# ---- vdp_cpu_bus_bridge ----
Fig. 1: vdp_cpu_bus_bridge, congestion heat map
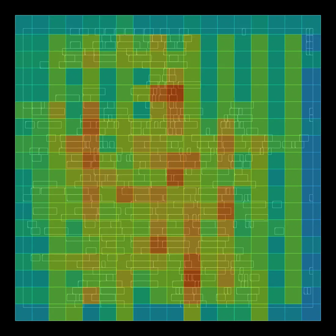
Fig. 2: vdp_cpu_bus_bridge, the metal 1 layer
Scale bar: 50 um. Supply wires on this layer in gray. Cells faint in the background.
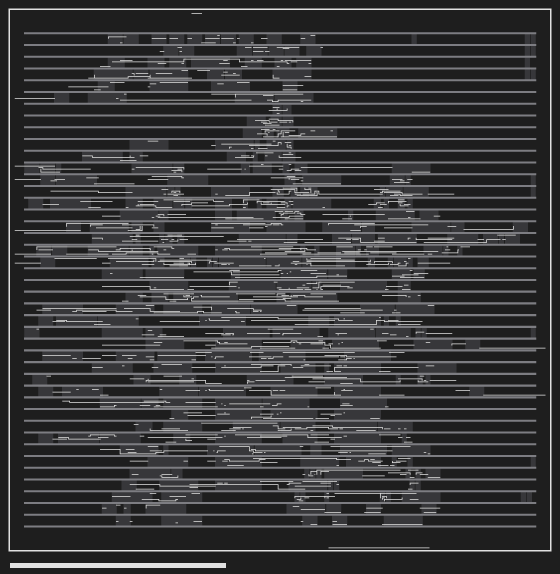
Fig. 3: vdp_cpu_bus_bridge, the metal 2 layer
Scale bar: 50 um. Cells faint in the background.
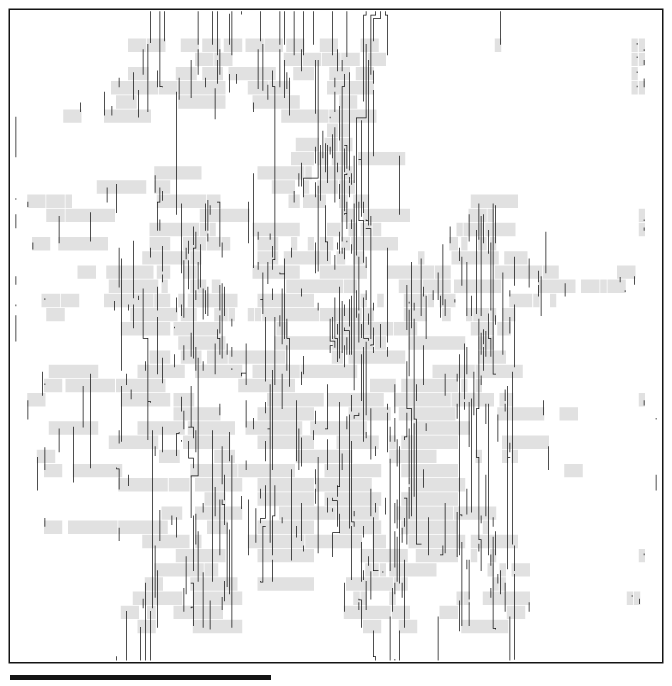
[config.mk]
export PLATFORM = sky130hd
export DESIGN_NAME = vdp_cpu_bus_bridge
export DESIGN_NICKNAME = d
export VERILOG_FILES = /design/src/rtl/vdp_bus_pkg.sv /design/src/rtl/vdp_sync_fifo.sv /design/src/rtl/vdp_cpu_bus_bridge.sv
export SDC_FILE = /design/constraint.sdc
export NUM_CORES = 1
export LEC_CHECK = 0
export CORE_MARGIN = 3
export CORE_UTILIZATION = 30
export CTS_CLUSTER_SIZE = 14
export DETAILED_ROUTE_END_ITERATION = 12
export MAX_ROUTING_LAYER = met4
export SYNTH_ARGS = -nofsm -noshare
export SYNTH_HDL_FRONTEND = slang
export SYNTH_HIERARCHICAL = 1
export SYNTH_SLANG_ARGS = --single-unit
[constraint.sdc]
create_clock -name clk -period 3.5 [get_ports clk]
set_clock_uncertainty 0.1 [all_clocks]
set_input_delay 0.7 -clock clk [delete_from_list [all_inputs] [get_ports clk]]
set_output_delay 0.7 -clock clk [all_outputs]
set_load 0.005 [all_outputs]
[src/rtl/vdp_bus_pkg.sv]
// Shared types and helpers for the CPU-to-VDP host bus bridge.
//   issue_state_t : issue-side FSM states
//   VDP_ADR_W     : width of the VDP core address port
//   bitrev()      : reverse the low w bits of a word (pin order <-> bit order)
package vdp_bus_pkg;

  localparam int unsigned VDP_ADR_W = 16;

  typedef enum logic [1:0] {
    IDLE,
    WR_REQ,
    RD_REQ,
    RD_HOLD
  } issue_state_t;

  function automatic logic [31:0] bitrev(input logic [31:0] d, input int unsigned w);
    logic [31:0] r;
    r = '0;
    for (int unsigned i = 0; i < 32; i++) begin
      if (i < w) r[5'(i)] = d[5'(w - 1 - i)];
    end
    return r;
  endfunction

endpackage

[src/rtl/vdp_sync_fifo.sv]
// Synchronous FIFO holding posted writes.
//   clk, rst_n_w  : clock, asynchronous active-low reset (empties the FIFO)
//   push, din     : write an entry (ignored when full)
//   pop, dout     : dout shows the head; pop removes it (ignored when empty)
//   full, empty   : occupancy flags
//   level         : number of occupied entries
module vdp_sync_fifo #(
  parameter int unsigned WIDTH = 10,
  parameter int unsigned DEPTH = 4
) (
  input  logic                       clk,
  input  logic                       rst_n_w,
  input  logic                       push,
  input  logic                       pop,
  input  logic [WIDTH-1:0]           din,
  output logic [WIDTH-1:0]           dout,
  output logic                       full,
  output logic                       empty,
  output logic [$clog2(DEPTH):0]     level
);

  localparam int unsigned AW = $clog2(DEPTH);

  // Pointers carry one extra wrap bit so full and empty are distinguishable.
  logic [AW:0]      wr_ptr, rd_ptr;
  logic [WIDTH-1:0] mem [DEPTH];
  logic             do_push, do_pop;

  assign empty   = (wr_ptr == rd_ptr);
  assign full    = (wr_ptr[AW] != rd_ptr[AW]) && (wr_ptr[AW-1:0] == rd_ptr[AW-1:0]);
  assign level   = wr_ptr - rd_ptr;
  assign dout    = mem[rd_ptr[AW-1:0]];
  assign do_push = push & ~full;
  assign do_pop  = pop & ~empty;

  always_ff @(posedge clk or negedge rst_n_w) begin
    if (!rst_n_w) begin
      wr_ptr <= '0;
      rd_ptr <= '0;
    end else begin
      if (do_push) wr_ptr <= wr_ptr + 1'b1;
      if (do_pop)  rd_ptr <= rd_ptr + 1'b1;
    end
  end

  always_ff @(posedge clk) begin
    if (do_push) mem[wr_ptr[AW-1:0]] <= din;
  end

endmodule

[src/rtl/vdp_cpu_bus_bridge.sv]
// CPU-to-VDP host bus bridge with posted writes.
// Synchronises and glitch-filters csr_n/csw_n, queues writes in a FIFO, and
// issues req/ack transactions to the VDP core; reads wait for prior writes.
//   clk, rst_n_w          : clock, asynchronous active-low reset
//   csr_n, csw_n          : async CPU read/write strobes
//   mode, cd_in           : async register select and data pins (pin order)
//   cd_out, cd_oe         : read data (pin order) and pin driver enable
//   vdp_req/wrt/adr/dbo   : request to VDP core
//   vdp_dbi, vdp_ack      : read data and accept from VDP core
//   fifo_level            : occupied posted-write entries
//   overflow, proto_err   : sticky error flags, cleared by err_clr
module vdp_cpu_bus_bridge
  import vdp_bus_pkg::*;
#(
  parameter int unsigned SYNC_STAGES = 2,
  parameter int unsigned ADDR_W      = 2,
  parameter int unsigned DATA_W      = 8,
  parameter int unsigned FIFO_DEPTH  = 4,
  parameter bit          BIT_REVERSE = 1'b1
) (
  input  logic                          clk,
  input  logic                          rst_n_w,
  input  logic                          csr_n,
  input  logic                          csw_n,
  input  logic [ADDR_W-1:0]             mode,
  input  logic [DATA_W-1:0]             cd_in,
  output logic [DATA_W-1:0]             cd_out,
  output logic                          cd_oe,
  output logic                          vdp_req,
  output logic                          vdp_wrt,
  output logic [15:0]                   vdp_adr,
  output logic [DATA_W-1:0]             vdp_dbo,
  input  logic [DATA_W-1:0]             vdp_dbi,
  input  logic                          vdp_ack,
  output logic [$clog2(FIFO_DEPTH):0]   fifo_level,
  output logic                          overflow,
  output logic                          proto_err,
  input  logic                          err_clr
);

  localparam int unsigned ENTRY_W = ADDR_W + DATA_W;

  logic [SYNC_STAGES-1:0] csr_sync, csw_sync;
  logic [ENTRY_W-1:0]     dat_sync [SYNC_STAGES];
  logic                   csr_f, csw_f, csr_fn, csw_fn;
  logic                   blocked, both_low, quiet, wr_evt, rd_evt;
  logic [ADDR_W-1:0]      mode_last, rd_adr;
  logic [DATA_W-1:0]      cd_last, cd_logical, rd_data;
  logic [ENTRY_W-1:0]     wr_hold, fifo_dout;
  logic                   fifo_full, fifo_empty, pop, start_rd, rd_done, rd_pend;
  issue_state_t           state, state_nx;

  for (genvar g = 0; g < SYNC_STAGES; g++) begin : g_csr
    always_ff @(posedge clk or negedge rst_n_w) begin
      if (!rst_n_w) csr_sync[g] <= 1'b1;
      else if (g == 0) csr_sync[g] <= csr_n;
      else csr_sync[g] <= csr_sync[(g == 0) ? 0 : g - 1];
    end
  end

  for (genvar g = 0; g < SYNC_STAGES; g++) begin : g_csw
    always_ff @(posedge clk or negedge rst_n_w) begin
      if (!rst_n_w) csw_sync[g] <= 1'b1;
      else if (g == 0) csw_sync[g] <= csw_n;
      else csw_sync[g] <= csw_sync[(g == 0) ? 0 : g - 1];
    end
  end

  // mode/cd travel through a chain of equal depth so the last stage lines up with the strobes.
  for (genvar g = 0; g < SYNC_STAGES; g++) begin : g_dat
    always_ff @(posedge clk or negedge rst_n_w) begin
      if (!rst_n_w) dat_sync[g] <= '1;
      else if (g == 0) dat_sync[g] <= {mode, cd_in};
      else dat_sync[g] <= dat_sync[(g == 0) ? 0 : g - 1];
    end
  end

  assign {mode_last, cd_last} = dat_sync[SYNC_STAGES-1];
  assign cd_logical = BIT_REVERSE ? DATA_W'(bitrev(32'(cd_last), DATA_W)) : cd_last;
  assign cd_out     = BIT_REVERSE ? DATA_W'(bitrev(32'(rd_data), DATA_W)) : rd_data;
  assign cd_oe      = ~csr_n;

  // Filtered strobe moves only when every synchroniser stage agrees.
  assign csr_fn = (&csr_sync) ? 1'b1 : (~|csr_sync) ? 1'b0 : csr_f;
  assign csw_fn = (&csw_sync) ? 1'b1 : (~|csw_sync) ? 1'b0 : csw_f;

  // Once both strobes are seen low, all edges are suppressed until both are high again.
  assign both_low = ~csr_fn & ~csw_fn;
  assign quiet    = ~both_low & ~blocked;
  assign wr_evt   = quiet & ~csw_f & csw_fn;
  assign rd_evt   = quiet & csr_f & ~csr_fn;

  always_ff @(posedge clk or negedge rst_n_w) begin
    if (!rst_n_w) begin
      csr_f     <= 1'b1;
      csw_f     <= 1'b1;
      blocked   <= 1'b0;
      wr_hold   <= '0;
      rd_adr    <= '0;
      rd_pend   <= 1'b0;
      rd_data   <= '0;
      overflow  <= 1'b0;
      proto_err <= 1'b0;
      vdp_adr   <= '0;
      vdp_dbo   <= '0;
      state     <= IDLE;
    end else begin
      csr_f <= csr_fn;
      csw_f <= csw_fn;
      if (both_low) blocked <= 1'b1;
      else if (csr_fn & csw_fn) blocked <= 1'b0;
      // Keep the last sample seen while the write strobe was low.
      if (!csw_sync[SYNC_STAGES-1]) wr_hold <= {mode_last, cd_logical};
      if (rd_evt) rd_adr <= mode_last;
      if (rd_done) begin
        rd_pend <= 1'b0;
        rd_data <= vdp_dbi;
      end
      if (rd_evt) rd_pend <= 1'b1;
      if (wr_evt & fifo_full) overflow <= 1'b1;
      else if (err_clr) overflow <= 1'b0;
      if (both_low) proto_err <= 1'b1;
      else if (err_clr) proto_err <= 1'b0;
      if (pop) begin
        vdp_adr <= VDP_ADR_W'(fifo_dout[ENTRY_W-1:DATA_W]);
        vdp_dbo <= fifo_dout[DATA_W-1:0];
      end else if (start_rd) begin
        vdp_adr <= VDP_ADR_W'(rd_adr);
      end
      state <= state_nx;
    end
  end

  always_comb begin
    state_nx = state;
    vdp_req  = 1'b0;
    vdp_wrt  = 1'b0;
    pop      = 1'b0;
    start_rd = 1'b0;
    rd_done  = 1'b0;
    case (state)
      IDLE: begin
        if (rd_pend && fifo_empty) begin
          start_rd = 1'b1;
          state_nx = RD_REQ;
        end else if (!fifo_empty) begin
          pop      = 1'b1;
          state_nx = WR_REQ;
        end
      end
      WR_REQ: begin
        vdp_req = 1'b1;
        vdp_wrt = 1'b1;
        if (vdp_ack) state_nx = IDLE;
      end
      RD_REQ: begin
        vdp_req = 1'b1;
        if (vdp_ack) begin
          rd_done  = 1'b1;
          state_nx = RD_HOLD;
        end
      end
      RD_HOLD: begin
        if (csr_f) state_nx = IDLE;
      end
      default: state_nx = IDLE;
    endcase
  end

  vdp_sync_fifo #(
    .WIDTH(ENTRY_W),
    .DEPTH(FIFO_DEPTH)
  ) u_fifo (
    .clk    (clk),
    .rst_n_w(rst_n_w),
    .push   (wr_evt),
    .pop    (pop),
    .din    (wr_hold),
    .dout   (fifo_dout),
    .full   (fifo_full),
    .empty  (fifo_empty),
    .level  (fifo_level)
  );

endmodule
==> flow_summary_export.csv <==
group,metric,value,unit
status,status,"finished clean",
placed_design,dp_cells,493,
cells_and_area,diodes,0,
grt,track_usage,10.0,%
cells_and_area,final_nets,366,
yosys,avgSynthCellArea,15.8,um^2
setup_path,critPathMaxStageDelay,0.52,ns
sta,tns,0,ns
sta,finalHoldViolCount,0,
grt,grt_pass1_vias,2305,
setup_path,cp_slowest_cell,"clkdlybuf4s50_1",
setup_path,cpMostUsedCell,"inv_1",
power,power_switching_share,30.2,%
placed_design,dp_hpwl,5140,um
floorplan,num_io_pins,64,
placed_design,place_ws,0.679,ns
cts,cts_num_sinks,108,
floorplan,fp.dieH,125,um
setup_path,critPathLaunch,"u_fifo/wr_ptr[0]$_DFFE_PN0P_",
grt,antenna_found_initial,0,
setup_path,cp.required,2.70,ns
floorplan,die_area,15600,um^2
yosys,yosys.area_share.simple,6.03,%
worst_hold_path,min_path_type,"primary input to async pin",
grt,grt.overflow.total,0,
drt,avgRoutedWirePerCell,14.1,um
yosys,ys_area,4250,um^2
setup_path,setup.worst_path.end,"fifo_level[2]",
cells_and_area,final_area,5190,um^2
run,warning_count,34,
yosys,top_area_share,28.2,%
cells_and_area,final_common_cell,"clkdlybuf4s50_1",
cts,cts-root-buf,"clkbuf_16",
yosys,ys_sh_mux,12.1,%
cts,clk_path_buf_depth,2,
drt,ant_nets,0,
setup_path,start_kind,"flip-flop",
power,power.density,786,nW/um^2
cts,h-tree-depth,3,
About Fig. 1:
GR peak layer: met2
met3 Usage GRT: 1.45%
Core Util, Final: 38.3%
routing usage on met1: 13.0%

About Fig. 2:
main direction = horizontal
share of all routed wire = 48%
longest straight run = 31.7 um
wire length on this layer = 3430 um
via count: 2206
Post-Route WL: 7170 um

About Fig. 3:
main direction = vertical
share of all routed wire = 47%
wire length on this layer = 3370 um
global-route track usage on met2: 15.1%

==> routing by layer <==
layer,routed length (um),vias up
li1,-,1033
met1,3430,1108
met2,3370,55
met3,206,10
met4,157,0
met5,0,-
==> area by class of cell <==
type                       count  share of cell area (%)
timing repair buffer          53                    9.93
multi-input combinational    140                    22.6
clock inverter                 6                   0.916
clock buffer                  10                    4.60
inverter                      16                    1.16
tap                          176                    4.24
sequential                   108                    56.6
==> cells by family after synthesis <==
family / count (synthesis)
muxes: 35
adders and majority gates: 14
and+or+nand+nor: 54
AOI/OAI and AO/OA: 19
DFF: 108
other: 1
buffers and inverters: 34
xor gates and xnor gates: 4

# ---- axi_mem_port_arbiter_flat ----
==> src/rtl/axi_mem_port_arbiter_if.sv <==
// ---------------------------------------------------------------------------
// axi_mem_port_arbiter_if
//
// Bundle of every signal between the memory port arbiter, the two AXI burst
// engines (read and write) and the single-port user memory.
//
// Signal groups:
//   RD_*   read command, read grant and read beat data (buffer head)
//   WR_*   write command, write grant, write beat data and completion
//   MEM_*  single-port synchronous memory (read data one cycle after access)
//
// Modports:
//   slave  - the arbiter's view (commands and memory read data come in)
//   master - the engines' and memory's view (commands and read data go out)
// ---------------------------------------------------------------------------
interface axi_mem_port_arbiter_if #(
    parameter int DATA_WIDTH = 32,
    parameter int ADDR_WIDTH = 8
);
    // Read engine
    logic                  RD_REQ;
    logic [ADDR_WIDTH-1:0] RD_ADDR;
    logic [7:0]            RD_LEN;
    logic [1:0]            RD_BURST;
    logic                  RD_GNT;
    logic [DATA_WIDTH-1:0] RD_DATA;
    logic                  RD_DVALID;
    logic                  RD_DLAST;
    logic                  RD_DREADY;

    // Write engine
    logic                  WR_REQ;
    logic [ADDR_WIDTH-1:0] WR_ADDR;
    logic [7:0]            WR_LEN;
    logic [1:0]            WR_BURST;
    logic                  WR_GNT;
    logic [DATA_WIDTH-1:0] WR_DATA;
    logic                  WR_DVALID;
    logic                  WR_DREADY;
    logic                  WR_DONE;

    // Memory port
    logic                  MEM_EN;
    logic                  MEM_WE;
    logic [ADDR_WIDTH-1:0] MEM_ADDR;
    logic [DATA_WIDTH-1:0] MEM_WDATA;
    logic [DATA_WIDTH-1:0] MEM_RDATA;

    modport slave (
        input  RD_REQ, RD_ADDR, RD_LEN, RD_BURST, RD_DREADY,
        output RD_GNT, RD_DATA, RD_DVALID, RD_DLAST,
        input  WR_REQ, WR_ADDR, WR_LEN, WR_BURST, WR_DATA, WR_DVALID,
        output WR_GNT, WR_DREADY, WR_DONE,
        output MEM_EN, MEM_WE, MEM_ADDR, MEM_WDATA,
        input  MEM_RDATA
    );

    modport master (
        output RD_REQ, RD_ADDR, RD_LEN, RD_BURST, RD_DREADY,
        input  RD_GNT, RD_DATA, RD_DVALID, RD_DLAST,
        output WR_REQ, WR_ADDR, WR_LEN, WR_BURST, WR_DATA, WR_DVALID,
        input  WR_GNT, WR_DREADY, WR_DONE,
        input  MEM_EN, MEM_WE, MEM_ADDR, MEM_WDATA,
        output MEM_RDATA
    );
endinterface

==> src/rtl/axi_mem_port_arbiter.sv <==
// ---------------------------------------------------------------------------
// axi_mem_port_arbiter
//
// Shares one single-port synchronous memory between the AXI read-burst
// engine and the AXI write-burst engine. The port is granted round-robin at
// burst granularity and held for the whole burst. Per-beat addresses are
// generated for FIXED and INCR bursts (10/11 behave as INCR). Read data goes
// back through a 2-entry {data,last} buffer that honours RD_DREADY.
//
// Ports:
//   S_AXI_ACLK     sole clock, rising edge
//   S_AXI_ARESETN  synchronous active-low reset
//   bus            axi_mem_port_arbiter_if.slave (commands, beats, memory)
//   dbg_state      current FSM state (0 idle, 1 read burst, 2 write burst)
//
// Handshakes:
//   Commands: REQ is held with ADDR/LEN/BURST until the one-cycle GNT pulse;
//   the command is captured on the edge that raises GNT.
//   Read beats: a beat moves on every edge where RD_DVALID && RD_DREADY.
//   Write beats: a beat moves on every edge where WR_DVALID && WR_DREADY.
//   Memory: MEM_RDATA belongs to the read access of the previous cycle.
//
// DATA_WIDTH/ADDR_WIDTH must match the parameters of the connected interface.
// ---------------------------------------------------------------------------
module axi_mem_port_arbiter #(
    parameter int DATA_WIDTH = 32,
    parameter int ADDR_WIDTH = 8
) (
    input  logic                       S_AXI_ACLK,
    input  logic                       S_AXI_ARESETN,
    axi_mem_port_arbiter_if.slave      bus,
    output logic [1:0]                 dbg_state
);

    typedef enum logic [1:0] {
        ST_IDLE     = 2'd0,
        ST_RD_BURST = 2'd1,
        ST_WR_BURST = 2'd2
    } state_t;

    state_t                state;
    logic                  last_grant_wr;   // 1: write engine was granted last
    logic [ADDR_WIDTH-1:0] cmd_addr;
    logic [7:0]            cmd_len;
    logic                  cmd_fixed;
    logic [7:0]            beat_idx;
    logic                  rd_gnt_q;
    logic                  wr_gnt_q;
    logic                  wr_done_q;

    // Read pipeline: one access in flight, two buffered results
    logic                  inflight;
    logic                  inflight_last;
    logic [DATA_WIDTH-1:0] buf_data [2];
    logic [1:0]            buf_last;
    logic                  buf_wr_ptr;
    logic                  buf_rd_ptr;
    logic [1:0]            buf_count;

    logic [ADDR_WIDTH-1:0] beat_addr;
    logic                  last_beat;
    logic                  rd_dvalid;
    logic                  rd_pop;
    logic                  rd_issue;
    logic                  wr_beat;
    logic                  mem_en;

    always_comb begin
        beat_addr = cmd_fixed ? cmd_addr : cmd_addr + ADDR_WIDTH'(beat_idx);
        last_beat = (beat_idx == cmd_len);
        rd_dvalid = (buf_count != 2'd0);
        rd_pop    = rd_dvalid && bus.RD_DREADY;
        // Issue only if the result is guaranteed a buffer slot next cycle,
        // counting the access already in flight and a pop happening now.
        rd_issue  = (state == ST_RD_BURST) &&
                    (({1'b0, buf_count} + {2'b00, inflight}) < (3'd2 + {2'b00, rd_pop}));
        wr_beat   = (state == ST_WR_BURST) && bus.WR_DVALID;
        mem_en    = rd_issue || wr_beat;
    end

    assign bus.MEM_EN    = mem_en;
    assign bus.MEM_WE    = wr_beat;
    assign bus.MEM_ADDR  = mem_en ? beat_addr : '0;
    assign bus.MEM_WDATA = wr_beat ? bus.WR_DATA : '0;

    assign bus.RD_DVALID = rd_dvalid;
    assign bus.RD_DATA   = rd_dvalid ? buf_data[buf_rd_ptr] : '0;
    assign bus.RD_DLAST  = rd_dvalid && buf_last[buf_rd_ptr];
    assign bus.RD_GNT    = rd_gnt_q;
    assign bus.WR_GNT    = wr_gnt_q;
    assign bus.WR_DONE   = wr_done_q;
    assign bus.WR_DREADY = (state == ST_WR_BURST);
    assign dbg_state     = state;

    // Arbitration and burst sequencing
    always_ff @(posedge S_AXI_ACLK) begin
        if (!S_AXI_ARESETN) begin
            state         <= ST_IDLE;
            last_grant_wr <= 1'b1;
            cmd_addr      <= '0;
            cmd_len       <= '0;
            cmd_fixed     <= 1'b0;
            beat_idx      <= '0;
            rd_gnt_q      <= 1'b0;
            wr_gnt_q      <= 1'b0;
            wr_done_q     <= 1'b0;
        end else begin
            rd_gnt_q  <= 1'b0;
            wr_gnt_q  <= 1'b0;
            wr_done_q <= 1'b0;
            case (state)
                ST_IDLE: begin
                    beat_idx <= '0;
                    if (bus.RD_REQ && (!bus.WR_REQ || last_grant_wr)) begin
                        state         <= ST_RD_BURST;
                        cmd_addr      <= bus.RD_ADDR;
                        cmd_len       <= bus.RD_LEN;
                        cmd_fixed     <= (bus.RD_BURST == 2'b00);
                        rd_gnt_q      <= 1'b1;
                        last_grant_wr <= 1'b0;
                    end else if (bus.WR_REQ) begin
                        state         <= ST_WR_BURST;
                        cmd_addr      <= bus.WR_ADDR;
                        cmd_len       <= bus.WR_LEN;
                        cmd_fixed     <= (bus.WR_BURST == 2'b00);
                        wr_gnt_q      <= 1'b1;
                        last_grant_wr <= 1'b1;
                    end
                end
                ST_RD_BURST: begin
                    if (rd_issue) begin
                        if (last_beat) state <= ST_IDLE;
                        else           beat_idx <= beat_idx + 8'd1;
                    end
                end
                ST_WR_BURST: begin
                    if (wr_beat) begin
                        if (last_beat) begin
                            state     <= ST_IDLE;
                            wr_done_q <= 1'b1;
                        end else begin
                            beat_idx <= beat_idx + 8'd1;
                        end
                    end
                end
                default: state <= ST_IDLE;
            endcase
        end
    end

    // Read return buffer; pushes whatever the access of the previous cycle
    // returned, so a reset (which clears inflight) discards late data.
    always_ff @(posedge S_AXI_ACLK) begin
        if (!S_AXI_ARESETN) begin
            inflight      <= 1'b0;
            inflight_last <= 1'b0;
            buf_data[0]   <= '0;
            buf_data[1]   <= '0;
            buf_last      <= '0;
            buf_wr_ptr    <= 1'b0;
            buf_rd_ptr    <= 1'b0;
            buf_count     <= '0;
        end else begin
            inflight      <= rd_issue;
            inflight_last <= rd_issue && last_beat;
            if (inflight) begin
                buf_data[buf_wr_ptr] <= bus.MEM_RDATA;
                buf_last[buf_wr_ptr] <= inflight_last;
                buf_wr_ptr           <= ~buf_wr_ptr;
            end
            if (rd_pop) buf_rd_ptr <= ~buf_rd_ptr;
            case ({inflight, rd_pop})
                2'b10:   buf_count <= buf_count + 2'd1;
                2'b01:   buf_count <= buf_count - 2'd1;
                default: buf_count <= buf_count;
            endcase
        end
    end

endmodule

==> src/flat_wrapper.sv <==
// flat-port wrapper written by rule: the top's interface ports become plain ports
module axi_mem_port_arbiter_flat 
#(
    parameter int DATA_WIDTH = 32,
    parameter int ADDR_WIDTH = 8
)
  (S_AXI_ACLK, S_AXI_ARESETN, dbg_state, bus_RD_REQ, bus_RD_ADDR, bus_RD_LEN, bus_RD_BURST, bus_RD_DREADY, bus_RD_GNT, bus_RD_DATA, bus_RD_DVALID, bus_RD_DLAST, bus_WR_REQ, bus_WR_ADDR, bus_WR_LEN, bus_WR_BURST, bus_WR_DATA, bus_WR_DVALID, bus_WR_GNT, bus_WR_DREADY, bus_WR_DONE, bus_MEM_EN, bus_MEM_WE, bus_MEM_ADDR, bus_MEM_WDATA, bus_MEM_RDATA);
  axi_mem_port_arbiter_if #(.DATA_WIDTH(DATA_WIDTH), .ADDR_WIDTH(ADDR_WIDTH)) bus_i ();
  input  logic S_AXI_ACLK;
  input  logic S_AXI_ARESETN;
  output logic [1:0] dbg_state;
  input wire logic [$bits(bus_i.RD_REQ)-1:0] bus_RD_REQ;
  input wire logic [$bits(bus_i.RD_ADDR)-1:0] bus_RD_ADDR;
  input wire logic [$bits(bus_i.RD_LEN)-1:0] bus_RD_LEN;
  input wire logic [$bits(bus_i.RD_BURST)-1:0] bus_RD_BURST;
  input wire logic [$bits(bus_i.RD_DREADY)-1:0] bus_RD_DREADY;
  output wire logic [$bits(bus_i.RD_GNT)-1:0] bus_RD_GNT;
  output wire logic [$bits(bus_i.RD_DATA)-1:0] bus_RD_DATA;
  output wire logic [$bits(bus_i.RD_DVALID)-1:0] bus_RD_DVALID;
  output wire logic [$bits(bus_i.RD_DLAST)-1:0] bus_RD_DLAST;
  input wire logic [$bits(bus_i.WR_REQ)-1:0] bus_WR_REQ;
  input wire logic [$bits(bus_i.WR_ADDR)-1:0] bus_WR_ADDR;
  input wire logic [$bits(bus_i.WR_LEN)-1:0] bus_WR_LEN;
  input wire logic [$bits(bus_i.WR_BURST)-1:0] bus_WR_BURST;
  input wire logic [$bits(bus_i.WR_DATA)-1:0] bus_WR_DATA;
  input wire logic [$bits(bus_i.WR_DVALID)-1:0] bus_WR_DVALID;
  output wire logic [$bits(bus_i.WR_GNT)-1:0] bus_WR_GNT;
  output wire logic [$bits(bus_i.WR_DREADY)-1:0] bus_WR_DREADY;
  output wire logic [$bits(bus_i.WR_DONE)-1:0] bus_WR_DONE;
  output wire logic [$bits(bus_i.MEM_EN)-1:0] bus_MEM_EN;
  output wire logic [$bits(bus_i.MEM_WE)-1:0] bus_MEM_WE;
  output wire logic [$bits(bus_i.MEM_ADDR)-1:0] bus_MEM_ADDR;
  output wire logic [$bits(bus_i.MEM_WDATA)-1:0] bus_MEM_WDATA;
  input wire logic [$bits(bus_i.MEM_RDATA)-1:0] bus_MEM_RDATA;
  assign bus_i.RD_REQ = bus_RD_REQ;
  assign bus_i.RD_ADDR = bus_RD_ADDR;
  assign bus_i.RD_LEN = bus_RD_LEN;
  assign bus_i.RD_BURST = bus_RD_BURST;
  assign bus_i.RD_DREADY = bus_RD_DREADY;
  assign bus_RD_GNT = bus_i.RD_GNT;
  assign bus_RD_DATA = bus_i.RD_DATA;
  assign bus_RD_DVALID = bus_i.RD_DVALID;
  assign bus_RD_DLAST = bus_i.RD_DLAST;
  assign bus_i.WR_REQ = bus_WR_REQ;
  assign bus_i.WR_ADDR = bus_WR_ADDR;
  assign bus_i.WR_LEN = bus_WR_LEN;
  assign bus_i.WR_BURST = bus_WR_BURST;
  assign bus_i.WR_DATA = bus_WR_DATA;
  assign bus_i.WR_DVALID = bus_WR_DVALID;
  assign bus_WR_GNT = bus_i.WR_GNT;
  assign bus_WR_DREADY = bus_i.WR_DREADY;
  assign bus_WR_DONE = bus_i.WR_DONE;
  assign bus_MEM_EN = bus_i.MEM_EN;
  assign bus_MEM_WE = bus_i.MEM_WE;
  assign bus_MEM_ADDR = bus_i.MEM_ADDR;
  assign bus_MEM_WDATA = bus_i.MEM_WDATA;
  assign bus_i.MEM_RDATA = bus_MEM_RDATA;
  axi_mem_port_arbiter #(.DATA_WIDTH(DATA_WIDTH), .ADDR_WIDTH(ADDR_WIDTH)) u_core (.S_AXI_ACLK(S_AXI_ACLK), .S_AXI_ARESETN(S_AXI_ARESETN), .bus(bus_i), .dbg_state(dbg_state));
endmodule
==> config.mk <==
export PLATFORM = sky130hd
export DESIGN_NAME = axi_mem_port_arbiter_flat
export DESIGN_NICKNAME = d
export VERILOG_FILES = /design/src/rtl/axi_mem_port_arbiter_if.sv /design/src/rtl/axi_mem_port_arbiter.sv /design/src/flat_wrapper.sv
export SDC_FILE = /design/constraint.sdc
export NUM_CORES = 1
export LEC_CHECK = 0
export CAP_MARGIN = 20
export CORE_MARGIN = 2
export CORE_UTILIZATION = 35
export CTS_CLUSTER_DIAMETER = 40
export DETAILED_ROUTE_END_ITERATION = 16
export GPL_ROUTABILITY_DRIVEN = 0
export MAX_ROUTING_LAYER = met4
export PLACE_DENSITY = 0.66
export SLEW_MARGIN = 5
export SYNTH_ARGS = -nofsm -noshare
export SYNTH_HDL_FRONTEND = slang
export SYNTH_SLANG_ARGS = --single-unit
==> constraint.sdc <==
create_clock -name S_AXI_ACLK -period 2.09 [get_ports S_AXI_ACLK]
set_input_delay 0.418 -clock S_AXI_ACLK [delete_from_list [all_inputs] [get_ports S_AXI_ACLK]]
set_output_delay 0.418 -clock S_AXI_ACLK [all_outputs]
set_load 0.03 [all_outputs]
Fig. 4: axi_mem_port_arbiter_flat, the metal 2 layer
Scale bar: 50 um. Cells faint in the background.
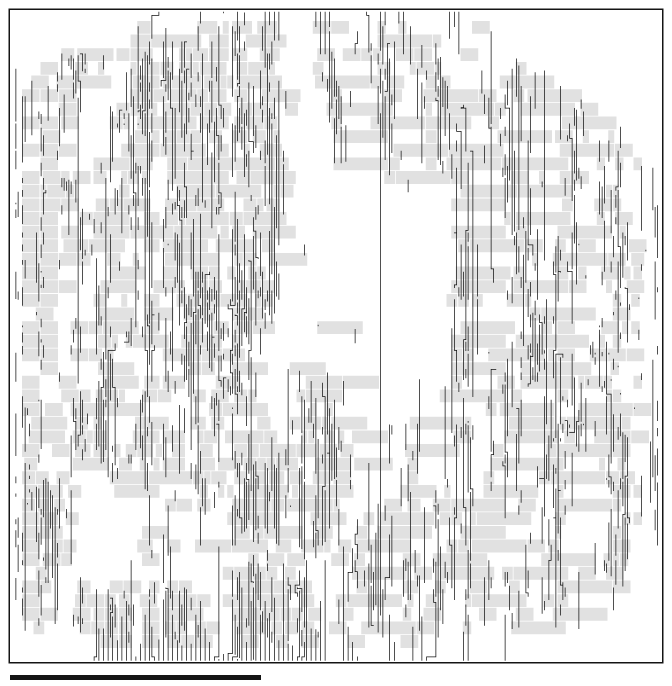
nets with wire on the layer = 734
longest straight run = 100 um
wire length on this layer = 7250 um
main direction = vertical
global-route track usage on met2: 30.0%
via count: 4672

Fig. 5: axi_mem_port_arbiter_flat, close-up of the layout
Scale bar: 10 um. Region (45, 19) to (85, 59) um. Cells in gray, sequential cells in the stronger gray; small squares are vias.
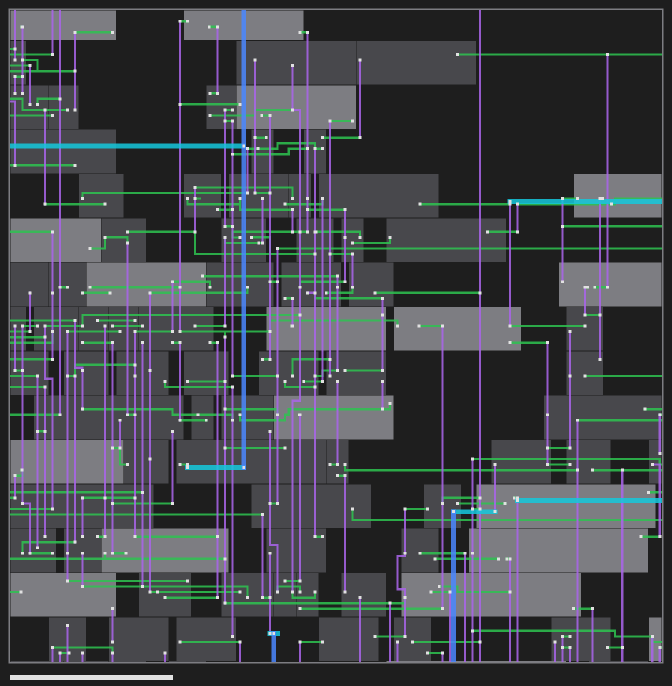
blue -> M4
cyan -> M3
purple -> M2
green -> M1
netlist names of flops here include = u_core.buf_data (4), u_core.buf_count (2), u_core.buf_last (2)
most frequent = buf_4 (10), dfxtp_1 (7), buf_12 (6)
cells with their middle in the window = 79
sequential cells in the window = 15

==> flow_summary_export.csv <==
group,metric,value,unit
status,status,"finished, violations left",
status,violations,"setup timing",
yosys,edf_count,64,
sta,fin_worst_skew,0.00664,ns
placed_design,dp_hpwl,9990,um
sta,whs,0.485,ns
setup_path,crit_chain,"ha_4 -> inv_2 -> fa_2 -> nor2b_2 -> o21a_1 -> o211a_1 -> o21a_1 -> o41ai_4 -> buf_6",
floorplan,fp.dieH,130,um
cells_and_area,drive_above_1_share,26.9,%
worst_hold_path,min_path_type,"flip-flop to flip-flop",
power,power_switching_share,37.6,%
yosys,ys_warn_count,0,
power,p_clk_share,21.1,%
sta,min_period_over_period,125,%
cells_and_area,area_growth,52.0,%
cts,h-tree-depth,3,
sta,setup_viol,9,
drt,drc,0,
cells_and_area,diodes,0,
floorplan,fp_util,35.3,%
yosys,top_area_cell,"edfxtp_1",
placed_design,place_area,8050,um^2
cts,post_cts_resized,66,
cells_and_area,fill_cells,1402,
yosys,ys_seq_elements,104,
power,pg_seq,2750,uW
power,leakagePower,0.00350,uW
setup_path,cp.required,1.67,ns
setup_path,critPathMaxStageDelay,0.34,ns
cells_and_area,largest_reg_flops,64,
yosys,yosys-top-cells-count,"and2_1, nor2_1, edfxtp_1",
power,switchingPower,3260,uW
cells_and_area,fin_cells,973,
yosys,yosys.area_share.simple,22.4,%
drt,wl_met3,723,um
drt,wl_met1,6080,um
floorplan,num_io_pins,188,
grt,antenna_found_initial,0,
power,peakVddDrop,975,uV
setup_path,reg2reg_from,"u_core.buf_count[0]$_SDFFE_PN0P_",
sta,maxSlewHeadroom,77.1,%
yosys,top_area_share,34.6,%
setup_path,setup.worst_path.end,"bus_MEM_ADDR[6]",
grt,grt_use_met3,2.75,%
power,top_power_group,"combinational cells",
sta,fin_ws,-0.517,ns
cells_and_area,final_common_cell,"clkdlybuf4s50_1",
power,power.total,8660,uW
sta,rsz0062_at_grt,"yes",
yosys,ys_sh_mux,9.67,%
yosys,synth-compound-area-share,8.83,%
drt,ant_nets,0,
Fig. 6: axi_mem_port_arbiter_flat, the metal 1 layer
Scale bar: 50 um. Supply wires on this layer in gray. Cells faint in the background.
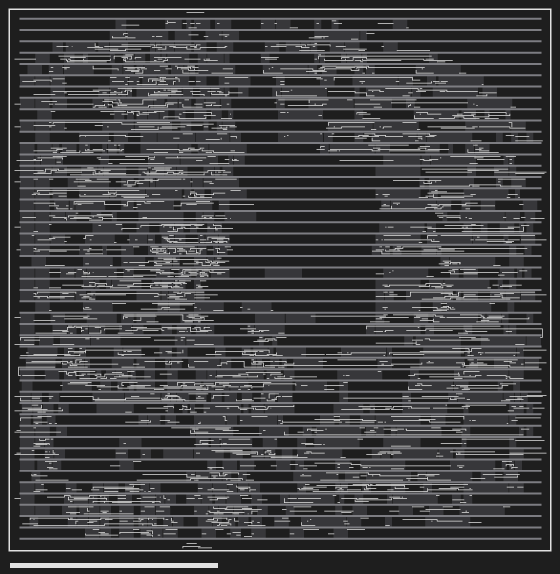
share of all routed wire = 43%
longest straight run = 57.5 um
routing usage on met1: 19.2%
Post-Route WL: 14300 um

[area by class of cell]
type	count	area, um^2	share of cell area, %
clock buffer	10	229	2.71
clock inverter	6	91.3	1.08
inverter	14	52.6	0.623
multi-input combinational	379	2820	33.5
sequential	104	2760	32.7
tap	216	270	3.20
timing repair buffer	244	2210	26.2
[worst register-to-register path: stages (launching register included)]
cell	delay, ns
dfxtp_2	0.33
ha_4	0.16
ha_4	0.24
buf_4	0.12
buf_4	0.12
o211ai_2	0.07
buf_4	0.14
nand3b_1	0.24
a311o_1	0.43

# ---- mux_arbiter ----
==> src/rtl/mux_arbiter.sv <==
// mux_arbiter: merges four first-word-fall-through class FIFOs into one
// tagged stream. A round-robin arbiter pops at most one FIFO per cycle, and
// the popped word appears one cycle later on data_out together with its
// 2-bit class. Per-class wrap-around counters record forwarded words.
//
// Ports:
//   clk, reset              rising-edge clock, synchronous active-high reset
//   data_in0..data_in3      head word of each FIFO (valid while empty_i=0)
//   empty_0..empty_3        FIFO empty flags
//   pause                   downstream almost-full; blocks all pops
//   pop_0..pop_3            combinational pop strobes (one-hot or zero)
//   data_out, class_out     registered merged word and its class
//   valid_out               registered, data_out/class_out valid
//   idle                    registered, high while the FSM is IDLE
//   count_0..count_3        per-class forwarded-word counters
//
// state | meaning
// ------+-------------------------------------------------
// IDLE  | no word popped in the previous cycle
// RUN   | a word was popped in the previous cycle
module mux_arbiter #(
  parameter int DATA_W = 12,
  parameter int CNT_W  = 8
) (
  input  logic              clk,
  input  logic              reset,
  input  logic [DATA_W-1:0] data_in0,
  input  logic [DATA_W-1:0] data_in1,
  input  logic [DATA_W-1:0] data_in2,
  input  logic [DATA_W-1:0] data_in3,
  input  logic              empty_0,
  input  logic              empty_1,
  input  logic              empty_2,
  input  logic              empty_3,
  input  logic              pause,
  output logic              pop_0,
  output logic              pop_1,
  output logic              pop_2,
  output logic              pop_3,
  output logic [DATA_W-1:0] data_out,
  output logic [1:0]        class_out,
  output logic              valid_out,
  output logic              idle,
  output logic [CNT_W-1:0]  count_0,
  output logic [CNT_W-1:0]  count_1,
  output logic [CNT_W-1:0]  count_2,
  output logic [CNT_W-1:0]  count_3
);

  typedef enum logic {S_IDLE, S_RUN} state_t;

  state_t             state, state_nxt;
  logic [1:0]         last_grant;
  logic [3:0]         eligible;
  logic [1:0]         grant;
  logic               grant_vld;
  logic [1:0]         idx;
  logic [DATA_W-1:0]  data_sel;
  logic [CNT_W-1:0]   cnt [4];

  // reset is folded in so no pop can escape during the reset cycle itself
  assign eligible = {~empty_3, ~empty_2, ~empty_1, ~empty_0} & {4{~pause & ~reset}};

  // Search starts just after the last winner; the first eligible class wins.
  always_comb begin
    grant     = 2'd0;
    grant_vld = 1'b0;
    idx       = 2'd0;
    for (int k = 1; k <= 4; k++) begin
      idx = last_grant + 2'(k);
      if (!grant_vld && eligible[idx]) begin
        grant_vld = 1'b1;
        grant     = idx;
      end
    end
  end

  assign pop_0 = grant_vld && (grant == 2'd0);
  assign pop_1 = grant_vld && (grant == 2'd1);
  assign pop_2 = grant_vld && (grant == 2'd2);
  assign pop_3 = grant_vld && (grant == 2'd3);

  always_comb begin
    data_sel = data_in0;
    case (grant)
      2'd0:    data_sel = data_in0;
      2'd1:    data_sel = data_in1;
      2'd2:    data_sel = data_in2;
      default: data_sel = data_in3;
    endcase
  end

  always_comb begin
    state_nxt = state;
    case (state)
      S_IDLE:  if (grant_vld)  state_nxt = S_RUN;
      S_RUN:   if (!grant_vld) state_nxt = S_IDLE;
      default: state_nxt = S_IDLE;
    endcase
  end

  always_ff @(posedge clk) begin
    if (reset) begin
      state      <= S_IDLE;
      last_grant <= 2'b11;
      data_out   <= '0;
      class_out  <= 2'd0;
      valid_out  <= 1'b0;
    end else begin
      state     <= state_nxt;
      valid_out <= grant_vld;
      if (grant_vld) begin
        data_out   <= data_sel;
        class_out  <= grant;
        last_grant <= grant;
      end
    end
  end

  always_ff @(posedge clk) begin
    for (int i = 0; i < 4; i++) begin
      if (reset)
        cnt[i] <= '0;
      else if (grant_vld && grant == 2'(i))
        cnt[i] <= cnt[i] + CNT_W'(1);
    end
  end

  assign idle    = (state == S_IDLE);
  assign count_0 = cnt[0];
  assign count_1 = cnt[1];
  assign count_2 = cnt[2];
  assign count_3 = cnt[3];

endmodule

==> config.mk <==
export PLATFORM = sky130hd
export DESIGN_NAME = mux_arbiter
export DESIGN_NICKNAME = d
export VERILOG_FILES = /design/src/rtl/mux_arbiter.sv
export SDC_FILE = /design/constraint.sdc
export NUM_CORES = 1
export LEC_CHECK = 0
export CORE_ASPECT_RATIO = 1.1
export CORE_MARGIN = 2
export CORE_UTILIZATION = 25
export CTS_BUF_LIST = sky130_fd_sc_hd__clkbuf_4 sky130_fd_sc_hd__clkbuf_8 sky130_fd_sc_hd__clkbuf_16
export DETAILED_ROUTE_END_ITERATION = 6
export PLACE_DENSITY_LB_ADDON = 0.12
export SETUP_SLACK_MARGIN = 0.02
export SLEW_MARGIN = 10
export SYNTH_ARGS = -nofsm -noshare
export SYNTH_HDL_FRONTEND = slang
export SYNTH_SLANG_ARGS = --single-unit
==> constraint.sdc <==
create_clock -name clk -period 2.85 [get_ports clk]
set_input_delay 0.855 -clock clk [delete_from_list [all_inputs] [get_ports clk]]
set_output_delay 0.855 -clock clk [all_outputs]
set_load 0.1 [all_outputs]
Fig. 7: mux_arbiter, cell sizes after repair
Scale bar: 20 um.
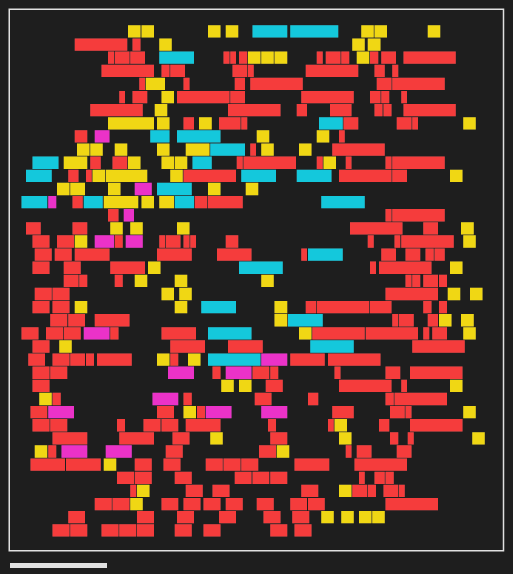
cyan -> x6 and larger  # cells 24, share 6.4%
red -> x1 and smaller  # cells 243, share 65%
yellow -> x3 and x4  # cells 93, share 25%
magenta -> x2  # cells 16, share 4.3%
slack of the critical path: -0.0774 ns
cell area after layout: 4360 um^2
Non-clk bufs: 145
area added between synthesis and finish: 65.0%

Fig. 8: mux_arbiter, the metal 1 layer
Scale bar: 20 um. Supply wires on this layer in gray. Cells faint in the background.
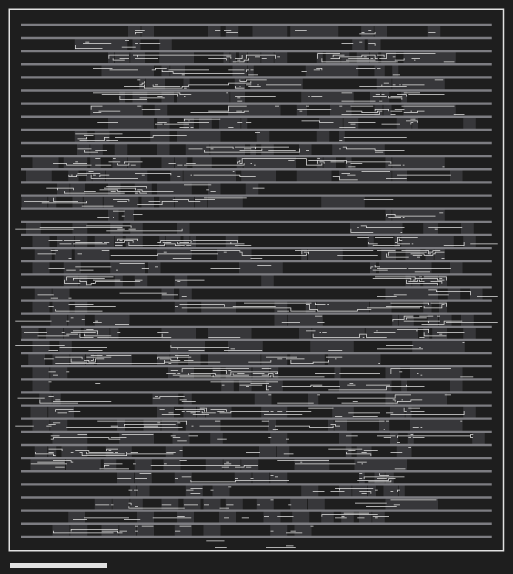
longest straight run = 23.9 um
wire length on this layer = 2950 um
share of all routed wire = 41%
main direction = horizontal
routing usage on met1: 16.2%
via count: 2266
Post-Route WL: 7220 um

==> flow_summary_export.csv <==
group,metric,value,unit
status,status,"finished, violations left",
sta,min_period,2.93,ns
setup_path,cp_slowest_cell,"o31a_1",
status,violations,"setup timing",
sta,setup_viol,4,
sta,min_period_over_period,103,%
setup_path,critPathMaxStageDelay,0.31,ns
yosys,synth-xor-area-share,7.95,%
setup_path,reg2reg_from,"last_grant[0]$_SDFFE_PP1N_",
setup_path,cp.required,2.00,ns
cells_and_area,diodes,0,
yosys,ys_sh_mux,9.08,%
floorplan,fp.dieH,112,um
yosys,synth-compound-area-share,12.3,%
worst_hold_path,min_path_type,"flip-flop to flip-flop",
grt,antenna_found_initial,0,
worst_hold_path,min_path_cells,1,
placed_design,io_buffer_count,106,
setup_path,critPathLaunch,"empty_0",
setup_path,path_depth,8,
sta,whs,0.462,ns
yosys,top_area_share,36.3,%
drt,drtPass1Iterations,4,
sta,fin_ws,-0.0774,ns
cts,post_cts_buffers,5,
worst_hold_path,min_to,"class_out[0]$_SDFFE_PP0N_",
yosys,ys_area,2650,um^2
yosys,yosys-top-cells-count,"edfxtp_1, nor2_1, mux2i_1",
power,leakagePower,0.00187,uW
cells_and_area,largest_registers,"cnt x32, data_out x12",
where the power goes:
part | switching (uW) | internal [uW] | total [uW]
registers | 50.4 | 815 | 865
clock network | 250 | 448 | 698
logic | 570 | 270 | 840
total | 870 | 1530 | 2400
per-layer routing:
| metal | wire length [um] | GRT usage, % | up-vias |
|---|---|---|---|
| li1 | - | - | 1130 |
| met1 | 2950 | 16.2 | 1074 |
| met2 | 3900 | 23.7 | 56 |
| met3 | 255 | 1.95 | 6 |
| met4 | 113 | 5.42 | 0 |
| met5 | 0 | 0 | - |

# ---- switch_event_ctrl ----
Fig. 9: switch_event_ctrl, congestion heat map
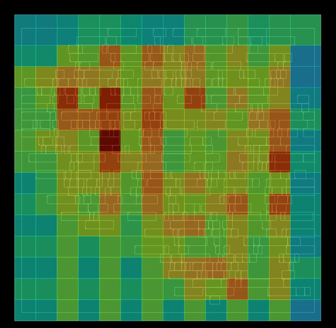
Fig. 10: switch_event_ctrl, cell sizes after repair
Scale bar: 20 um.
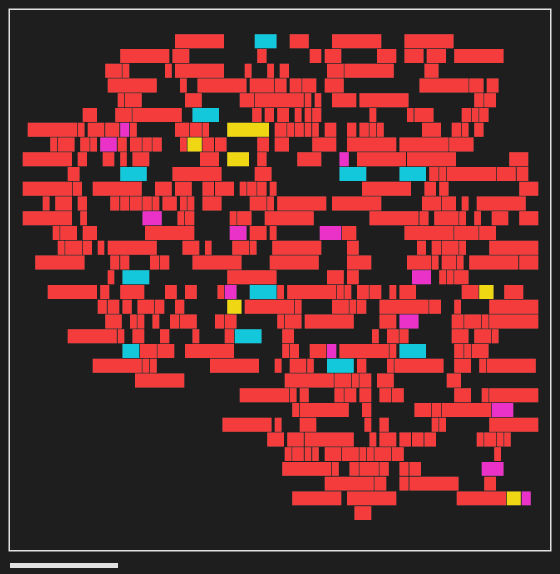
## config.mk

```make
export PLATFORM = sky130hd
export DESIGN_NAME = switch_event_ctrl
export DESIGN_NICKNAME = d
export VERILOG_FILES = /design/src/rtl/switch_event_ctrl.sv
export SDC_FILE = /design/constraint.sdc
export NUM_CORES = 1
export LEC_CHECK = 0
export CAP_MARGIN = 20
export CORE_MARGIN = 2
export CORE_UTILIZATION = 40
export DETAILED_ROUTE_END_ITERATION = 10
export SETUP_SLACK_MARGIN = 0.02
export SYNTH_ARGS = -nofsm -noshare
export SYNTH_HDL_FRONTEND = slang
export SYNTH_SLANG_ARGS = --single-unit
```

## constraint.sdc

```tcl
create_clock -name clk_i -period 5.9 [get_ports clk_i]
set_input_delay 1.18 -clock clk_i [delete_from_list [all_inputs] [get_ports clk_i]]
set_output_delay 1.18 -clock clk_i [all_outputs]
set_load 0.005 [all_outputs]
```

## src/rtl/switch_event_ctrl.sv

```systemverilog
// Footswitch event controller: short press toggles, long hold inverts momentarily,
// events are arbitrated round-robin onto one valid/ready port. Optional: SWITCH_EVT_DROP_CNT_EN.
module switch_event_ctrl #(
  parameter int              NUM         = 2,
  parameter int              LONG_CYCLES = 24000000,
  parameter int              CNT_W       = 25,
  parameter logic [NUM-1:0]  INIT_EN     = '0,
  parameter int              ID_W        = (NUM > 1) ? $clog2(NUM) : 1
) (
  input  logic            clk_i,
  input  logic            rst_n_i,
  input  logic [NUM-1:0]  sw_i,
  output logic [NUM-1:0]  toggle_o,
  output logic [NUM-1:0]  active_o,
  output logic            evt_valid_o,
  input  logic            evt_ready_i,
  output logic [ID_W-1:0] evt_id_o,
  output logic [1:0]      evt_type_o
`ifdef SWITCH_EVT_DROP_CNT_EN
  ,
  output logic [7:0]      drop_cnt_o
`endif
);

  localparam logic [1:0] ST_IDLE = 2'd0;
  localparam logic [1:0] ST_HOLD = 2'd1;
  localparam logic [1:0] ST_LONG = 2'd2;

  localparam logic [1:0] EV_SHORT      = 2'd0;
  localparam logic [1:0] EV_LONG_START = 2'd1;
  localparam logic [1:0] EV_LONG_END   = 2'd2;

  localparam logic [CNT_W-1:0] CNT_LAST = CNT_W'(LONG_CYCLES - 1);

  logic [1:0]       state_q [NUM];
  logic [1:0]       state_d [NUM];
  logic [CNT_W-1:0] cnt_q   [NUM];
  logic [CNT_W-1:0] cnt_d   [NUM];
  logic [NUM-1:0]   toggle_d;
  logic [NUM-1:0]   mom_d;
  logic [NUM-1:0]   raise;
  logic [1:0]       raise_type [NUM];

  logic [NUM-1:0]   pend_q;
  logic [NUM-1:0]   pend_d;
  logic [1:0]       ptype_q [NUM];
  logic [1:0]       ptype_d [NUM];
  logic [ID_W-1:0]  ptr_q;
  logic [ID_W-1:0]  ptr_d;
  logic             grant_vld;
  logic [ID_W-1:0]  grant_idx;
  logic             out_free;
  logic             take;

  // Per-switch press FSM and hold counter.
  always_comb begin
    for (int i = 0; i < NUM; i++) begin
      // NOTE: every output of a combinational block gets a default first, so no path leaves it unassigned and no latch is inferred.
      state_d[i]    = state_q[i];
      cnt_d[i]      = cnt_q[i];
      toggle_d[i]   = toggle_o[i];
      raise[i]      = 1'b0;
      raise_type[i] = EV_SHORT;
      case (state_q[i])
        ST_IDLE: begin
          if (sw_i[i]) begin
            state_d[i] = ST_HOLD;
            cnt_d[i]   = '0;
          end
        end
        ST_HOLD: begin
          // Release is checked first so a release on the threshold cycle is a short press.
          if (!sw_i[i]) begin
            state_d[i]  = ST_IDLE;
            toggle_d[i] = ~toggle_o[i];
            raise[i]    = 1'b1;
          end else if (cnt_q[i] == CNT_LAST) begin
            state_d[i]    = ST_LONG;
            raise[i]      = 1'b1;
            raise_type[i] = EV_LONG_START;
          end else begin
            cnt_d[i] = cnt_q[i] + CNT_W'(1);
          end
        end
        ST_LONG: begin
          if (!sw_i[i]) begin
            state_d[i]    = ST_IDLE;
            raise[i]      = 1'b1;
            raise_type[i] = EV_LONG_END;
          end
        end
        default: state_d[i] = ST_IDLE;
      endcase
      mom_d[i] = (state_d[i] == ST_LONG);
    end
  end

  // Round-robin search for the first pending slot at or after the pointer.
  always_comb begin
    int unsigned idx;
    idx       = 0;
    grant_vld = 1'b0;
    grant_idx = '0;
    for (int k = 0; k < NUM; k++) begin
      idx = int'(ptr_q) + k;
      if (idx >= NUM) idx = idx - NUM;
      if (!grant_vld && pend_q[idx]) begin
        grant_vld = 1'b1;
        grant_idx = ID_W'(idx);
      end
    end
  end

  assign out_free = !evt_valid_o || evt_ready_i;
  assign take     = out_free && grant_vld;
  assign ptr_d    = (grant_idx == ID_W'(NUM - 1)) ? '0 : grant_idx + ID_W'(1);

  // A newly raised event always lands in its slot, even when that slot is granted this edge.
  always_comb begin
    for (int i = 0; i < NUM; i++) begin
      pend_d[i]  = pend_q[i];
      ptype_d[i] = ptype_q[i];
      if (raise[i]) begin
        pend_d[i]  = 1'b1;
        ptype_d[i] = raise_type[i];
      end else if (take && grant_idx == ID_W'(i)) begin
        pend_d[i] = 1'b0;
      end
    end
  end

  always_ff @(posedge clk_i or negedge rst_n_i) begin
    if (!rst_n_i) begin
      // NOTE: the per-switch arrays are a handful of flops, not a RAM, so they are reset like any other state.
      for (int i = 0; i < NUM; i++) begin
        state_q[i] <= ST_IDLE;
        cnt_q[i]   <= '0;
        ptype_q[i] <= EV_SHORT;
      end
      pend_q      <= '0;
      toggle_o    <= INIT_EN;
      active_o    <= INIT_EN;
      ptr_q       <= '0;
      evt_valid_o <= 1'b0;
      evt_id_o    <= '0;
      evt_type_o  <= EV_SHORT;
    end else begin
      // NOTE: sequential state uses non-blocking assignments so every flop samples pre-edge values.
      for (int i = 0; i < NUM; i++) begin
        state_q[i] <= state_d[i];
        cnt_q[i]   <= cnt_d[i];
        ptype_q[i] <= ptype_d[i];
      end
      pend_q   <= pend_d;
      toggle_o <= toggle_d;
      active_o <= toggle_d ^ mom_d;
      if (take) begin
        evt_valid_o <= 1'b1;
        evt_id_o    <= grant_idx;
        evt_type_o  <= ptype_q[grant_idx];
        ptr_q       <= ptr_d;
      end else if (out_free) begin
        evt_valid_o <= 1'b0;
      end
    end
  end

`ifdef SWITCH_EVT_DROP_CNT_EN
  logic [7:0] drop_d;

  // Overwrites of a slot that is not drained on the same edge lose an event.
  always_comb begin
    int unsigned n;
    n = 0;
    for (int i = 0; i < NUM; i++) begin
      if (raise[i] && pend_q[i] && !(take && grant_idx == ID_W'(i))) n = n + 1;
    end
    if (32'(drop_cnt_o) + n > 32'd255) drop_d = 8'hFF;
    else                                drop_d = drop_cnt_o + 8'(n);
  end

  always_ff @(posedge clk_i or negedge rst_n_i) begin
    if (!rst_n_i) drop_cnt_o <= '0;
    else          drop_cnt_o <= drop_d;
  end
`endif

endmodule

```

==> flow_summary_export.csv <==
group,metric,value,unit
yosys,ys_area,3660,um^2
setup_path,cp_slowest_cell,"nor4_1",
yosys,yosysMostFrequentCell,"dfrtp_1",
status,status,"finished clean",
yosys,postSynthSeqShare,47.2,%
setup_path,ff2ff_path_depth,7,
sta,maxSlewHeadroom,42.7,%
yosys,synth-compound-area-share,9.41,%
floorplan,num_io_pins,13,
power,top_power_group,"registers",
setup_path,cp_max_fo,26,
setup_path,cp.required,6.12,ns
floorplan,rows,34,
cells_and_area,final_nets,409,
cells_and_area,largest_cell_class,"multi-input combinational cells",
cts,cts.clk_slew.worst_paths,0.08,ns
yosys,top_cells_by_area,"dfrtp_1, xnor2_1, nor2_1, ha_1, xor2_1",
About Fig. 9:
global-route track usage on met2: 23.6%
total global-route track usage: 15.2%
Core Util, Final: 45.6%

About Fig. 10:
cyan -> x6 and larger  # cells 11, share 2.8%
yellow -> x3 and x4  # cells 6, share 1.5%
magenta -> x2  # cells 13, share 3.3%
red -> x1 and smaller  # cells 369, share 92%
area added between synthesis and finish: 9.89%
Non-clk bufs: 15
slack of the critical path: 2.77 ns
cell area after layout: 4020 um^2

-- flip-flops by register name (all words and copies together) (netlist names), 2 cells and up --
| name | count |
|---|---|
| evt_type_o | 2 |
| ptype_q | 4 |
| toggle_o | 2 |
| cnt_q | 50 |
| state_q | 4 |
| active_o | 2 |
| pend_q | 2 |
-- through the flow --
step	hold slack (ns)	setup slack (ns)	area, um^2
2_1_floorplan	0.441	3.34	3660
3_3_place_gp	0.461	2.49	3840
3_5_place_dp	0.466	2.46	3840
4_1_cts	0.485	2.81	4010
5_1_grt	0.516	2.63	4020
6_report	0.475	2.77	4020

# ---- fetch_unit ----
Fig. 11: fetch_unit, close-up of the layout
Scale bar: 10 um. Region (29, 10) to (69, 50) um. Cells in gray, sequential cells in the stronger gray; small squares are vias.
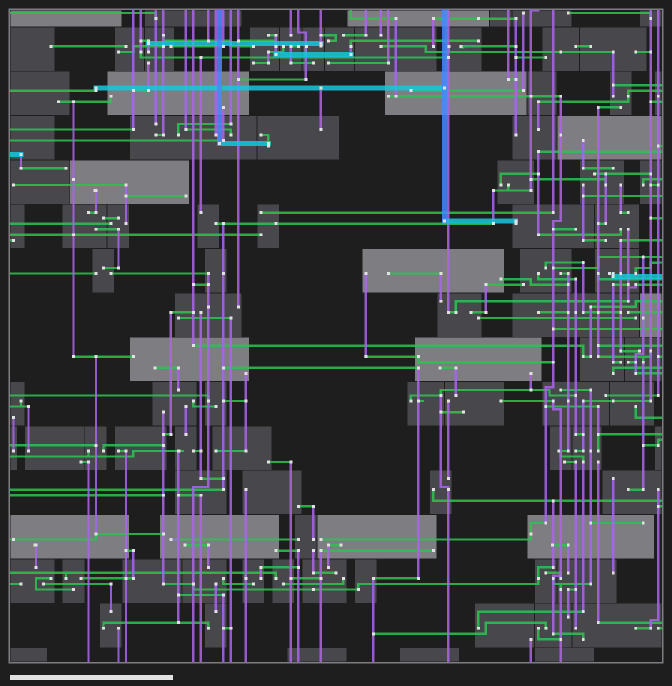
==> src/rtl/tinycpu_pkg.sv <==
// Shared TinyCPU definitions: datapath widths, HALT opcode, opcode field
// position and the fetch-stage state encoding.
package tinycpu_pkg;

    localparam int ADDR_W  = 8;
    localparam int INSTR_W = 16;

    localparam logic [3:0] OP_HALT = 4'hF;

    // Opcode field slice within an instruction word
    localparam int OPC_MSB = 15;
    localparam int OPC_LSB = 12;

    typedef enum logic {
        FS_RUN  = 1'b0,
        FS_HALT = 1'b1
    } fetch_state_e;

endpackage

==> src/rtl/fetch_pc.sv <==
// Program counter: reset to RESET_PC, load a branch target, or step by one
// (wrapping naturally at 2^ADDR_W) unless the word just fetched is a HALT.
module fetch_pc #(
    parameter int                ADDR_W   = 8,
    parameter logic [ADDR_W-1:0] RESET_PC = '0
) (
    input  logic              clk,
    input  logic              rst_n,
    input  logic              load_i,
    input  logic              branch_i,
    input  logic              halt_i,
    input  logic [ADDR_W-1:0] target_i,
    output logic [ADDR_W-1:0] pc_o
);

    logic [ADDR_W-1:0] pc_q, pc_d;

    // Branch wins over any load; a HALT fetch parks the PC on its own address
    always_comb begin
        pc_d = pc_q;
        if (branch_i)
            pc_d = target_i;
        else if (load_i && !halt_i)
            pc_d = pc_q + ADDR_W'(1);
    end

    always_ff @(posedge clk) begin
        if (!rst_n)
            pc_q <= RESET_PC;
        else
            pc_q <= pc_d;
    end

    assign pc_o = pc_q;

endmodule

==> src/rtl/fetch_unit.sv <==
// TinyCPU fetch stage: PC drives inst_mem, the returned word is captured in
// the IR with a valid/ready handshake to decode; branches redirect, HALT stops.
module fetch_unit #(
    parameter int                 ADDR_W   = tinycpu_pkg::ADDR_W,
    parameter int                 INSTR_W  = tinycpu_pkg::INSTR_W,
    parameter logic [ADDR_W-1:0]  RESET_PC = '0,
    parameter logic [3:0]         HALT_OP  = tinycpu_pkg::OP_HALT
) (
    input  logic               clk,
    input  logic               rst_n,
    output logic [ADDR_W-1:0]  imem_addr,
    input  logic [INSTR_W-1:0] imem_data,
    input  logic               branch_valid,
    input  logic [ADDR_W-1:0]  branch_target,
    output logic               ir_valid,
    output logic [INSTR_W-1:0] ir,
    output logic [ADDR_W-1:0]  ir_pc,
    input  logic               ir_ready,
    output logic               halted,
    output logic [15:0]        fetch_count
);

    import tinycpu_pkg::*;

    fetch_state_e       state_q, state_d;
    logic [INSTR_W-1:0] ir_q, ir_d;
    logic [ADDR_W-1:0]  ir_pc_q, ir_pc_d;
    logic               ir_valid_q, ir_valid_d;
    logic               halted_q, halted_d;
    logic [15:0]        count_q, count_d;

    logic [ADDR_W-1:0]  pc;
    logic               load;
    logic               is_halt;

    assign is_halt = (imem_data[OPC_MSB:OPC_LSB] == HALT_OP);
    assign load    = (state_q == FS_RUN) && (!ir_valid_q || ir_ready) && !branch_valid;

    fetch_pc #(
        .ADDR_W   (ADDR_W),
        .RESET_PC (RESET_PC)
    ) u_pc (
        .clk      (clk),
        .rst_n    (rst_n),
        .load_i   (load),
        .branch_i (branch_valid),
        .halt_i   (is_halt),
        .target_i (branch_target),
        .pc_o     (pc)
    );

    always_comb begin
        state_d    = state_q;
        ir_d       = ir_q;
        ir_pc_d    = ir_pc_q;
        ir_valid_d = ir_valid_q;
        halted_d   = halted_q;
        count_d    = count_q;

        if (branch_valid) begin
            state_d    = FS_RUN;
            ir_valid_d = 1'b0;
            halted_d   = 1'b0;
        end else if (load) begin
            ir_d       = imem_data;
            ir_pc_d    = pc;
            ir_valid_d = 1'b1;
            if (is_halt) begin
                state_d  = FS_HALT;
                halted_d = 1'b1;
            end
        end else if (ir_ready) begin
            // Only reachable while halted: the parked IR drains to decode
            ir_valid_d = 1'b0;
        end

        // The handshake counts even when a branch is taken on the same edge
        if (ir_valid_q && ir_ready && (count_q != 16'hFFFF))
            count_d = count_q + 16'd1;
    end

    always_ff @(posedge clk) begin
        if (!rst_n) begin
            state_q    <= FS_RUN;
            ir_q       <= '0;
            ir_pc_q    <= '0;
            ir_valid_q <= 1'b0;
            halted_q   <= 1'b0;
            count_q    <= '0;
        end else begin
            state_q    <= state_d;
            ir_q       <= ir_d;
            ir_pc_q    <= ir_pc_d;
            ir_valid_q <= ir_valid_d;
            halted_q   <= halted_d;
            count_q    <= count_d;
        end
    end

    assign imem_addr   = pc;
    assign ir_valid    = ir_valid_q;
    assign ir          = ir_q;
    assign ir_pc       = ir_pc_q;
    assign halted      = halted_q;
    assign fetch_count = count_q;

endmodule

==> config.mk <==
export PLATFORM = sky130hd
export DESIGN_NAME = fetch_unit
export DESIGN_NICKNAME = d
export VERILOG_FILES = /design/src/rtl/tinycpu_pkg.sv /design/src/rtl/fetch_pc.sv /design/src/rtl/fetch_unit.sv
export SDC_FILE = /design/constraint.sdc
export NUM_CORES = 1
export LEC_CHECK = 0
export CAP_MARGIN = 20
export CORE_MARGIN = 4
export CORE_UTILIZATION = 28
export DETAILED_ROUTE_END_ITERATION = 8
export GPL_TIMING_DRIVEN = 0
export PLACE_DENSITY = 0.53
export SYNTH_ARGS = -nofsm -noshare
export SYNTH_HDL_FRONTEND = slang
export SYNTH_SLANG_ARGS = --single-unit
==> constraint.sdc <==
create_clock -name clk -period 1.6 [get_ports clk]
set_clock_uncertainty 0.05 [all_clocks]
set_input_delay 0.24 -clock clk [delete_from_list [all_inputs] [get_ports clk]]
set_output_delay 0.24 -clock clk [all_outputs]
set_load 0.01 [all_outputs]
==> flow_summary_export.csv <==
group,metric,value,unit
yosys,ys_area,2300,um^2
yosys,synth-xor-area-share,0.760,%
drt,avgRoutedWirePerCell,14.5,um
status,status,"finished, violations left",
sta,fin_ws,-0.0351,ns
grt,track_usage,13.6,%
cells_and_area,final_common_cell,"clkdlybuf4s50_1",
floorplan,dieWidth,98.7,um
setup_path,worst-setup-path-type,"flip-flop to flip-flop",
sta,setup_viol,5,
setup_path,path_depth,4,
cts,cts.clk_slew.worst_paths,0.10,ns
drt,wl_met2,3300,um
yosys,postSynthSeqShare,43.5,%
cts,cts-root-buf,"clkbuf_8",
setup_path,r2r_end,"u_pc.pc_o[4]$_SDFFE_PN0P_",
power,comb_power_share,15.0,%
power,power_switching_share,25.1,%
power,p_clk_share,34.5,%
yosys,yosysUniqueCellTypes,42,
drt,finalWirelength,6810,um
setup_path,critical-path-top-delay-family,"simple AND/OR/NAND/NOR gates",
cells_and_area,final_cell_mix,"clkdlybuf4s50_1, nand2_1, dfxtp_1",
setup_path,arrival,1.81,ns
drt,vias,2271,
sta,maxSlewHeadroom,65.1,%
grt,use_met2,22.7,%
setup_path,critPathMaxStageDelay,0.50,ns
drt,drtIter0Drc,49,
power,pg_seq,1330,uW
setup_path,cp.required,1.77,ns
grt,busiest_layer,"met2",
yosys,ys_cells,264,
grt,grt_use_met3,5.10,%
power,p_seq_share,50.5,%
yosys,syn_inst,264,
setup_path,cp_max_fo,6,
floorplan,die_area,9740,um^2
status,violations,"setup timing",
grt,grt.overflow.total,0,
## Picture notes: Fig. 11
cyan -> M3
purple -> M2
blue -> M4
green -> M1
sequential cells in the window = 11
netlist names of flops here include = fetch_count (5), ir (5)
most frequent = nand2_1 (17), clkdlybuf4s50_1 (7)
cells with their middle in the window = 81

metrics by stage:
stage                     power, uW  utilization (%)
after floorplan                1520                -
after global placement         1750             41.2
after detailed placement       1750             41.2
after CTS                      2690             44.5
after global routing           2780             46.8
final                          2640             46.8
repair_timing:
item                       4_1_cts  5_1_grt
pin swaps                        9       19
cloned                           0        1
buffers inserted                12        8
gates resized                   34       37
setup endpoints to repair       52       53
hold buffers                     0        0
flip-flops by register name, summed over array words and instances (netlist names):
| register | count |
|---|---|
| ir | 16 |
| halted | 1 |
| fetch_count | 16 |
| ir_valid | 1 |
| ir_pc | 8 |
| u_pc.pc_o | 8 |

# ---- mfcc_mul_arbiter ----
File: src/rtl/mfcc_mul_arbiter_pkg.sv
// Shared constants for the MFCC multiplier arbiter: FSM encoding, multiplier
// latency and the requester tag that travels alongside each product.
package mfcc_mul_arbiter_pkg;

  localparam logic [1:0] StIdle   = 2'd0;
  localparam logic [1:0] StArb    = 2'd1;
  localparam logic [1:0] StLocked = 2'd2;

  localparam int unsigned MUL_LAT = 3;
  localparam int unsigned TAG_W   = 3;

  typedef struct packed {
    logic             valid;
    logic [TAG_W-1:0] tag;
  } pipe_t;

endpackage

File: src/rtl/mfcc_mul_arbiter_mul.sv
// Three-stage signed 16x16 multiplier: operand register, product register,
// output register. Synchronous reset, clock enable on every stage.
module mul16x16_signed (
  input  logic        clk_i,
  input  logic        rst_i,
  input  logic        ce_i,
  input  logic [15:0] a_i,
  input  logic [15:0] b_i,
  output logic [31:0] p_o
);

  logic signed [15:0] a_q, b_q;
  logic signed [31:0] prod_q, p_q;

  always_ff @(posedge clk_i) begin
    if (rst_i) begin
      a_q    <= '0;
      b_q    <= '0;
      prod_q <= '0;
      p_q    <= '0;
    end else if (ce_i) begin
      a_q    <= a_i;
      b_q    <= b_i;
      // Sign-extend before multiplying so the full 32-bit product is kept.
      prod_q <= 32'(a_q) * 32'(b_q);
      p_q    <= prod_q;
    end
  end

  assign p_o = p_q;

endmodule

File: src/rtl/mfcc_mul_arbiter.sv
// Round-robin arbiter with burst locking in front of a shared pipelined
// signed multiplier; results return in order, tagged with the requester.
module mfcc_mul_arbiter
  import mfcc_mul_arbiter_pkg::*;
#(
  parameter int unsigned NREQ     = 3,
  parameter int unsigned LOCK_MAX = 32
) (
  input  logic               clk,
  input  logic               rst_n,
  input  logic [NREQ-1:0]    req_i,
  input  logic [NREQ-1:0]    lock_i,
  input  logic [16*NREQ-1:0] op_a_i,
  input  logic [16*NREQ-1:0] op_b_i,
  output logic [NREQ-1:0]    gnt_o,
  output logic [31:0]        p_o,
  output logic [NREQ-1:0]    p_valid_o,
  output logic               busy_o,
  output logic               lock_err_o
);

  localparam int unsigned PtrW = $clog2(NREQ);
  localparam int unsigned CntW = $clog2(LOCK_MAX + 1);

  logic [1:0]      state_q, state_d;
  logic [PtrW-1:0] ptr_q, ptr_d;
  logic [PtrW-1:0] owner_q, owner_d;
  logic [CntW-1:0] cnt_q, cnt_d;
  logic [NREQ-1:0] skip_q, skip_d;
  logic            lock_err_q, lock_err_d;
  logic [15:0]     opa_q, opa_d, opb_q, opb_d;
  pipe_t [MUL_LAT:0] pipe_q, pipe_d;
  logic [31:0]     p_q, p_d;
  logic [NREQ-1:0] p_valid_q, p_valid_d;

  logic [NREQ-1:0] gnt, eligible;
  logic [PtrW-1:0] gnt_idx, scan_idx;
  logic            found, xfer;
  logic [31:0]     mul_p;

  function automatic logic [PtrW-1:0] wrap_inc(input logic [PtrW-1:0] i);
    return (i == PtrW'(NREQ - 1)) ? '0 : i + 1'b1;
  endfunction

  always_comb begin
    gnt      = '0;
    gnt_idx  = '0;
    found    = 1'b0;
    scan_idx = ptr_q;
    eligible = req_i & ~skip_q;
    if (state_q == StArb) begin
      for (int off = 0; off < int'(NREQ); off++) begin
        if (!found && eligible[scan_idx]) begin
          found         = 1'b1;
          gnt[scan_idx] = 1'b1;
          gnt_idx       = scan_idx;
        end
        scan_idx = wrap_inc(scan_idx);
      end
    end else if (state_q == StLocked) begin
      // Idle cycles of the owner are not handed to anyone else.
      if (req_i[owner_q]) begin
        gnt[owner_q] = 1'b1;
        gnt_idx      = owner_q;
      end
    end
  end

  assign xfer  = |gnt;
  assign gnt_o = gnt;

  always_comb begin
    state_d    = state_q;
    ptr_d      = ptr_q;
    owner_d    = owner_q;
    cnt_d      = cnt_q;
    skip_d     = skip_q;
    lock_err_d = lock_err_q;
    case (state_q)
      StIdle: begin
        if (|req_i) state_d = StArb;
      end
      StArb: begin
        skip_d = '0;
        if (xfer) begin
          ptr_d = wrap_inc(gnt_idx);
          if (lock_i[gnt_idx]) begin
            state_d = StLocked;
            owner_d = gnt_idx;
            cnt_d   = CntW'(1);
          end
        end else if (!(|req_i)) begin
          state_d = StIdle;
        end
      end
      StLocked: begin
        if (xfer) begin
          ptr_d = wrap_inc(owner_q);
          cnt_d = cnt_q + 1'b1;
        end
        if (!req_i[owner_q] || !lock_i[owner_q]) begin
          state_d = StArb;
        end else if (cnt_q == CntW'(LOCK_MAX - 1)) begin
          // Watchdog release: owner sits out the next arbitration round.
          state_d         = StArb;
          lock_err_d      = 1'b1;
          skip_d          = '0;
          skip_d[owner_q] = 1'b1;
        end
      end
      default: state_d = StIdle;
    endcase
  end

  always_comb begin
    opa_d = opa_q;
    opb_d = opb_q;
    if (xfer) begin
      opa_d = op_a_i[{gnt_idx, 4'b0000} +: 16];
      opb_d = op_b_i[{gnt_idx, 4'b0000} +: 16];
    end
    pipe_d = {pipe_q[MUL_LAT-1:0], pipe_t'{valid: xfer, tag: TAG_W'(gnt_idx)}};
  end

  mul16x16_signed u_mul (
    .clk_i (clk),
    .rst_i (~rst_n),
    .ce_i  (1'b1),
    .a_i   (opa_q),
    .b_i   (opb_q),
    .p_o   (mul_p)
  );

  always_comb begin
    p_d       = '0;
    p_valid_d = '0;
    if (pipe_q[MUL_LAT].valid) begin
      p_d = mul_p;
      for (int i = 0; i < int'(NREQ); i++) begin
        if (pipe_q[MUL_LAT].tag == TAG_W'(i)) p_valid_d[i] = 1'b1;
      end
    end
  end

  always_comb begin
    busy_o = 1'b0;
    for (int i = 0; i <= int'(MUL_LAT); i++) begin
      busy_o = busy_o | pipe_q[i].valid;
    end
  end

  always_ff @(posedge clk or negedge rst_n) begin
    if (!rst_n) begin
      state_q    <= StIdle;
      ptr_q      <= '0;
      owner_q    <= '0;
      cnt_q      <= '0;
      skip_q     <= '0;
      lock_err_q <= 1'b0;
      opa_q      <= '0;
      opb_q      <= '0;
      pipe_q     <= '0;
      p_q        <= '0;
      p_valid_q  <= '0;
    end else begin
      state_q    <= state_d;
      ptr_q      <= ptr_d;
      owner_q    <= owner_d;
      cnt_q      <= cnt_d;
      skip_q     <= skip_d;
      lock_err_q <= lock_err_d;
      opa_q      <= opa_d;
      opb_q      <= opb_d;
      pipe_q     <= pipe_d;
      p_q        <= p_d;
      p_valid_q  <= p_valid_d;
    end
  end

  assign p_o        = p_q;
  assign p_valid_o  = p_valid_q;
  assign lock_err_o = lock_err_q;

endmodule

File: config.mk
export PLATFORM = sky130hd
export DESIGN_NAME = mfcc_mul_arbiter
export DESIGN_NICKNAME = d
export VERILOG_FILES = /design/src/rtl/mfcc_mul_arbiter_pkg.sv /design/src/rtl/mfcc_mul_arbiter_mul.sv /design/src/rtl/mfcc_mul_arbiter.sv
export SDC_FILE = /design/constraint.sdc
export NUM_CORES = 1
export LEC_CHECK = 0
export CORE_AREA = 2 2 188 190
export DETAILED_ROUTE_END_ITERATION = 10
export DIE_AREA = 0 0 190 192
export HOLD_SLACK_MARGIN = 0.06
export PLACE_DENSITY = 0.69
export SLEW_MARGIN = 20
export SYNTH_ARGS = -nofsm -noshare
export SYNTH_HDL_FRONTEND = slang
export SYNTH_SLANG_ARGS = --single-unit
File: constraint.sdc
create_clock -name clk -period 7.6 [get_ports clk]
set_clock_uncertainty 0.15 [all_clocks]
set_input_delay 0.76 -clock clk [delete_from_list [all_inputs] [get_ports clk]]
set_output_delay 0.76 -clock clk [all_outputs]
set_load 0.005 [all_outputs]
Fig. 12: mfcc_mul_arbiter, close-up of the layout
Scale bar: 10 um. Region (75, 38) to (115, 78) um. Cells in gray, sequential cells in the stronger gray; small squares are vias.
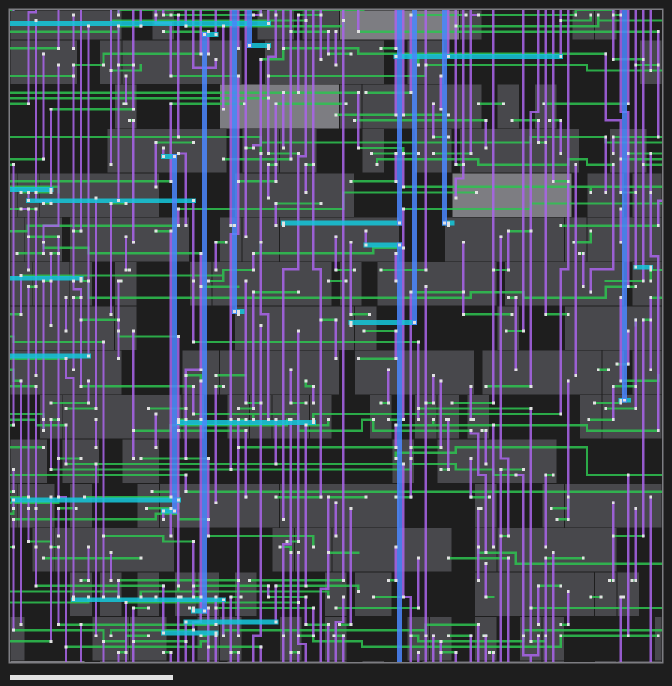
blue -> M4
green -> M1
purple -> M2
cyan -> M3
cells with their middle in the window = 116
most frequent = fa_1 (32), inv_1 (28), nand2_1 (25)
netlist names of flops here include = u_mul.b_q (3)
sequential cells in the window = 3

Fig. 13: mfcc_mul_arbiter, cell sizes after repair
Scale bar: 50 um.
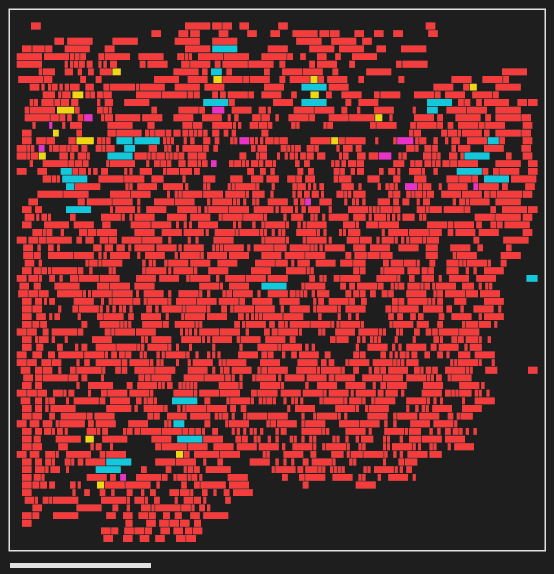
yellow -> x3 and x4  # cells 15, share 0.82%
magenta -> x2  # cells 12, share 0.65%
red -> x1 and smaller  # cells 1783, share 97%
cyan -> x6 and larger  # cells 26, share 1.4%
Non-clk bufs: 148
area added between synthesis and finish: 14.2%
cell area after layout: 19000 um^2
slack of the critical path: 0.904 ns

Fig. 14: mfcc_mul_arbiter, congestion heat map
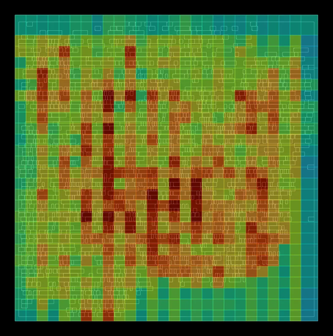
met3 Usage GRT: 3.25%
DR WL/cell: 15.4 um
total global-route track usage: 21.1%
GR peak layer: met2
global-route track usage on met2: 39.0%

==> flow_summary_export.csv <==
group,metric,value,unit
drt,vias,11641,
sta,slew_viol_final,0,
placed_design,place_area,18400,um^2
placed_design,dp_cells,2258,
floorplan,fp_util,48.5,%
cts,clk_path_buf_depth,2,
cells_and_area,fin_cells,2291,
yosys,ys_warn_count,0,
drt,routed_via_density,5.08,
placed_design,dp_hpwl,28000,um
setup_path,critical-path-top-delay-family,"adder cells",
yosys,synth-compound-area-share,8.02,%
floorplan,dieWidth,190,um
sta,min_period,6.70,ns
status,status,"finished clean",
cts,post_cts_buffers,0,
yosys,syn_inst,1723,
cells_and_area,final_nets,2276,
setup_path,worst-setup-path-type,"flip-flop to flip-flop",
floorplan,taps,455,
cts,cts_buffers,17,
drt,finalWirelength,35200,um
sta,min_period_over_period,88.1,%
cells_and_area,diodes,0,
cts,clk_latency,0.45,ns
yosys,synth-xor-area-share,1.16,%
[registers in the layout, summed over array words and instances, names as in the netlist]
signal and flops:
state_q 2, owner_q 2, u_mul.p_o 32, lock_err_o 1, opa_q 16, u_mul.prod_q 32, p_o 32, skip_q 3
cnt_q 6, u_mul.a_q 16, pipe_d 9, ptr_q 2, pipe_q 3, opb_q 16, p_valid_o 3, u_mul.b_q 16
[routing by layer]
layer  routed length, um  vias to the layer above
met3                1320                       57
met1               14500                     5806
met4                1060                        0
met5                   0                        -
met2               18300                      280
li1                    -                     5498

# ---- ads131_spi_responder_flat ----
<file path="config.mk">
export PLATFORM = sky130hd
export DESIGN_NAME = ads131_spi_responder_flat
export DESIGN_NICKNAME = d
export VERILOG_FILES = /design/src/rtl/ads131_spi_responder_if.sv /design/src/rtl/ads131_spi_responder.sv /design/src/flat_wrapper.sv
export SDC_FILE = /design/constraint.sdc
export NUM_CORES = 1
export LEC_CHECK = 0
export CORE_MARGIN = 1
export CORE_UTILIZATION = 55
export DETAILED_ROUTE_END_ITERATION = 8
export PLACE_DENSITY = 0.75
export SLEW_MARGIN = 20
export SYNTH_ARGS = -nofsm -noshare
export SYNTH_HDL_FRONTEND = slang
export SYNTH_SLANG_ARGS = --single-unit
</file>
<file path="constraint.sdc">
create_clock -name synthesized_clock_4_167Mhz -period 2.4 [get_ports synthesized_clock_4_167Mhz]
set_input_delay 0.48 -clock synthesized_clock_4_167Mhz [delete_from_list [all_inputs] [get_ports synthesized_clock_4_167Mhz]]
set_output_delay 0.48 -clock synthesized_clock_4_167Mhz [all_outputs]
set_load 0.05 [all_outputs]
</file>
<file path="src/rtl/ads131_spi_responder_if.sv">
// SPI pin bundle between an SPI master and the ADS131A0X command-interface responder.
interface ads131_spi_responder_if;
  logic spi_sclk;
  logic spi_cs;
  logic spi_mosi;
  logic spi_miso;

  modport master (output spi_sclk, output spi_cs, output spi_mosi, input spi_miso);
  modport slave  (input spi_sclk, input spi_cs, input spi_mosi, output spi_miso);
endinterface

</file>
<file path="src/rtl/ads131_spi_responder.sv">
// ADS131A0X command-interface SPI slave (CPOL=0, CPHA=1): decodes 32-bit frames, replies next frame.
// Pins are 2-flop synchronised and edge-detected; SCLK high/low must each last >= 3 block clocks.
module ads131_spi_responder #(
  parameter int          WORD_BITS  = 32,
  parameter logic [7:0]  ID_VALUE   = 8'h04,
  parameter logic [31:0] READY_WORD = 32'hFF04_0000
) (
  input  logic                  synthesized_clock_4_167Mhz,
  input  logic                  reset_n,
  ads131_spi_responder_if.slave spi,
  output logic                  frame_done,
  output logic                  frame_error,
  output logic [31:0]           rx_word,
  output logic                  unlocked,
  output logic [1:0]            fsm_state
);

  localparam int             CW     = $clog2(WORD_BITS + 1);
  localparam logic [CW-1:0]  WB_C   = CW'(WORD_BITS);
  localparam logic [CW-1:0]  LAST_C = CW'(WORD_BITS - 1);

  typedef enum logic [1:0] {IDLE = 2'd0, SHIFT = 2'd1, DONE = 2'd2, ABORT = 2'd3} state_t;

  state_t        state;
  logic [1:0]    sclk_sync, cs_sync, mosi_sync;
  logic          sclk_q, cs_q;
  logic          sclk_rise, sclk_fall, cs_fall, cs_rise, mosi_s;
  logic          cs_pend, rise_seen, miso_q;
  logic [CW-1:0] bit_cnt;
  logic [31:0]   tx_shift, shift_rx, reply_word;
  logic [15:0]   cmd;
  logic [7:0]    regs [16];

  // CS synchroniser resets low so a frame already in progress at reset release is never entered.
  always_ff @(posedge synthesized_clock_4_167Mhz or negedge reset_n) begin
    if (!reset_n) begin
      sclk_sync <= '0;
      cs_sync   <= '0;
      mosi_sync <= '0;
      sclk_q    <= 1'b0;
      cs_q      <= 1'b0;
    end else begin
      sclk_sync <= {sclk_sync[0], spi.spi_sclk};
      cs_sync   <= {cs_sync[0], spi.spi_cs};
      mosi_sync <= {mosi_sync[0], spi.spi_mosi};
      sclk_q    <= sclk_sync[1];
      cs_q      <= cs_sync[1];
    end
  end

  assign sclk_rise    = sclk_sync[1] & ~sclk_q;
  assign sclk_fall    = ~sclk_sync[1] & sclk_q;
  assign cs_fall      = ~cs_sync[1] & cs_q;
  assign cs_rise      = cs_sync[1] & ~cs_q;
  assign mosi_s       = mosi_sync[1];
  assign cmd          = shift_rx[31:16];
  assign spi.spi_miso = miso_q;
  assign fsm_state    = state;

  always_ff @(posedge synthesized_clock_4_167Mhz or negedge reset_n) begin
    if (!reset_n) begin
      state       <= IDLE;
      cs_pend     <= 1'b0;
      rise_seen   <= 1'b0;
      miso_q      <= 1'b0;
      bit_cnt     <= '0;
      tx_shift    <= '0;
      shift_rx    <= '0;
      reply_word  <= READY_WORD;
      rx_word     <= '0;
      unlocked    <= 1'b0;
      frame_done  <= 1'b0;
      frame_error <= 1'b0;
      for (int i = 0; i < 16; i++) regs[i] <= (i == 0) ? ID_VALUE : 8'h00;
    end else begin
      frame_done  <= 1'b0;
      frame_error <= 1'b0;
      if (cs_fall && state != IDLE) cs_pend <= 1'b1;
      case (state)
        IDLE: begin
          miso_q <= 1'b0;
          if (cs_fall || cs_pend) begin
            cs_pend   <= 1'b0;
            tx_shift  <= reply_word;
            miso_q    <= reply_word[31];
            bit_cnt   <= '0;
            rise_seen <= 1'b0;
            state     <= SHIFT;
          end
        end
        SHIFT: begin
          if (cs_rise) begin
            miso_q <= 1'b0;
            state  <= (bit_cnt == WB_C) ? DONE : ABORT;
          end else begin
            // The first rising edge launches the MSB already on the pin; later ones advance.
            if (sclk_rise) begin
              rise_seen <= 1'b1;
              if (rise_seen) begin
                tx_shift <= tx_shift << 1;
                if (bit_cnt != WB_C) miso_q <= tx_shift[30];
              end
            end
            if (sclk_fall && bit_cnt != WB_C) begin
              shift_rx <= {shift_rx[30:0], mosi_s};
              bit_cnt  <= bit_cnt + 1'b1;
              if (bit_cnt == LAST_C) miso_q <= 1'b0;
            end
          end
        end
        DONE: begin
          rx_word    <= shift_rx;
          frame_done <= 1'b1;
          state      <= IDLE;
          if (!unlocked) begin
            if (cmd == 16'h0655) begin
              unlocked   <= 1'b1;
              reply_word <= 32'h0655_0000;
            end else begin
              reply_word <= READY_WORD;
            end
          end else if (cmd == 16'h0655) begin
            reply_word <= 32'h0655_0000;
          end else if (cmd == 16'h0555) begin
            unlocked   <= 1'b0;
            reply_word <= 32'h0555_0000;
          end else if (cmd == 16'h0000) begin
            reply_word <= 32'h2200_0000;
          end else if (cmd == 16'h0033) begin
            reply_word <= 32'h0033_0000;
          end else if (cmd[15:13] == 3'b001) begin
            reply_word <= {3'b001, cmd[12:8], regs[cmd[11:8]], 16'h0000};
          end else if (cmd[15:13] == 3'b010) begin
            // Register 0 holds the read-only ID, so a write there only echoes the ID.
            if (cmd[11:8] != 4'h0) begin
              regs[cmd[11:8]] <= cmd[7:0];
              reply_word      <= {3'b001, cmd[12:8], cmd[7:0], 16'h0000};
            end else begin
              reply_word      <= {3'b001, cmd[12:8], regs[0], 16'h0000};
            end
          end else begin
            reply_word <= 32'h0000_0000;
          end
        end
        ABORT: begin
          frame_error <= 1'b1;
          state       <= IDLE;
        end
        default: state <= IDLE;
      endcase
    end
  end

endmodule
</file>
<file path="src/flat_wrapper.sv">
// flat-port wrapper written by rule: the top's interface ports become plain ports
module ads131_spi_responder_flat 
#(
  parameter int          WORD_BITS  = 32,
  parameter logic [7:0]  ID_VALUE   = 8'h04,
  parameter logic [31:0] READY_WORD = 32'hFF04_0000
)
  (synthesized_clock_4_167Mhz, reset_n, frame_done, frame_error, rx_word, unlocked, fsm_state, spi_spi_sclk, spi_spi_cs, spi_spi_mosi, spi_spi_miso);
  ads131_spi_responder_if spi_i ();
  input  logic synthesized_clock_4_167Mhz;
  input  logic reset_n;
  output logic frame_done;
  output logic frame_error;
  output logic [31:0] rx_word;
  output logic unlocked;
  output logic [1:0] fsm_state;
  input wire logic [$bits(spi_i.spi_sclk)-1:0] spi_spi_sclk;
  input wire logic [$bits(spi_i.spi_cs)-1:0] spi_spi_cs;
  input wire logic [$bits(spi_i.spi_mosi)-1:0] spi_spi_mosi;
  output wire logic [$bits(spi_i.spi_miso)-1:0] spi_spi_miso;
  assign spi_i.spi_sclk = spi_spi_sclk;
  assign spi_i.spi_cs = spi_spi_cs;
  assign spi_i.spi_mosi = spi_spi_mosi;
  assign spi_spi_miso = spi_i.spi_miso;
  ads131_spi_responder #(.WORD_BITS(WORD_BITS), .ID_VALUE(ID_VALUE), .READY_WORD(READY_WORD)) u_core (.synthesized_clock_4_167Mhz(synthesized_clock_4_167Mhz), .reset_n(reset_n), .spi(spi_i), .frame_done(frame_done), .frame_error(frame_error), .rx_word(rx_word), .unlocked(unlocked), .fsm_state(fsm_state));
endmodule
</file>
Fig. 15: ads131_spi_responder_flat, close-up of the layout
Scale bar: 10 um. Region (51, 22) to (91, 62) um. Cells in gray, sequential cells in the stronger gray; small squares are vias.
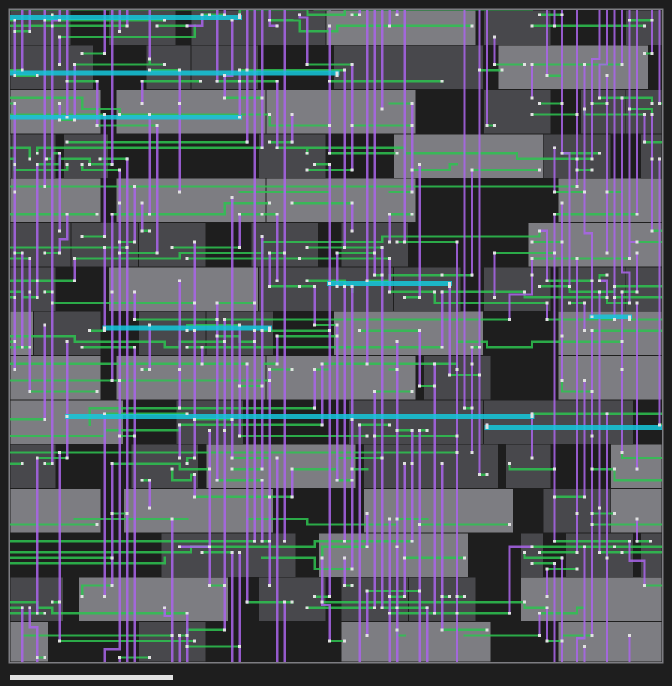
green -> M1
purple -> M2
cyan -> M3
netlist names of flops here include = u_core.regs (21), u_core.shift_rx (6)
sequential cells in the window = 28
cells with their middle in the window = 74
most frequent = mux2_2 (30), dfrtp_1 (28), mux4_2 (6)

==> flow_summary_export.csv <==
group,metric,value,unit
setup_path,path_depth,2,
yosys,floorplan.nets,838,
run,max_cap_violations,0,
worst_hold_path,hold_start,"u_core.mosi_sync[0]$_DFF_PN0_",
power,power_switching_share,26.4,%
floorplan,dieWidth,142,um
floorplan,fp.dieH,142,um
yosys,ff_type,"dfrtp_1",
setup_path,critical-path-top-delay-family,"buffers and inverters",
status,status,"finished clean",
cells_and_area,final_util,65.6,%
grt,busiest_layer,"met2",
sta,slew_viol_final,0,
power,switchingPower,2590,uW
drt,drtPass1Iterations,5,
yosys,ys_seq_elements,244,
drt,finalWirelength,23200,um
cts,cts_buffers,24,
setup_path,arrival,1.81,ns
cells_and_area,clockBufferCount,37,
cells_and_area,final_common_cell,"dfrtp_1",
yosys,synth-xor-area-share,0.491,%
drt,vias,6785,
yosys,top_cells_by_area,"dfrtp_1, mux2_2, mux4_2, nand2_1, mux2i_1",
setup_path,crit_chain,"buf_4 -> clkdlybuf4s50_1",
yosys,ys_warn_count,0,
yosys,postSynthSeqShare,57.1,%
sta,tns,0,ns
grt,antenna_found_initial,0,
sta,setup_viol,0,
cells_and_area,area_growth,15.8,%
yosys,edf_count,0,
placed_design,place_congestion,0.895,
drt,routed_via_density,5.85,
yosys,syn_inst,831,
power,pg_seq,4740,uW
cells_and_area,comb_share,34.8,%
yosys,fa_ha_area_share,0.234,%
cts,cts-root-buf,"clkbuf_16",
cells_and_area,final_area,12400,um^2
cts,cts_num_sinks,244,
cells_and_area,logic_gate_count,516,
grt,grt_pass1_wl,38500,um
cells_and_area,buffers,91,
setup_path,critPathLaunch,"u_core.fsm_state[0]$_DFFE_PN0P_",
[timing repair]
item,4_1_cts,5_1_grt
hold endpoints to repair,57,0
resized,0,1
endpoints found under the setup margin,0,1
hold buffers,1,0
[flip-flops by register name, summed over array words and instances (netlist names), 2 cells and up]
register and cells:
u_core.bit_cnt 6, u_core.cs_sync 2, u_core.fsm_state 2, u_core.mosi_sync 2, u_core.regs 128, u_core.reply_word 15, u_core.rx_word 32, u_core.sclk_sync 2
u_core.shift_rx 32, u_core.tx_shift 15

# ---- implode_read_sequencer ----
Fig. 16: implode_read_sequencer, close-up of the layout
Scale bar: 10 um. Region (120, 72) to (160, 112) um. Cells in gray, sequential cells in the stronger gray; small squares are vias.
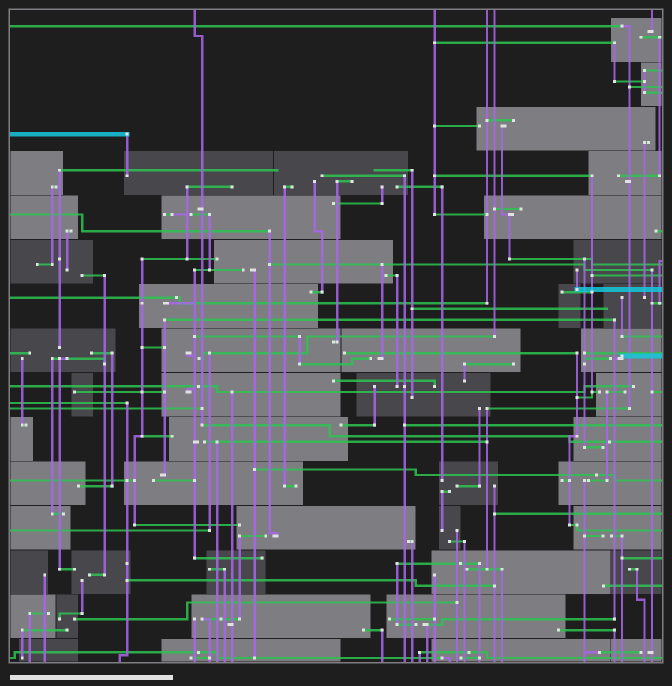
Fig. 17: implode_read_sequencer, congestion heat map
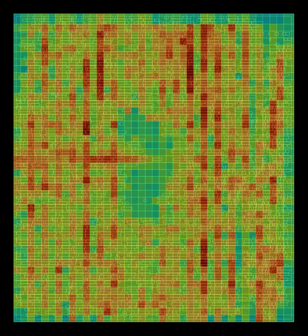
`config.mk`:
```
export PLATFORM = sky130hd
export DESIGN_NAME = implode_read_sequencer
export DESIGN_NICKNAME = d
export VERILOG_FILES = /design/src/rtl/implode_read_sequencer.sv
export SDC_FILE = /design/constraint.sdc
export NUM_CORES = 1
export LEC_CHECK = 0
export CORE_ASPECT_RATIO = 1.1
export CORE_MARGIN = 2
export CORE_UTILIZATION = 53
export CTS_CLUSTER_DIAMETER = 80
export DETAILED_ROUTE_END_ITERATION = 7
export HOLD_SLACK_MARGIN = 0.08
export PLACE_DENSITY_LB_ADDON = 0.15
export SYNTH_ARGS = -nofsm -noshare
export SYNTH_HDL_FRONTEND = slang
export SYNTH_SLANG_ARGS = --single-unit
```
`constraint.sdc`:
```
create_clock -name clk -period 17.57 [get_ports clk]
set_input_delay 3.514 -clock clk [delete_from_list [all_inputs] [get_ports clk]]
set_output_delay 3.514 -clock clk [all_outputs]
set_load 0.005 [all_outputs]
```
`src/rtl/implode_read_sequencer.sv`:
```
// Read sequencer feeding implode from the scratchpad: two ascending passes,
// credit-limited prefetch FIFO that hides read latency, desync flag, abort flush.
module implode_read_sequencer #(
  parameter int NUM_ROUNDS = 'h020,
  parameter int RD_LATENCY = 3,
  parameter int FIFO_DEPTH = 8
) (
  input  logic         clk,
  input  logic         rstn,
  input  logic         start,
  input  logic         abort,
  input  logic         request_read,
  input  logic [31:0]  mem_address,
  output logic [127:0] data_out,
  output logic         data_valid,
  output logic         mem_rd_en,
  output logic [31:0]  mem_rd_addr,
  input  logic         mem_grant,
  input  logic [127:0] mem_rd_data,
  output logic         busy,
  output logic         done,
  output logic         addr_err
);

  localparam int W  = NUM_ROUNDS << 3;
  localparam int CW = $clog2(2 * W) + 1;
  localparam int AW = $clog2(FIFO_DEPTH);
  localparam int OW = AW + 2;
  localparam int FW = $clog2(RD_LATENCY + 1);

  localparam logic [CW-1:0] TOTAL    = CW'(2 * W);
  localparam logic [CW-1:0] TOTAL_M1 = CW'(2 * W - 1);
  localparam logic [31:0]   LAST     = 32'(W - 1);
  localparam logic [OW-1:0] DEPTH    = OW'(FIFO_DEPTH);
  localparam logic [FW-1:0] FL_LAST  = FW'(RD_LATENCY - 1);

  typedef enum logic [1:0] {IDLE, RUN, DRAIN, FLUSH} state_t;

  state_t state, state_nxt;

  logic [31:0]           issue_addr;
  logic [31:0]           pop_addr;
  logic [CW-1:0]         issue_cnt;
  logic [CW-1:0]         pop_cnt;
  logic [RD_LATENCY-1:0] vpipe;
  logic [FW-1:0]         flush_cnt;
  logic [127:0]          fifo_mem [FIFO_DEPTH];
  logic [AW-1:0]         wr_ptr;
  logic [AW-1:0]         rd_ptr;
  logic [AW:0]           fifo_cnt;
  logic [OW-1:0]         inflight;
  logic [OW-1:0]         occ;
  logic                  issue;
  logic                  push;
  logic                  pop;
  logic                  last_pop;
  logic                  start_go;
  logic                  abort_go;
  logic                  clear;

  // credits cover in-flight reads, so a push always has a slot
  always_comb begin
    inflight = '0;
    for (int i = 0; i < RD_LATENCY; i++)
      inflight = inflight + OW'(vpipe[i]);
  end

  assign occ      = OW'(fifo_cnt) + inflight;
  assign start_go = start && (state == IDLE);
  assign abort_go = abort
                 && ((state == RUN) || (state == DRAIN));
  assign clear    = abort_go || (state == FLUSH);

  assign mem_rd_en   = (state == RUN) && (occ < DEPTH)
                    && (issue_cnt < TOTAL);
  assign mem_rd_addr = issue_addr;
  assign issue       = mem_rd_en && mem_grant;
  assign push        = vpipe[RD_LATENCY-1] && !clear;

  assign data_valid = request_read && (fifo_cnt != '0)
                   && (state != FLUSH);
  assign pop        = data_valid;
  assign last_pop   = pop && (pop_cnt == TOTAL_M1);
  assign done       = (state == DRAIN) && last_pop && !abort;
  assign busy       = (state != IDLE);
  assign data_out   = (fifo_cnt != '0) ? fifo_mem[rd_ptr] : '0;

  always_comb begin
    state_nxt = state;
    unique case (state)
      IDLE:  if (start) state_nxt = RUN;
      RUN: begin
        if (abort)
          state_nxt = FLUSH;
        else if (issue && (issue_cnt == TOTAL_M1))
          state_nxt = DRAIN;
      end
      DRAIN: begin
        if (abort)         state_nxt = FLUSH;
        else if (last_pop) state_nxt = IDLE;
      end
      FLUSH: if (flush_cnt == FL_LAST) state_nxt = IDLE;
    endcase
  end

  always_ff @(posedge clk) begin
    if (!rstn) begin
      state      <= IDLE;
      vpipe      <= '0;
      flush_cnt  <= '0;
      issue_addr <= '0;
      pop_addr   <= '0;
      issue_cnt  <= '0;
      pop_cnt    <= '0;
      addr_err   <= 1'b0;
      wr_ptr     <= '0;
      rd_ptr     <= '0;
      fifo_cnt   <= '0;
    end else begin
      state     <= state_nxt;
      vpipe     <= (vpipe << 1) | RD_LATENCY'(issue);
      flush_cnt <= (state == FLUSH) ? flush_cnt + 1'b1 : '0;
      if (start_go) begin
        issue_addr <= '0;
        pop_addr   <= '0;
        issue_cnt  <= '0;
        pop_cnt    <= '0;
        addr_err   <= 1'b0;
      end else begin
        if (issue) begin
          issue_addr <= (issue_addr == LAST) ? '0 : issue_addr + 1'b1;
          issue_cnt  <= issue_cnt + 1'b1;
        end
        if (pop) begin
          pop_addr <= (pop_addr == LAST) ? '0 : pop_addr + 1'b1;
          pop_cnt  <= pop_cnt + 1'b1;
          if (mem_address != pop_addr) addr_err <= 1'b1;
        end
      end
      if (clear) begin
        wr_ptr   <= '0;
        rd_ptr   <= '0;
        fifo_cnt <= '0;
      end else begin
        if (push) wr_ptr <= wr_ptr + 1'b1;
        if (pop)  rd_ptr <= rd_ptr + 1'b1;
        fifo_cnt <= fifo_cnt + (AW+1)'(push) - (AW+1)'(pop);
      end
    end
  end

  always_ff @(posedge clk) begin
    if (push) fifo_mem[wr_ptr] <= mem_rd_data;
  end

endmodule

```
==> flow_summary_export.csv <==
group,metric,value,unit
drt,wl_met3,5920,um
setup_path,reg2reg_from,"state[0]$_SDFFE_PN0P_",
run,max_cap_violations,0,
cells_and_area,final-clk-cell-share,6.72,%
status,status,"finished clean",
yosys,avgSynthCellArea,19.6,um^2
drt,routed_via_density,5.83,
grt,antenna_found_initial,17,
placed_design,io_buffer_count,330,
drt,drc,0,
cts,post_cts_buffers,0,
sta,min_period,9.00,ns
drt,topRoutingLayerUsed,"met5",
setup_path,ff2ff_path_depth,7,
setup_path,cp_max_fo,7,
## Picture notes: Fig. 16
cyan -> M3
purple -> M2
green -> M1
most frequent = edfxtp_1 (17), mux4_2 (4)
netlist names of flops here include = fifo_mem (17)
sequential cells in the window = 17
cells with their middle in the window = 31

## Picture notes: Fig. 17
routing usage on met1: 29.3%
global-route track usage on met2: 37.0%
DR WL/cell: 24.6 um
met3 Usage GRT: 4.62%
Core Util, Final: 63.0%

## state kept, by name (all words and copies together) (netlist names), named ones only
| register | flops |
|---|---|
| state | 2 |
| pop_addr | 32 |
| fifo_mem | 1024 |
| flush_cnt | 2 |
| rd_ptr | 3 |
| vpipe | 3 |
| pop_cnt | 10 |
| mem_rd_addr | 32 |
| addr_err | 1 |
| fifo_cnt | 4 |
| issue_cnt | 10 |
| wr_ptr | 3 |

# ---- apb_slave_regfile_flat ----
==> src/rtl/apb_pkg.sv <==
// rtl/apb_pkg.sv - shared APB state encoding and bus width defaults
// Contents: apb_state_e (IDLE/WAIT/RESP, common to apb_master and slaves),
//           APB_ADDR_W / APB_DATA_W default widths.
package apb_pkg;

    localparam int APB_ADDR_W = 8;
    localparam int APB_DATA_W = 8;

    typedef enum logic [1:0] {
        IDLE = 2'b00,
        WAIT = 2'b01,
        RESP = 2'b10
    } apb_state_e;

endpackage

==> src/rtl/apb_slave_regfile_if.sv <==
// rtl/apb_slave_regfile_if.sv - APB bus bundle between master and slave
// Signals: psel, penable, pwrite, paddr, pwdata (master -> slave);
//          prdata, pready, pslverr (slave -> master).
// Modports: master, slave.
interface apb_slave_regfile_if
    import apb_pkg::*;
#(
    parameter int ADDR_W = APB_ADDR_W,
    parameter int DATA_W = APB_DATA_W
);

    logic              psel;
    logic              penable;
    logic              pwrite;
    logic [ADDR_W-1:0] paddr;
    logic [DATA_W-1:0] pwdata;
    logic [DATA_W-1:0] prdata;
    logic              pready;
    logic              pslverr;

    modport master (
        output psel, penable, pwrite, paddr, pwdata,
        input  prdata, pready, pslverr
    );

    modport slave (
        input  psel, penable, pwrite, paddr, pwdata,
        output prdata, pready, pslverr
    );

endinterface

==> src/rtl/apb_regbank.sv <==
// rtl/apb_regbank.sv - NUM_REGS x DATA_W register storage
// Ports: clk, reset (async, active-high); write port we/wr_idx/wdata;
//        combinational read port rd_idx -> rdata (0 for out-of-range index);
//        reg_q flattened contents, reg i at [i*DATA_W +: DATA_W].
module apb_regbank #(
    parameter int ADDR_W   = 8,
    parameter int DATA_W   = 8,
    parameter int NUM_REGS = 16
) (
    input  logic                         clk,
    input  logic                         reset,
    input  logic                         we,
    input  logic [ADDR_W-1:0]            wr_idx,
    input  logic [DATA_W-1:0]            wdata,
    input  logic [ADDR_W-1:0]            rd_idx,
    output logic [DATA_W-1:0]            rdata,
    output logic [NUM_REGS*DATA_W-1:0]   reg_q
);

    logic [DATA_W-1:0] regs_q [NUM_REGS];
    logic [DATA_W-1:0] regs_d [NUM_REGS];

    // Index decode by comparison so the address width never has to match
    // the array depth.
    always_comb begin
        for (int i = 0; i < NUM_REGS; i++) begin
            regs_d[i] = regs_q[i];
            if (we && (wr_idx == ADDR_W'(i))) begin
                regs_d[i] = wdata;
            end
        end
    end

    always_comb begin
        rdata = '0;
        for (int i = 0; i < NUM_REGS; i++) begin
            if (rd_idx == ADDR_W'(i)) begin
                rdata = regs_q[i];
            end
        end
    end

    always_ff @(posedge clk or posedge reset) begin
        if (reset) begin
            for (int i = 0; i < NUM_REGS; i++) begin
                regs_q[i] <= '0;
            end
        end else begin
            for (int i = 0; i < NUM_REGS; i++) begin
                regs_q[i] <= regs_d[i];
            end
        end
    end

    for (genvar g = 0; g < NUM_REGS; g++) begin : g_flat
        assign reg_q[g*DATA_W +: DATA_W] = regs_q[g];
    end

endmodule

==> src/rtl/apb_slave_regfile.sv <==
// rtl/apb_slave_regfile.sv - APB slave with wait states, range check and register bank
// Ports: clk, reset (async, active-high); bus (apb_slave_regfile_if.slave);
//        reg_q flattened register contents; wr_pulse one cycle after a
//        committed write; wr_idx index of the last committed write.
module apb_slave_regfile
    import apb_pkg::*;
#(
    parameter int ADDR_W      = APB_ADDR_W,
    parameter int DATA_W      = APB_DATA_W,
    parameter int NUM_REGS    = 16,
    parameter int WAIT_CYCLES = 2
) (
    input  logic                       clk,
    input  logic                       reset,
    apb_slave_regfile_if.slave         bus,
    output logic [NUM_REGS*DATA_W-1:0] reg_q,
    output logic                       wr_pulse,
    output logic [ADDR_W-1:0]          wr_idx
);

    localparam int CNT_W = (WAIT_CYCLES < 2) ? 1 : $clog2(WAIT_CYCLES + 1);
    // One extra bit so NUM_REGS == 2**ADDR_W still compares correctly.
    localparam logic [ADDR_W:0] LIMIT = (ADDR_W + 1)'(NUM_REGS);

    apb_state_e        state_q, state_d;
    logic [CNT_W-1:0]  cnt_q, cnt_d;
    logic [ADDR_W-1:0] addr_q, addr_d;
    logic              write_q, write_d;
    logic [DATA_W-1:0] wdata_q, wdata_d;
    logic              err_q, err_d;
    logic [DATA_W-1:0] prdata_q, prdata_d;
    logic              pready_q, pready_d;
    logic              pslverr_q, pslverr_d;
    logic              wr_pulse_q, wr_pulse_d;
    logic [ADDR_W-1:0] wr_idx_q, wr_idx_d;

    logic              we;
    logic [DATA_W-1:0] rdata;
    logic              setup;

    assign setup = bus.psel && !bus.penable;

    always_comb begin
        state_d    = state_q;
        cnt_d      = cnt_q;
        addr_d     = addr_q;
        write_d    = write_q;
        wdata_d    = wdata_q;
        err_d      = err_q;
        we         = 1'b0;
        wr_idx_d   = wr_idx_q;

        case (state_q)
            IDLE: begin
                if (setup) begin
                    addr_d  = bus.paddr;
                    write_d = bus.pwrite;
                    wdata_d = bus.pwdata;
                    err_d   = ({1'b0, bus.paddr} >= LIMIT);
                    if (WAIT_CYCLES == 0) begin
                        state_d = RESP;
                    end else begin
                        cnt_d   = CNT_W'(WAIT_CYCLES);
                        state_d = WAIT;
                    end
                end
            end
            WAIT: begin
                if (!bus.psel) begin
                    state_d = IDLE;
                end else if (!bus.penable) begin
                    // A fresh setup mid-wait restarts the transfer.
                    addr_d  = bus.paddr;
                    write_d = bus.pwrite;
                    wdata_d = bus.pwdata;
                    err_d   = ({1'b0, bus.paddr} >= LIMIT);
                    cnt_d   = CNT_W'(WAIT_CYCLES);
                end else if (cnt_q == CNT_W'(1)) begin
                    state_d = RESP;
                end else begin
                    cnt_d = cnt_q - CNT_W'(1);
                end
            end
            RESP: begin
                // The write only lands if the master is still holding the
                // ACCESS phase when the response completes.
                we      = bus.psel && bus.penable && write_q && !err_q;
                state_d = IDLE;
            end
            default: state_d = IDLE;
        endcase

        wr_pulse_d = we;
        if (we) begin
            wr_idx_d = addr_q;
        end
    end

    // Response registers are loaded on the edge entering RESP, so they look
    // at the next-state values; the read index is addr_d so a zero-wait read
    // sees paddr directly from the setup cycle.
    always_comb begin
        pready_d  = (state_d == RESP);
        pslverr_d = (state_d == RESP) && err_d;
        prdata_d  = '0;
        if ((state_d == RESP) && !write_d && !err_d) begin
            prdata_d = rdata;
        end
    end

    always_ff @(posedge clk or posedge reset) begin
        if (reset) begin
            state_q    <= IDLE;
            cnt_q      <= '0;
            addr_q     <= '0;
            write_q    <= 1'b0;
            wdata_q    <= '0;
            err_q      <= 1'b0;
            prdata_q   <= '0;
            pready_q   <= 1'b0;
            pslverr_q  <= 1'b0;
            wr_pulse_q <= 1'b0;
            wr_idx_q   <= '0;
        end else begin
            state_q    <= state_d;
            cnt_q      <= cnt_d;
            addr_q     <= addr_d;
            write_q    <= write_d;
            wdata_q    <= wdata_d;
            err_q      <= err_d;
            prdata_q   <= prdata_d;
            pready_q   <= pready_d;
            pslverr_q  <= pslverr_d;
            wr_pulse_q <= wr_pulse_d;
            wr_idx_q   <= wr_idx_d;
        end
    end

    apb_regbank #(
        .ADDR_W   (ADDR_W),
        .DATA_W   (DATA_W),
        .NUM_REGS (NUM_REGS)
    ) u_regbank (
        .clk    (clk),
        .reset  (reset),
        .we     (we),
        .wr_idx (addr_q),
        .wdata  (wdata_q),
        .rd_idx (addr_d),
        .rdata  (rdata),
        .reg_q  (reg_q)
    );

    assign bus.prdata  = prdata_q;
    assign bus.pready  = pready_q;
    assign bus.pslverr = pslverr_q;
    assign wr_pulse    = wr_pulse_q;
    assign wr_idx      = wr_idx_q;

endmodule

==> src/flat_wrapper.sv <==
// flat-port wrapper written by rule: the top's interface ports become plain ports
module apb_slave_regfile_flat import apb_pkg::*;
#(
    parameter int ADDR_W      = APB_ADDR_W,
    parameter int DATA_W      = APB_DATA_W,
    parameter int NUM_REGS    = 16,
    parameter int WAIT_CYCLES = 2
)
  (clk, reset, reg_q, wr_pulse, wr_idx, bus_psel, bus_penable, bus_pwrite, bus_paddr, bus_pwdata, bus_prdata, bus_pready, bus_pslverr);
  apb_slave_regfile_if #(.ADDR_W(ADDR_W), .DATA_W(DATA_W)) bus_i ();
  input  logic clk;
  input  logic reset;
  output logic [NUM_REGS*DATA_W-1:0] reg_q;
  output logic wr_pulse;
  output logic [ADDR_W-1:0] wr_idx;
  input wire logic [$bits(bus_i.psel)-1:0] bus_psel;
  input wire logic [$bits(bus_i.penable)-1:0] bus_penable;
  input wire logic [$bits(bus_i.pwrite)-1:0] bus_pwrite;
  input wire logic [$bits(bus_i.paddr)-1:0] bus_paddr;
  input wire logic [$bits(bus_i.pwdata)-1:0] bus_pwdata;
  output wire logic [$bits(bus_i.prdata)-1:0] bus_prdata;
  output wire logic [$bits(bus_i.pready)-1:0] bus_pready;
  output wire logic [$bits(bus_i.pslverr)-1:0] bus_pslverr;
  assign bus_i.psel = bus_psel;
  assign bus_i.penable = bus_penable;
  assign bus_i.pwrite = bus_pwrite;
  assign bus_i.paddr = bus_paddr;
  assign bus_i.pwdata = bus_pwdata;
  assign bus_prdata = bus_i.prdata;
  assign bus_pready = bus_i.pready;
  assign bus_pslverr = bus_i.pslverr;
  apb_slave_regfile #(.ADDR_W(ADDR_W), .DATA_W(DATA_W), .NUM_REGS(NUM_REGS), .WAIT_CYCLES(WAIT_CYCLES)) u_core (.clk(clk), .reset(reset), .bus(bus_i), .reg_q(reg_q), .wr_pulse(wr_pulse), .wr_idx(wr_idx));
endmodule
==> config.mk <==
export PLATFORM = sky130hd
export DESIGN_NAME = apb_slave_regfile_flat
export DESIGN_NICKNAME = d
export VERILOG_FILES = /design/src/rtl/apb_pkg.sv /design/src/rtl/apb_slave_regfile_if.sv /design/src/rtl/apb_regbank.sv /design/src/rtl/apb_slave_regfile.sv /design/src/flat_wrapper.sv
export SDC_FILE = /design/constraint.sdc
export NUM_CORES = 1
export LEC_CHECK = 0
export CORE_ASPECT_RATIO = 1.25
export CORE_MARGIN = 2
export CORE_UTILIZATION = 25
export DETAILED_ROUTE_END_ITERATION = 10
export PLACE_DENSITY_LB_ADDON = 0.25
export SYNTH_ARGS = -nofsm -noshare
export SYNTH_HDL_FRONTEND = slang
export SYNTH_SLANG_ARGS = --single-unit
==> constraint.sdc <==
create_clock -name clk -period 15.4 [get_ports clk]
set_input_delay 2.31 -clock clk [delete_from_list [all_inputs] [get_ports clk]]
set_output_delay 2.31 -clock clk [all_outputs]
set_load 0.01 [all_outputs]
Fig. 18: apb_slave_regfile_flat, close-up of the layout
Scale bar: 10 um. Region (62, 41) to (102, 81) um. Cells in gray, sequential cells in the stronger gray; small squares are vias.
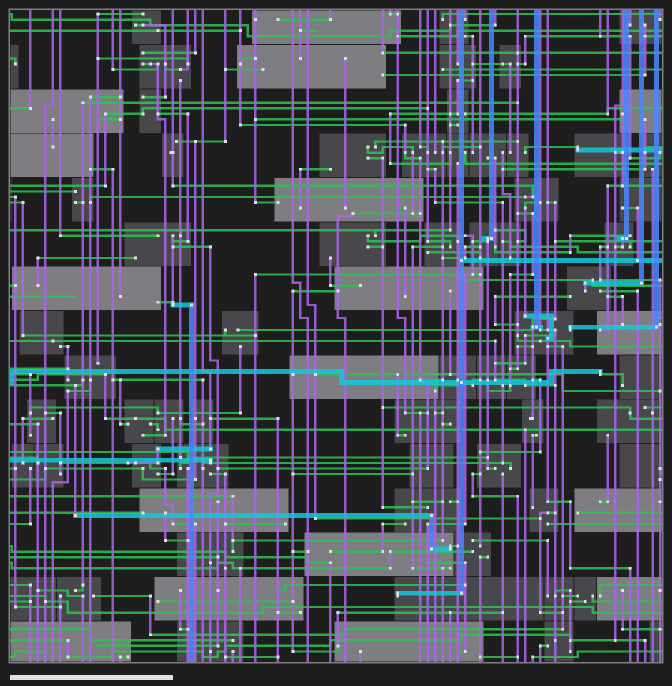
blue -> M4
green -> M1
purple -> M2
cyan -> M3
most frequent = dfrtp_1 (14), nand2_1 (9), mux2_2 (9)
sequential cells in the window = 14
cells with their middle in the window = 71
netlist names of flops here include = u_core.u_regbank.reg_q (11), u_core.bus.prdata (2)

==> flow_summary_export.csv <==
group,metric,value,unit
yosys,synth-compound-area-share,13.4,%
floorplan,fp_util,25.2,%
cts,post_cts_buffers,0,
sta,setup_viol,0,
yosys,syn-cell-area,8000,um^2
power,p_seq_share,47.8,%
placed_design,place_area,10100,um^2
drt,drc,0,
worst_hold_path,min_to,"u_core.wr_idx[7]$_DFFE_PP0P_",
power,p_clk_share,45.1,%
setup_path,arrival,5.67,ns
grt,grt.overflow.total,0,
drt,drtIter0Drc,590,
cells_and_area,fin_cells,1260,
cts,clk_latency,0.45,ns
sta,maxSlewHeadroom,28.6,%
drt,vias,6432,
setup_path,setup.worst_path.end,"u_core.bus.prdata[1]$_DFF_PP0_",
status,status,"finished clean",
power,peakVddDrop,57.6,uV
drt,ant_nets,0,
cells_and_area,final_common_cell,"dfrtp_1",
yosys,ys_cells,675,
sta,slew_viol_final,0,
drt,wl_met3,1310,um
sta,finalHoldViolCount,0,
power,powerComb,69.9,uW
yosys,top_cells_by_area,"dfrtp_1, mux2_2, nand2_1, a21oi_1, o22ai_1",
cells_and_area,flop_area,4230,um^2
power,p_clk,448,uW
sta,worst_pin_slew,1.07,ns
drt,drtPass1Iterations,7,
setup_path,cp-end-kind,"flip-flop",
yosys,avgSynthCellArea,11.9,um^2
cells_and_area,diodes,0,
setup_path,critPathMaxStageDelay,0.79,ns
cells_and_area,largest_reg_flops,128,
cts,cts_buffers,17,
yosys,fa_ha_area_share,0.156,%
setup_path,ff2ff_setup_slack,12.04,ns
setup_path,critPathLaunch,"bus_penable",
sta,fin_ws,10.03,ns
yosys,top_area_cell,"dfrtp_1",
placed_design,place_congestion,0.890,
placed_design,dp_cells,1228,
sta,fin_worst_skew,0.0140,ns
setup_path,cp_slowest_cell,"mux2i_4",
grt,grt_pass1_wl,45200,um
run,max_cap_violations,0,
yosys,ys_area,8000,um^2
grt,grt_max_degree,103,
cts,cts-root-buf,"clkbuf_16",
power,p_int,727,uW
cts,cts_num_sinks,169,
sta,whs,0.507,ns
cells_and_area,drive_above_1_share,23.6,%
floorplan,rows,73,
worst_hold_path,hold_start,"u_core.wr_idx[7]$_DFFE_PP0P_",
cells_and_area,logic_area,3590,um^2
floorplan,die_area,33500,um^2
power,leakagePower,0.00466,uW
cts,h-tree-depth,4,
yosys,yosys.area_share.simple,10.7,%
cells_and_area,fill_cells,3192,
Fig. 19: apb_slave_regfile_flat, congestion heat map
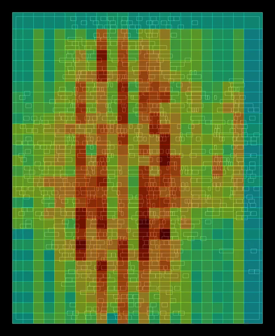
total global-route track usage: 18.8%
Core Util, Final: 33.7%
met3 Usage GRT: 2.82%
global-route track usage on met2: 32.4%
DR WL/cell: 24.6 um

-- critical path, delay by kind of cell --
kind	cells	cell delay [ns]
mux	2	1.20
simple gates	1	0.17
buf+inv	2	1.02
compound gates	5	0.96
-- area by class of cell --
cell class,count,area share [%]
sequential,169,39.6
multi-input combinational,468,33.6
timing repair buffer,173,16.1
tap,412,4.82
clock buffer,20,4.37
clock inverter,12,1.31
inverter,6,0.258
-- kinds of logic (layout without fill, tap and decap cells) --
group | Yosys count | count (layout)
flops | 169 | 169
buf+inv | 38 | 211
simple gates | 176 | 176
fa+ha+maj | 1 | 1
compound gates | 146 | 146
mux | 145 | 145

# ---- isqrt_seq ----
Fig. 20: isqrt_seq, congestion heat map
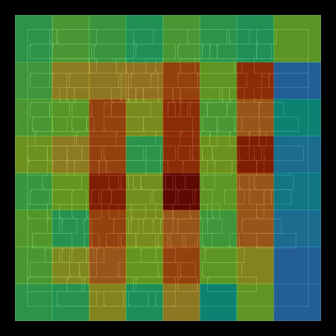
Fig. 21: isqrt_seq, signal wires by layer
Only two layers are drawn.
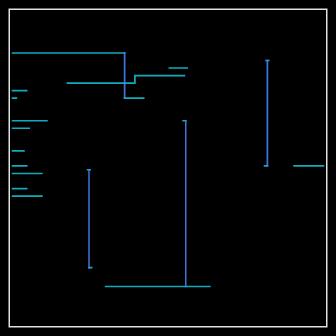
==> src/rtl/isqrt_pkg.sv <==
// Shared definitions for the sequential integer square-root unit:
// FSM encoding plus width helpers derived from the operand width.
package isqrt_pkg;

    localparam logic [1:0] IDLE = 2'd0;
    localparam logic [1:0] CALC = 2'd1;
    localparam logic [1:0] DONE = 2'd2;

    function automatic int root_width(input int w);
        return w / 2;
    endfunction

    // Iteration counter only ever holds R-1, but it must stay at least one bit wide.
    function automatic int cnt_width(input int r);
        return (r <= 2) ? 1 : $clog2(r);
    endfunction

endpackage

==> src/rtl/isqrt_step.sv <==
// One combinational digit of the restoring square root: brings down two
// operand bits and decides the next root bit.
module isqrt_step #(
    parameter int R = 4
) (
    input  logic [R+1:0] rem_in,
    input  logic [R-1:0] root_in,
    input  logic [1:0]   bits,
    output logic [R+1:0] rem_out,
    output logic [R-1:0] root_out
);

    logic [R+3:0] t;
    logic [R+3:0] trial;
    logic         fits;

    // Intermediates are kept two bits wider than rem_in so the shift never drops bits.
    always_comb begin
        t        = {rem_in, bits};
        trial    = {2'b00, root_in, 2'b01};
        fits     = (t >= trial);
        rem_out  = fits ? (R+2)'(t - trial) : t[R+1:0];
        root_out = fits ? ((root_in << 1) | R'(1)) : (root_in << 1);
    end

endmodule

==> src/rtl/isqrt_seq.sv <==
// Multi-cycle integer square root: one root bit per clock, with a
// start/busy/done handshake and results held until the next completion.
module isqrt_seq
    import isqrt_pkg::*;
#(
    parameter int W = 8
) (
    input  logic           clk,
    input  logic           clr,
    input  logic           start,
    input  logic [W-1:0]   a,
    output logic           busy,
    output logic           done,
    output logic [W/2-1:0] sqrt,
    output logic [W/2:0]   rem
);

    localparam int R  = root_width(W);
    localparam int CW = cnt_width(R);

    logic [1:0]    state_reg;
    logic [CW-1:0] cnt_reg;
    logic [W-1:0]  opnd_reg;
    logic [R-1:0]  root_reg;
    logic [R+1:0]  remw_reg;
    logic [R-1:0]  sqrt_reg;
    logic [R:0]    rem_reg;

    logic [R+1:0]  remw_next;
    logic [R-1:0]  root_next;

    isqrt_step #(.R(R)) u_step (
        .rem_in   (remw_reg),
        .root_in  (root_reg),
        .bits     (opnd_reg[W-1:W-2]),
        .rem_out  (remw_next),
        .root_out (root_next)
    );

    always_ff @(posedge clk) begin
        if (clr) begin
            state_reg <= IDLE;
            cnt_reg   <= '0;
            opnd_reg  <= '0;
            root_reg  <= '0;
            remw_reg  <= '0;
            sqrt_reg  <= '0;
            rem_reg   <= '0;
        end else begin
            case (state_reg)
                IDLE, DONE: begin
                    if (start) begin
                        opnd_reg  <= a;
                        root_reg  <= '0;
                        remw_reg  <= '0;
                        cnt_reg   <= CW'(R - 1);
                        state_reg <= CALC;
                    end else begin
                        state_reg <= IDLE;
                    end
                end
                CALC: begin
                    remw_reg <= remw_next;
                    root_reg <= root_next;
                    opnd_reg <= opnd_reg << 2;
                    // Final digit publishes straight from the step so results appear with done.
                    if (cnt_reg == '0) begin
                        sqrt_reg  <= root_next;
                        rem_reg   <= remw_next[R:0];
                        state_reg <= DONE;
                    end else begin
                        cnt_reg <= cnt_reg - CW'(1);
                    end
                end
                default: state_reg <= IDLE;
            endcase
        end
    end

    assign busy = (state_reg == CALC);
    assign done = (state_reg == DONE);
    assign sqrt = sqrt_reg;
    assign rem  = rem_reg;

endmodule

==> config.mk <==
export PLATFORM = sky130hd
export DESIGN_NAME = isqrt_seq
export DESIGN_NICKNAME = d
export VERILOG_FILES = /design/src/rtl/isqrt_pkg.sv /design/src/rtl/isqrt_step.sv /design/src/rtl/isqrt_seq.sv
export SDC_FILE = /design/constraint.sdc
export NUM_CORES = 1
export LEC_CHECK = 0
export CAP_MARGIN = 20
export CORE_MARGIN = 2
export CORE_UTILIZATION = 52
export CTS_BUF_LIST = sky130_fd_sc_hd__clkbuf_16
export CTS_CLUSTER_DIAMETER = 30
export DETAILED_ROUTE_END_ITERATION = 10
export PLACE_DENSITY = 0.78
export SLEW_MARGIN = 20
export SYNTH_ARGS = -nofsm -noshare
export SYNTH_HDL_FRONTEND = slang
export SYNTH_SLANG_ARGS = --single-unit
export TNS_END_PERCENT = 10
==> constraint.sdc <==
create_clock -name clk -period 2.2 [get_ports clk]
set_input_delay 0.44 -clock clk [delete_from_list [all_inputs] [get_ports clk]]
set_output_delay 0.44 -clock clk [all_outputs]
set_load 0.05 [all_outputs]
==> flow_summary_export.csv <==
group,metric,value,unit
yosys,top_area_cell,"dfxtp_1",
drt,routed_via_density,5.40,
cells_and_area,final_common_cell,"dfxtp_1",
grt,grt_max_degree,18,
yosys,yosysMostFrequentCell,"dfxtp_1",
yosys,top_cells_by_area,"dfxtp_1, nor2_1, a211oi_1, ha_1, mux2i_1",
floorplan,num_io_pins,22,
setup_path,ff2ff_path_depth,7,
yosys,postSynthSeqShare,42.4,%
cells_and_area,diodes,0,
power,power_switching_share,31.5,%
yosys,synth-compound-area-share,17.8,%
cells_and_area,final_nets,211,
yosys,fa_ha_area_share,5.98,%
sta,worst_pin_slew,0.500,ns
sta,finalHoldViolCount,0,
cells_and_area,drive_above_1_share,9.28,%
sta,min_period_over_period,91.2,%
power,leakagePower,0.000739,uW
cts,clk_path_buf_depth,2,
cts,hold_buffers,0,
run,warning_count,27,
placed_design,dp_hpwl,2220,um
cells_and_area,fin_cells,225,
sta,fin_worst_skew,0.00633,ns
drt,wl_met3,104,um
grt,antenna_found_initial,0,
cts,post_cts_buffers,0,
drt,drc,0,
setup_path,start_kind,"flip-flop",
cts,cts-root-buf,"clkbuf_16",
cts,cts.clk_slew.worst_paths,0.05,ns
setup_path,ff2ff_setup_slack,0.19,ns
yosys,top_area_share,42.4,%
sta,fin_ws,0.194,ns
setup_path,crit_buf_inv,1,
floorplan,coreArea,2710,um^2
worst_hold_path,min_path_type,"flip-flop to flip-flop",
cells_and_area,final-clk-cell-share,7.49,%
status,status,"finished clean",
yosys,ys_warn_count,0,
yosys,ys_area,1460,um^2
## Picture notes: Fig. 20
GR peak layer: met2
total global-route track usage: 21.4%

## Picture notes: Fig. 21
cyan -> M3  # wire length 105 um
blue -> M4  # wire length 74.8 um
via count: 1216
Post-Route WL: 3070 um
DR WL/cell: 13.7 um

-- metal layers --
layer	up-vias	track usage, %
met1	552	25.0
li1	634	-
met2	22	35.8
met4	0	9.63
met5	-	0
met3	8	6.80
-- kinds of logic (layout without fill, tap and decap cells) --
group                    after synthesis  after routing
AND-OR/OR-AND                         35             35
XOR/XNOR                               5              5
adder cells (fa/ha/maj)                7              7
buffers and inverters                 18             44
flip-flops                            31             31
multiplexers                           9              9
AND/OR/NAND/NOR                       63             63


## Gallery

Congestion heat map.
shot_01.png
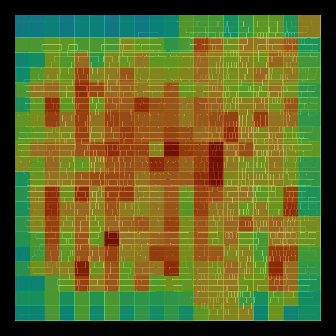
shot_02.png
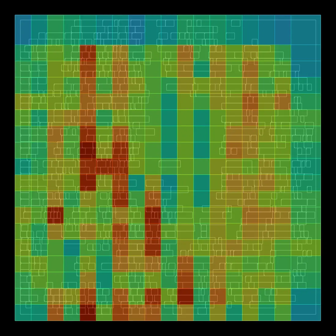
shot_03.png
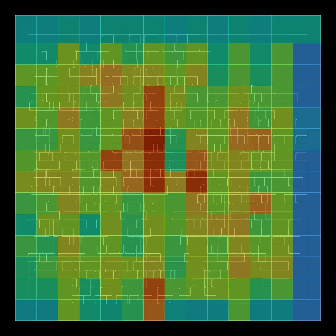
shot_04.png
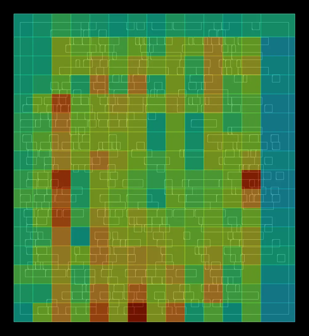
- highest track usage: shot_01.png
- most wire per cell: shot_01.png
- fetch_unit = shot_03.png
- ads131_spi_responder_flat = shot_01.png
- mux_arbiter = shot_04.png
- axi_mem_port_arbiter_flat = shot_02.png


==> notes/layouts.md <==
Pictures saved along the way, in no particular order.

The metal 2 layer.
(a)
Scale bar: 20 um. Cells faint in the background.
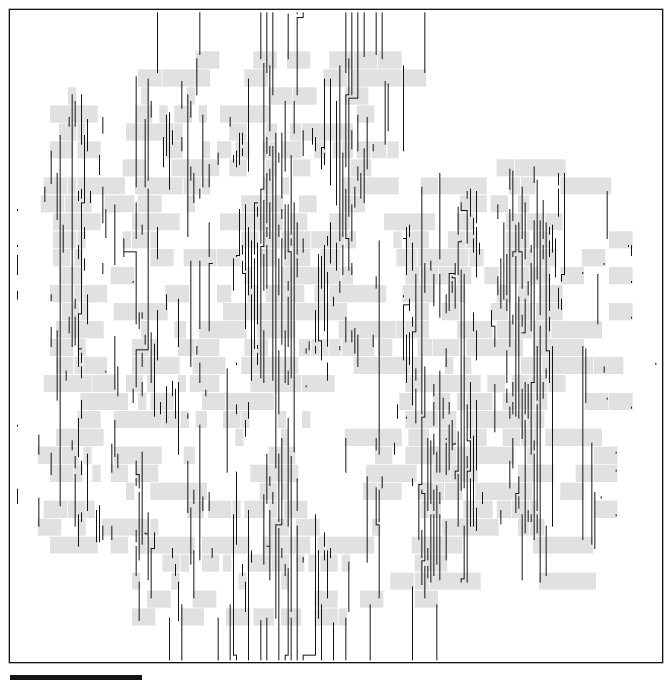
(b)
Scale bar: 20 um. Cells faint in the background.
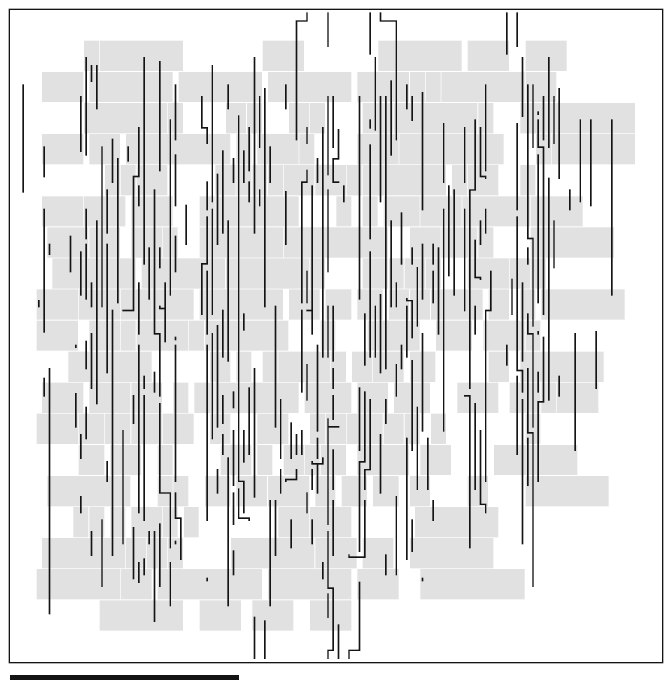
(c)
Scale bar: 100 um. Cells faint in the background.
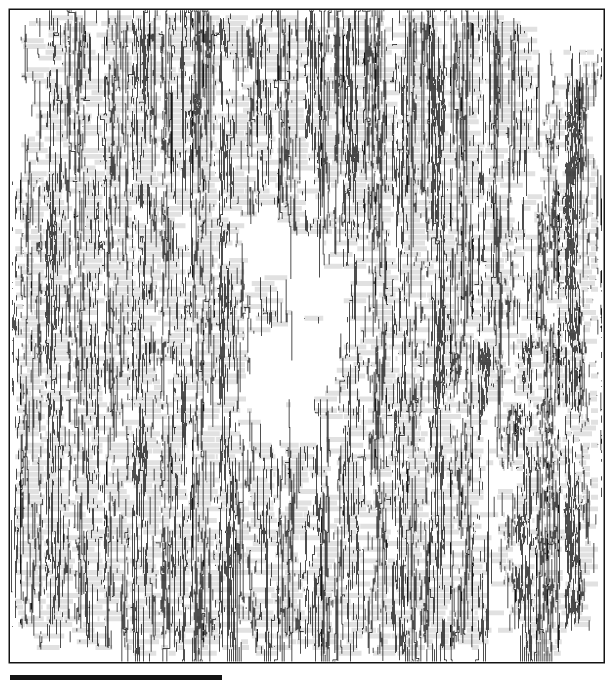
(d)
Scale bar: 50 um. Cells faint in the background.
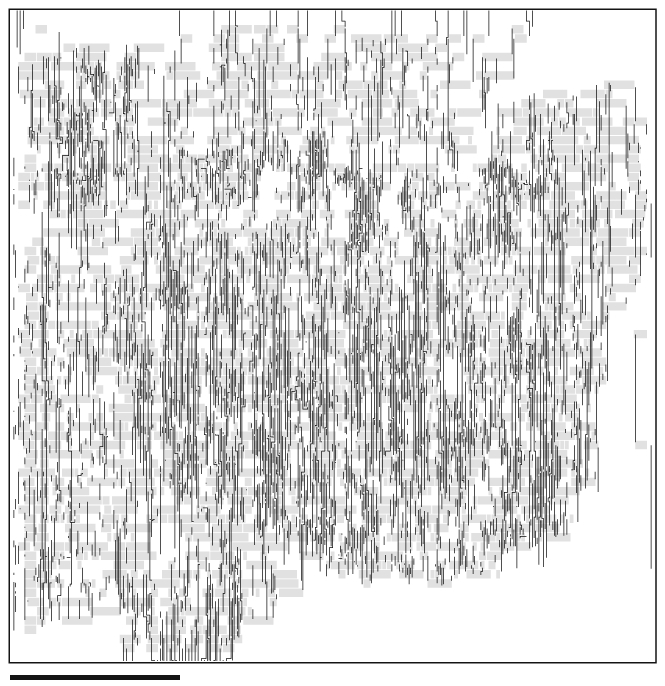
(e)
Scale bar: 20 um. Cells faint in the background.
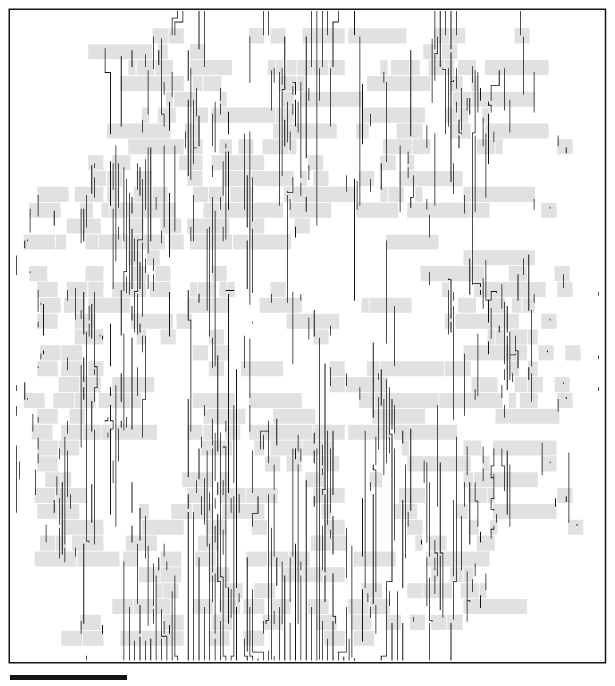
(f)
Scale bar: 50 um. Cells faint in the background.
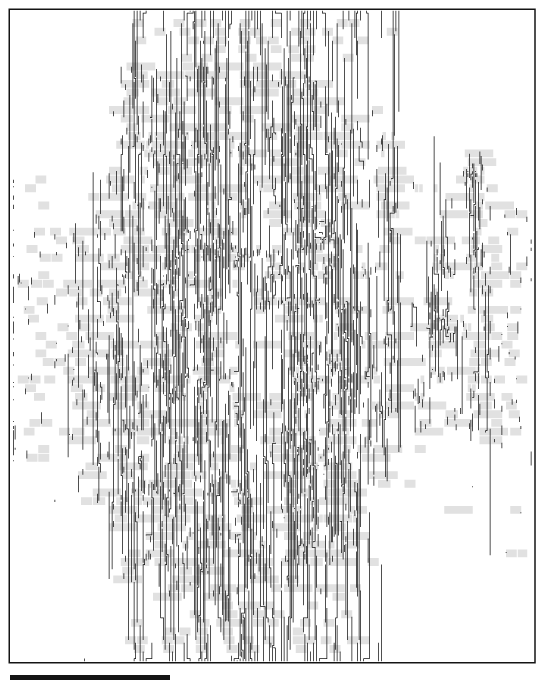
(f) is apb_slave_regfile_flat.
(b) is isqrt_seq.
(d) is mfcc_mul_arbiter.
(a) is fetch_unit.
(e) is mux_arbiter.
(c) is implode_read_sequencer.
The one with the largest die is (c).
The one with the smallest die is (b).

Key to (c):
main direction = vertical
nets with wire on the layer = 2527
share of all routed wire = 50%

Power and IR drop assume default switching activity.
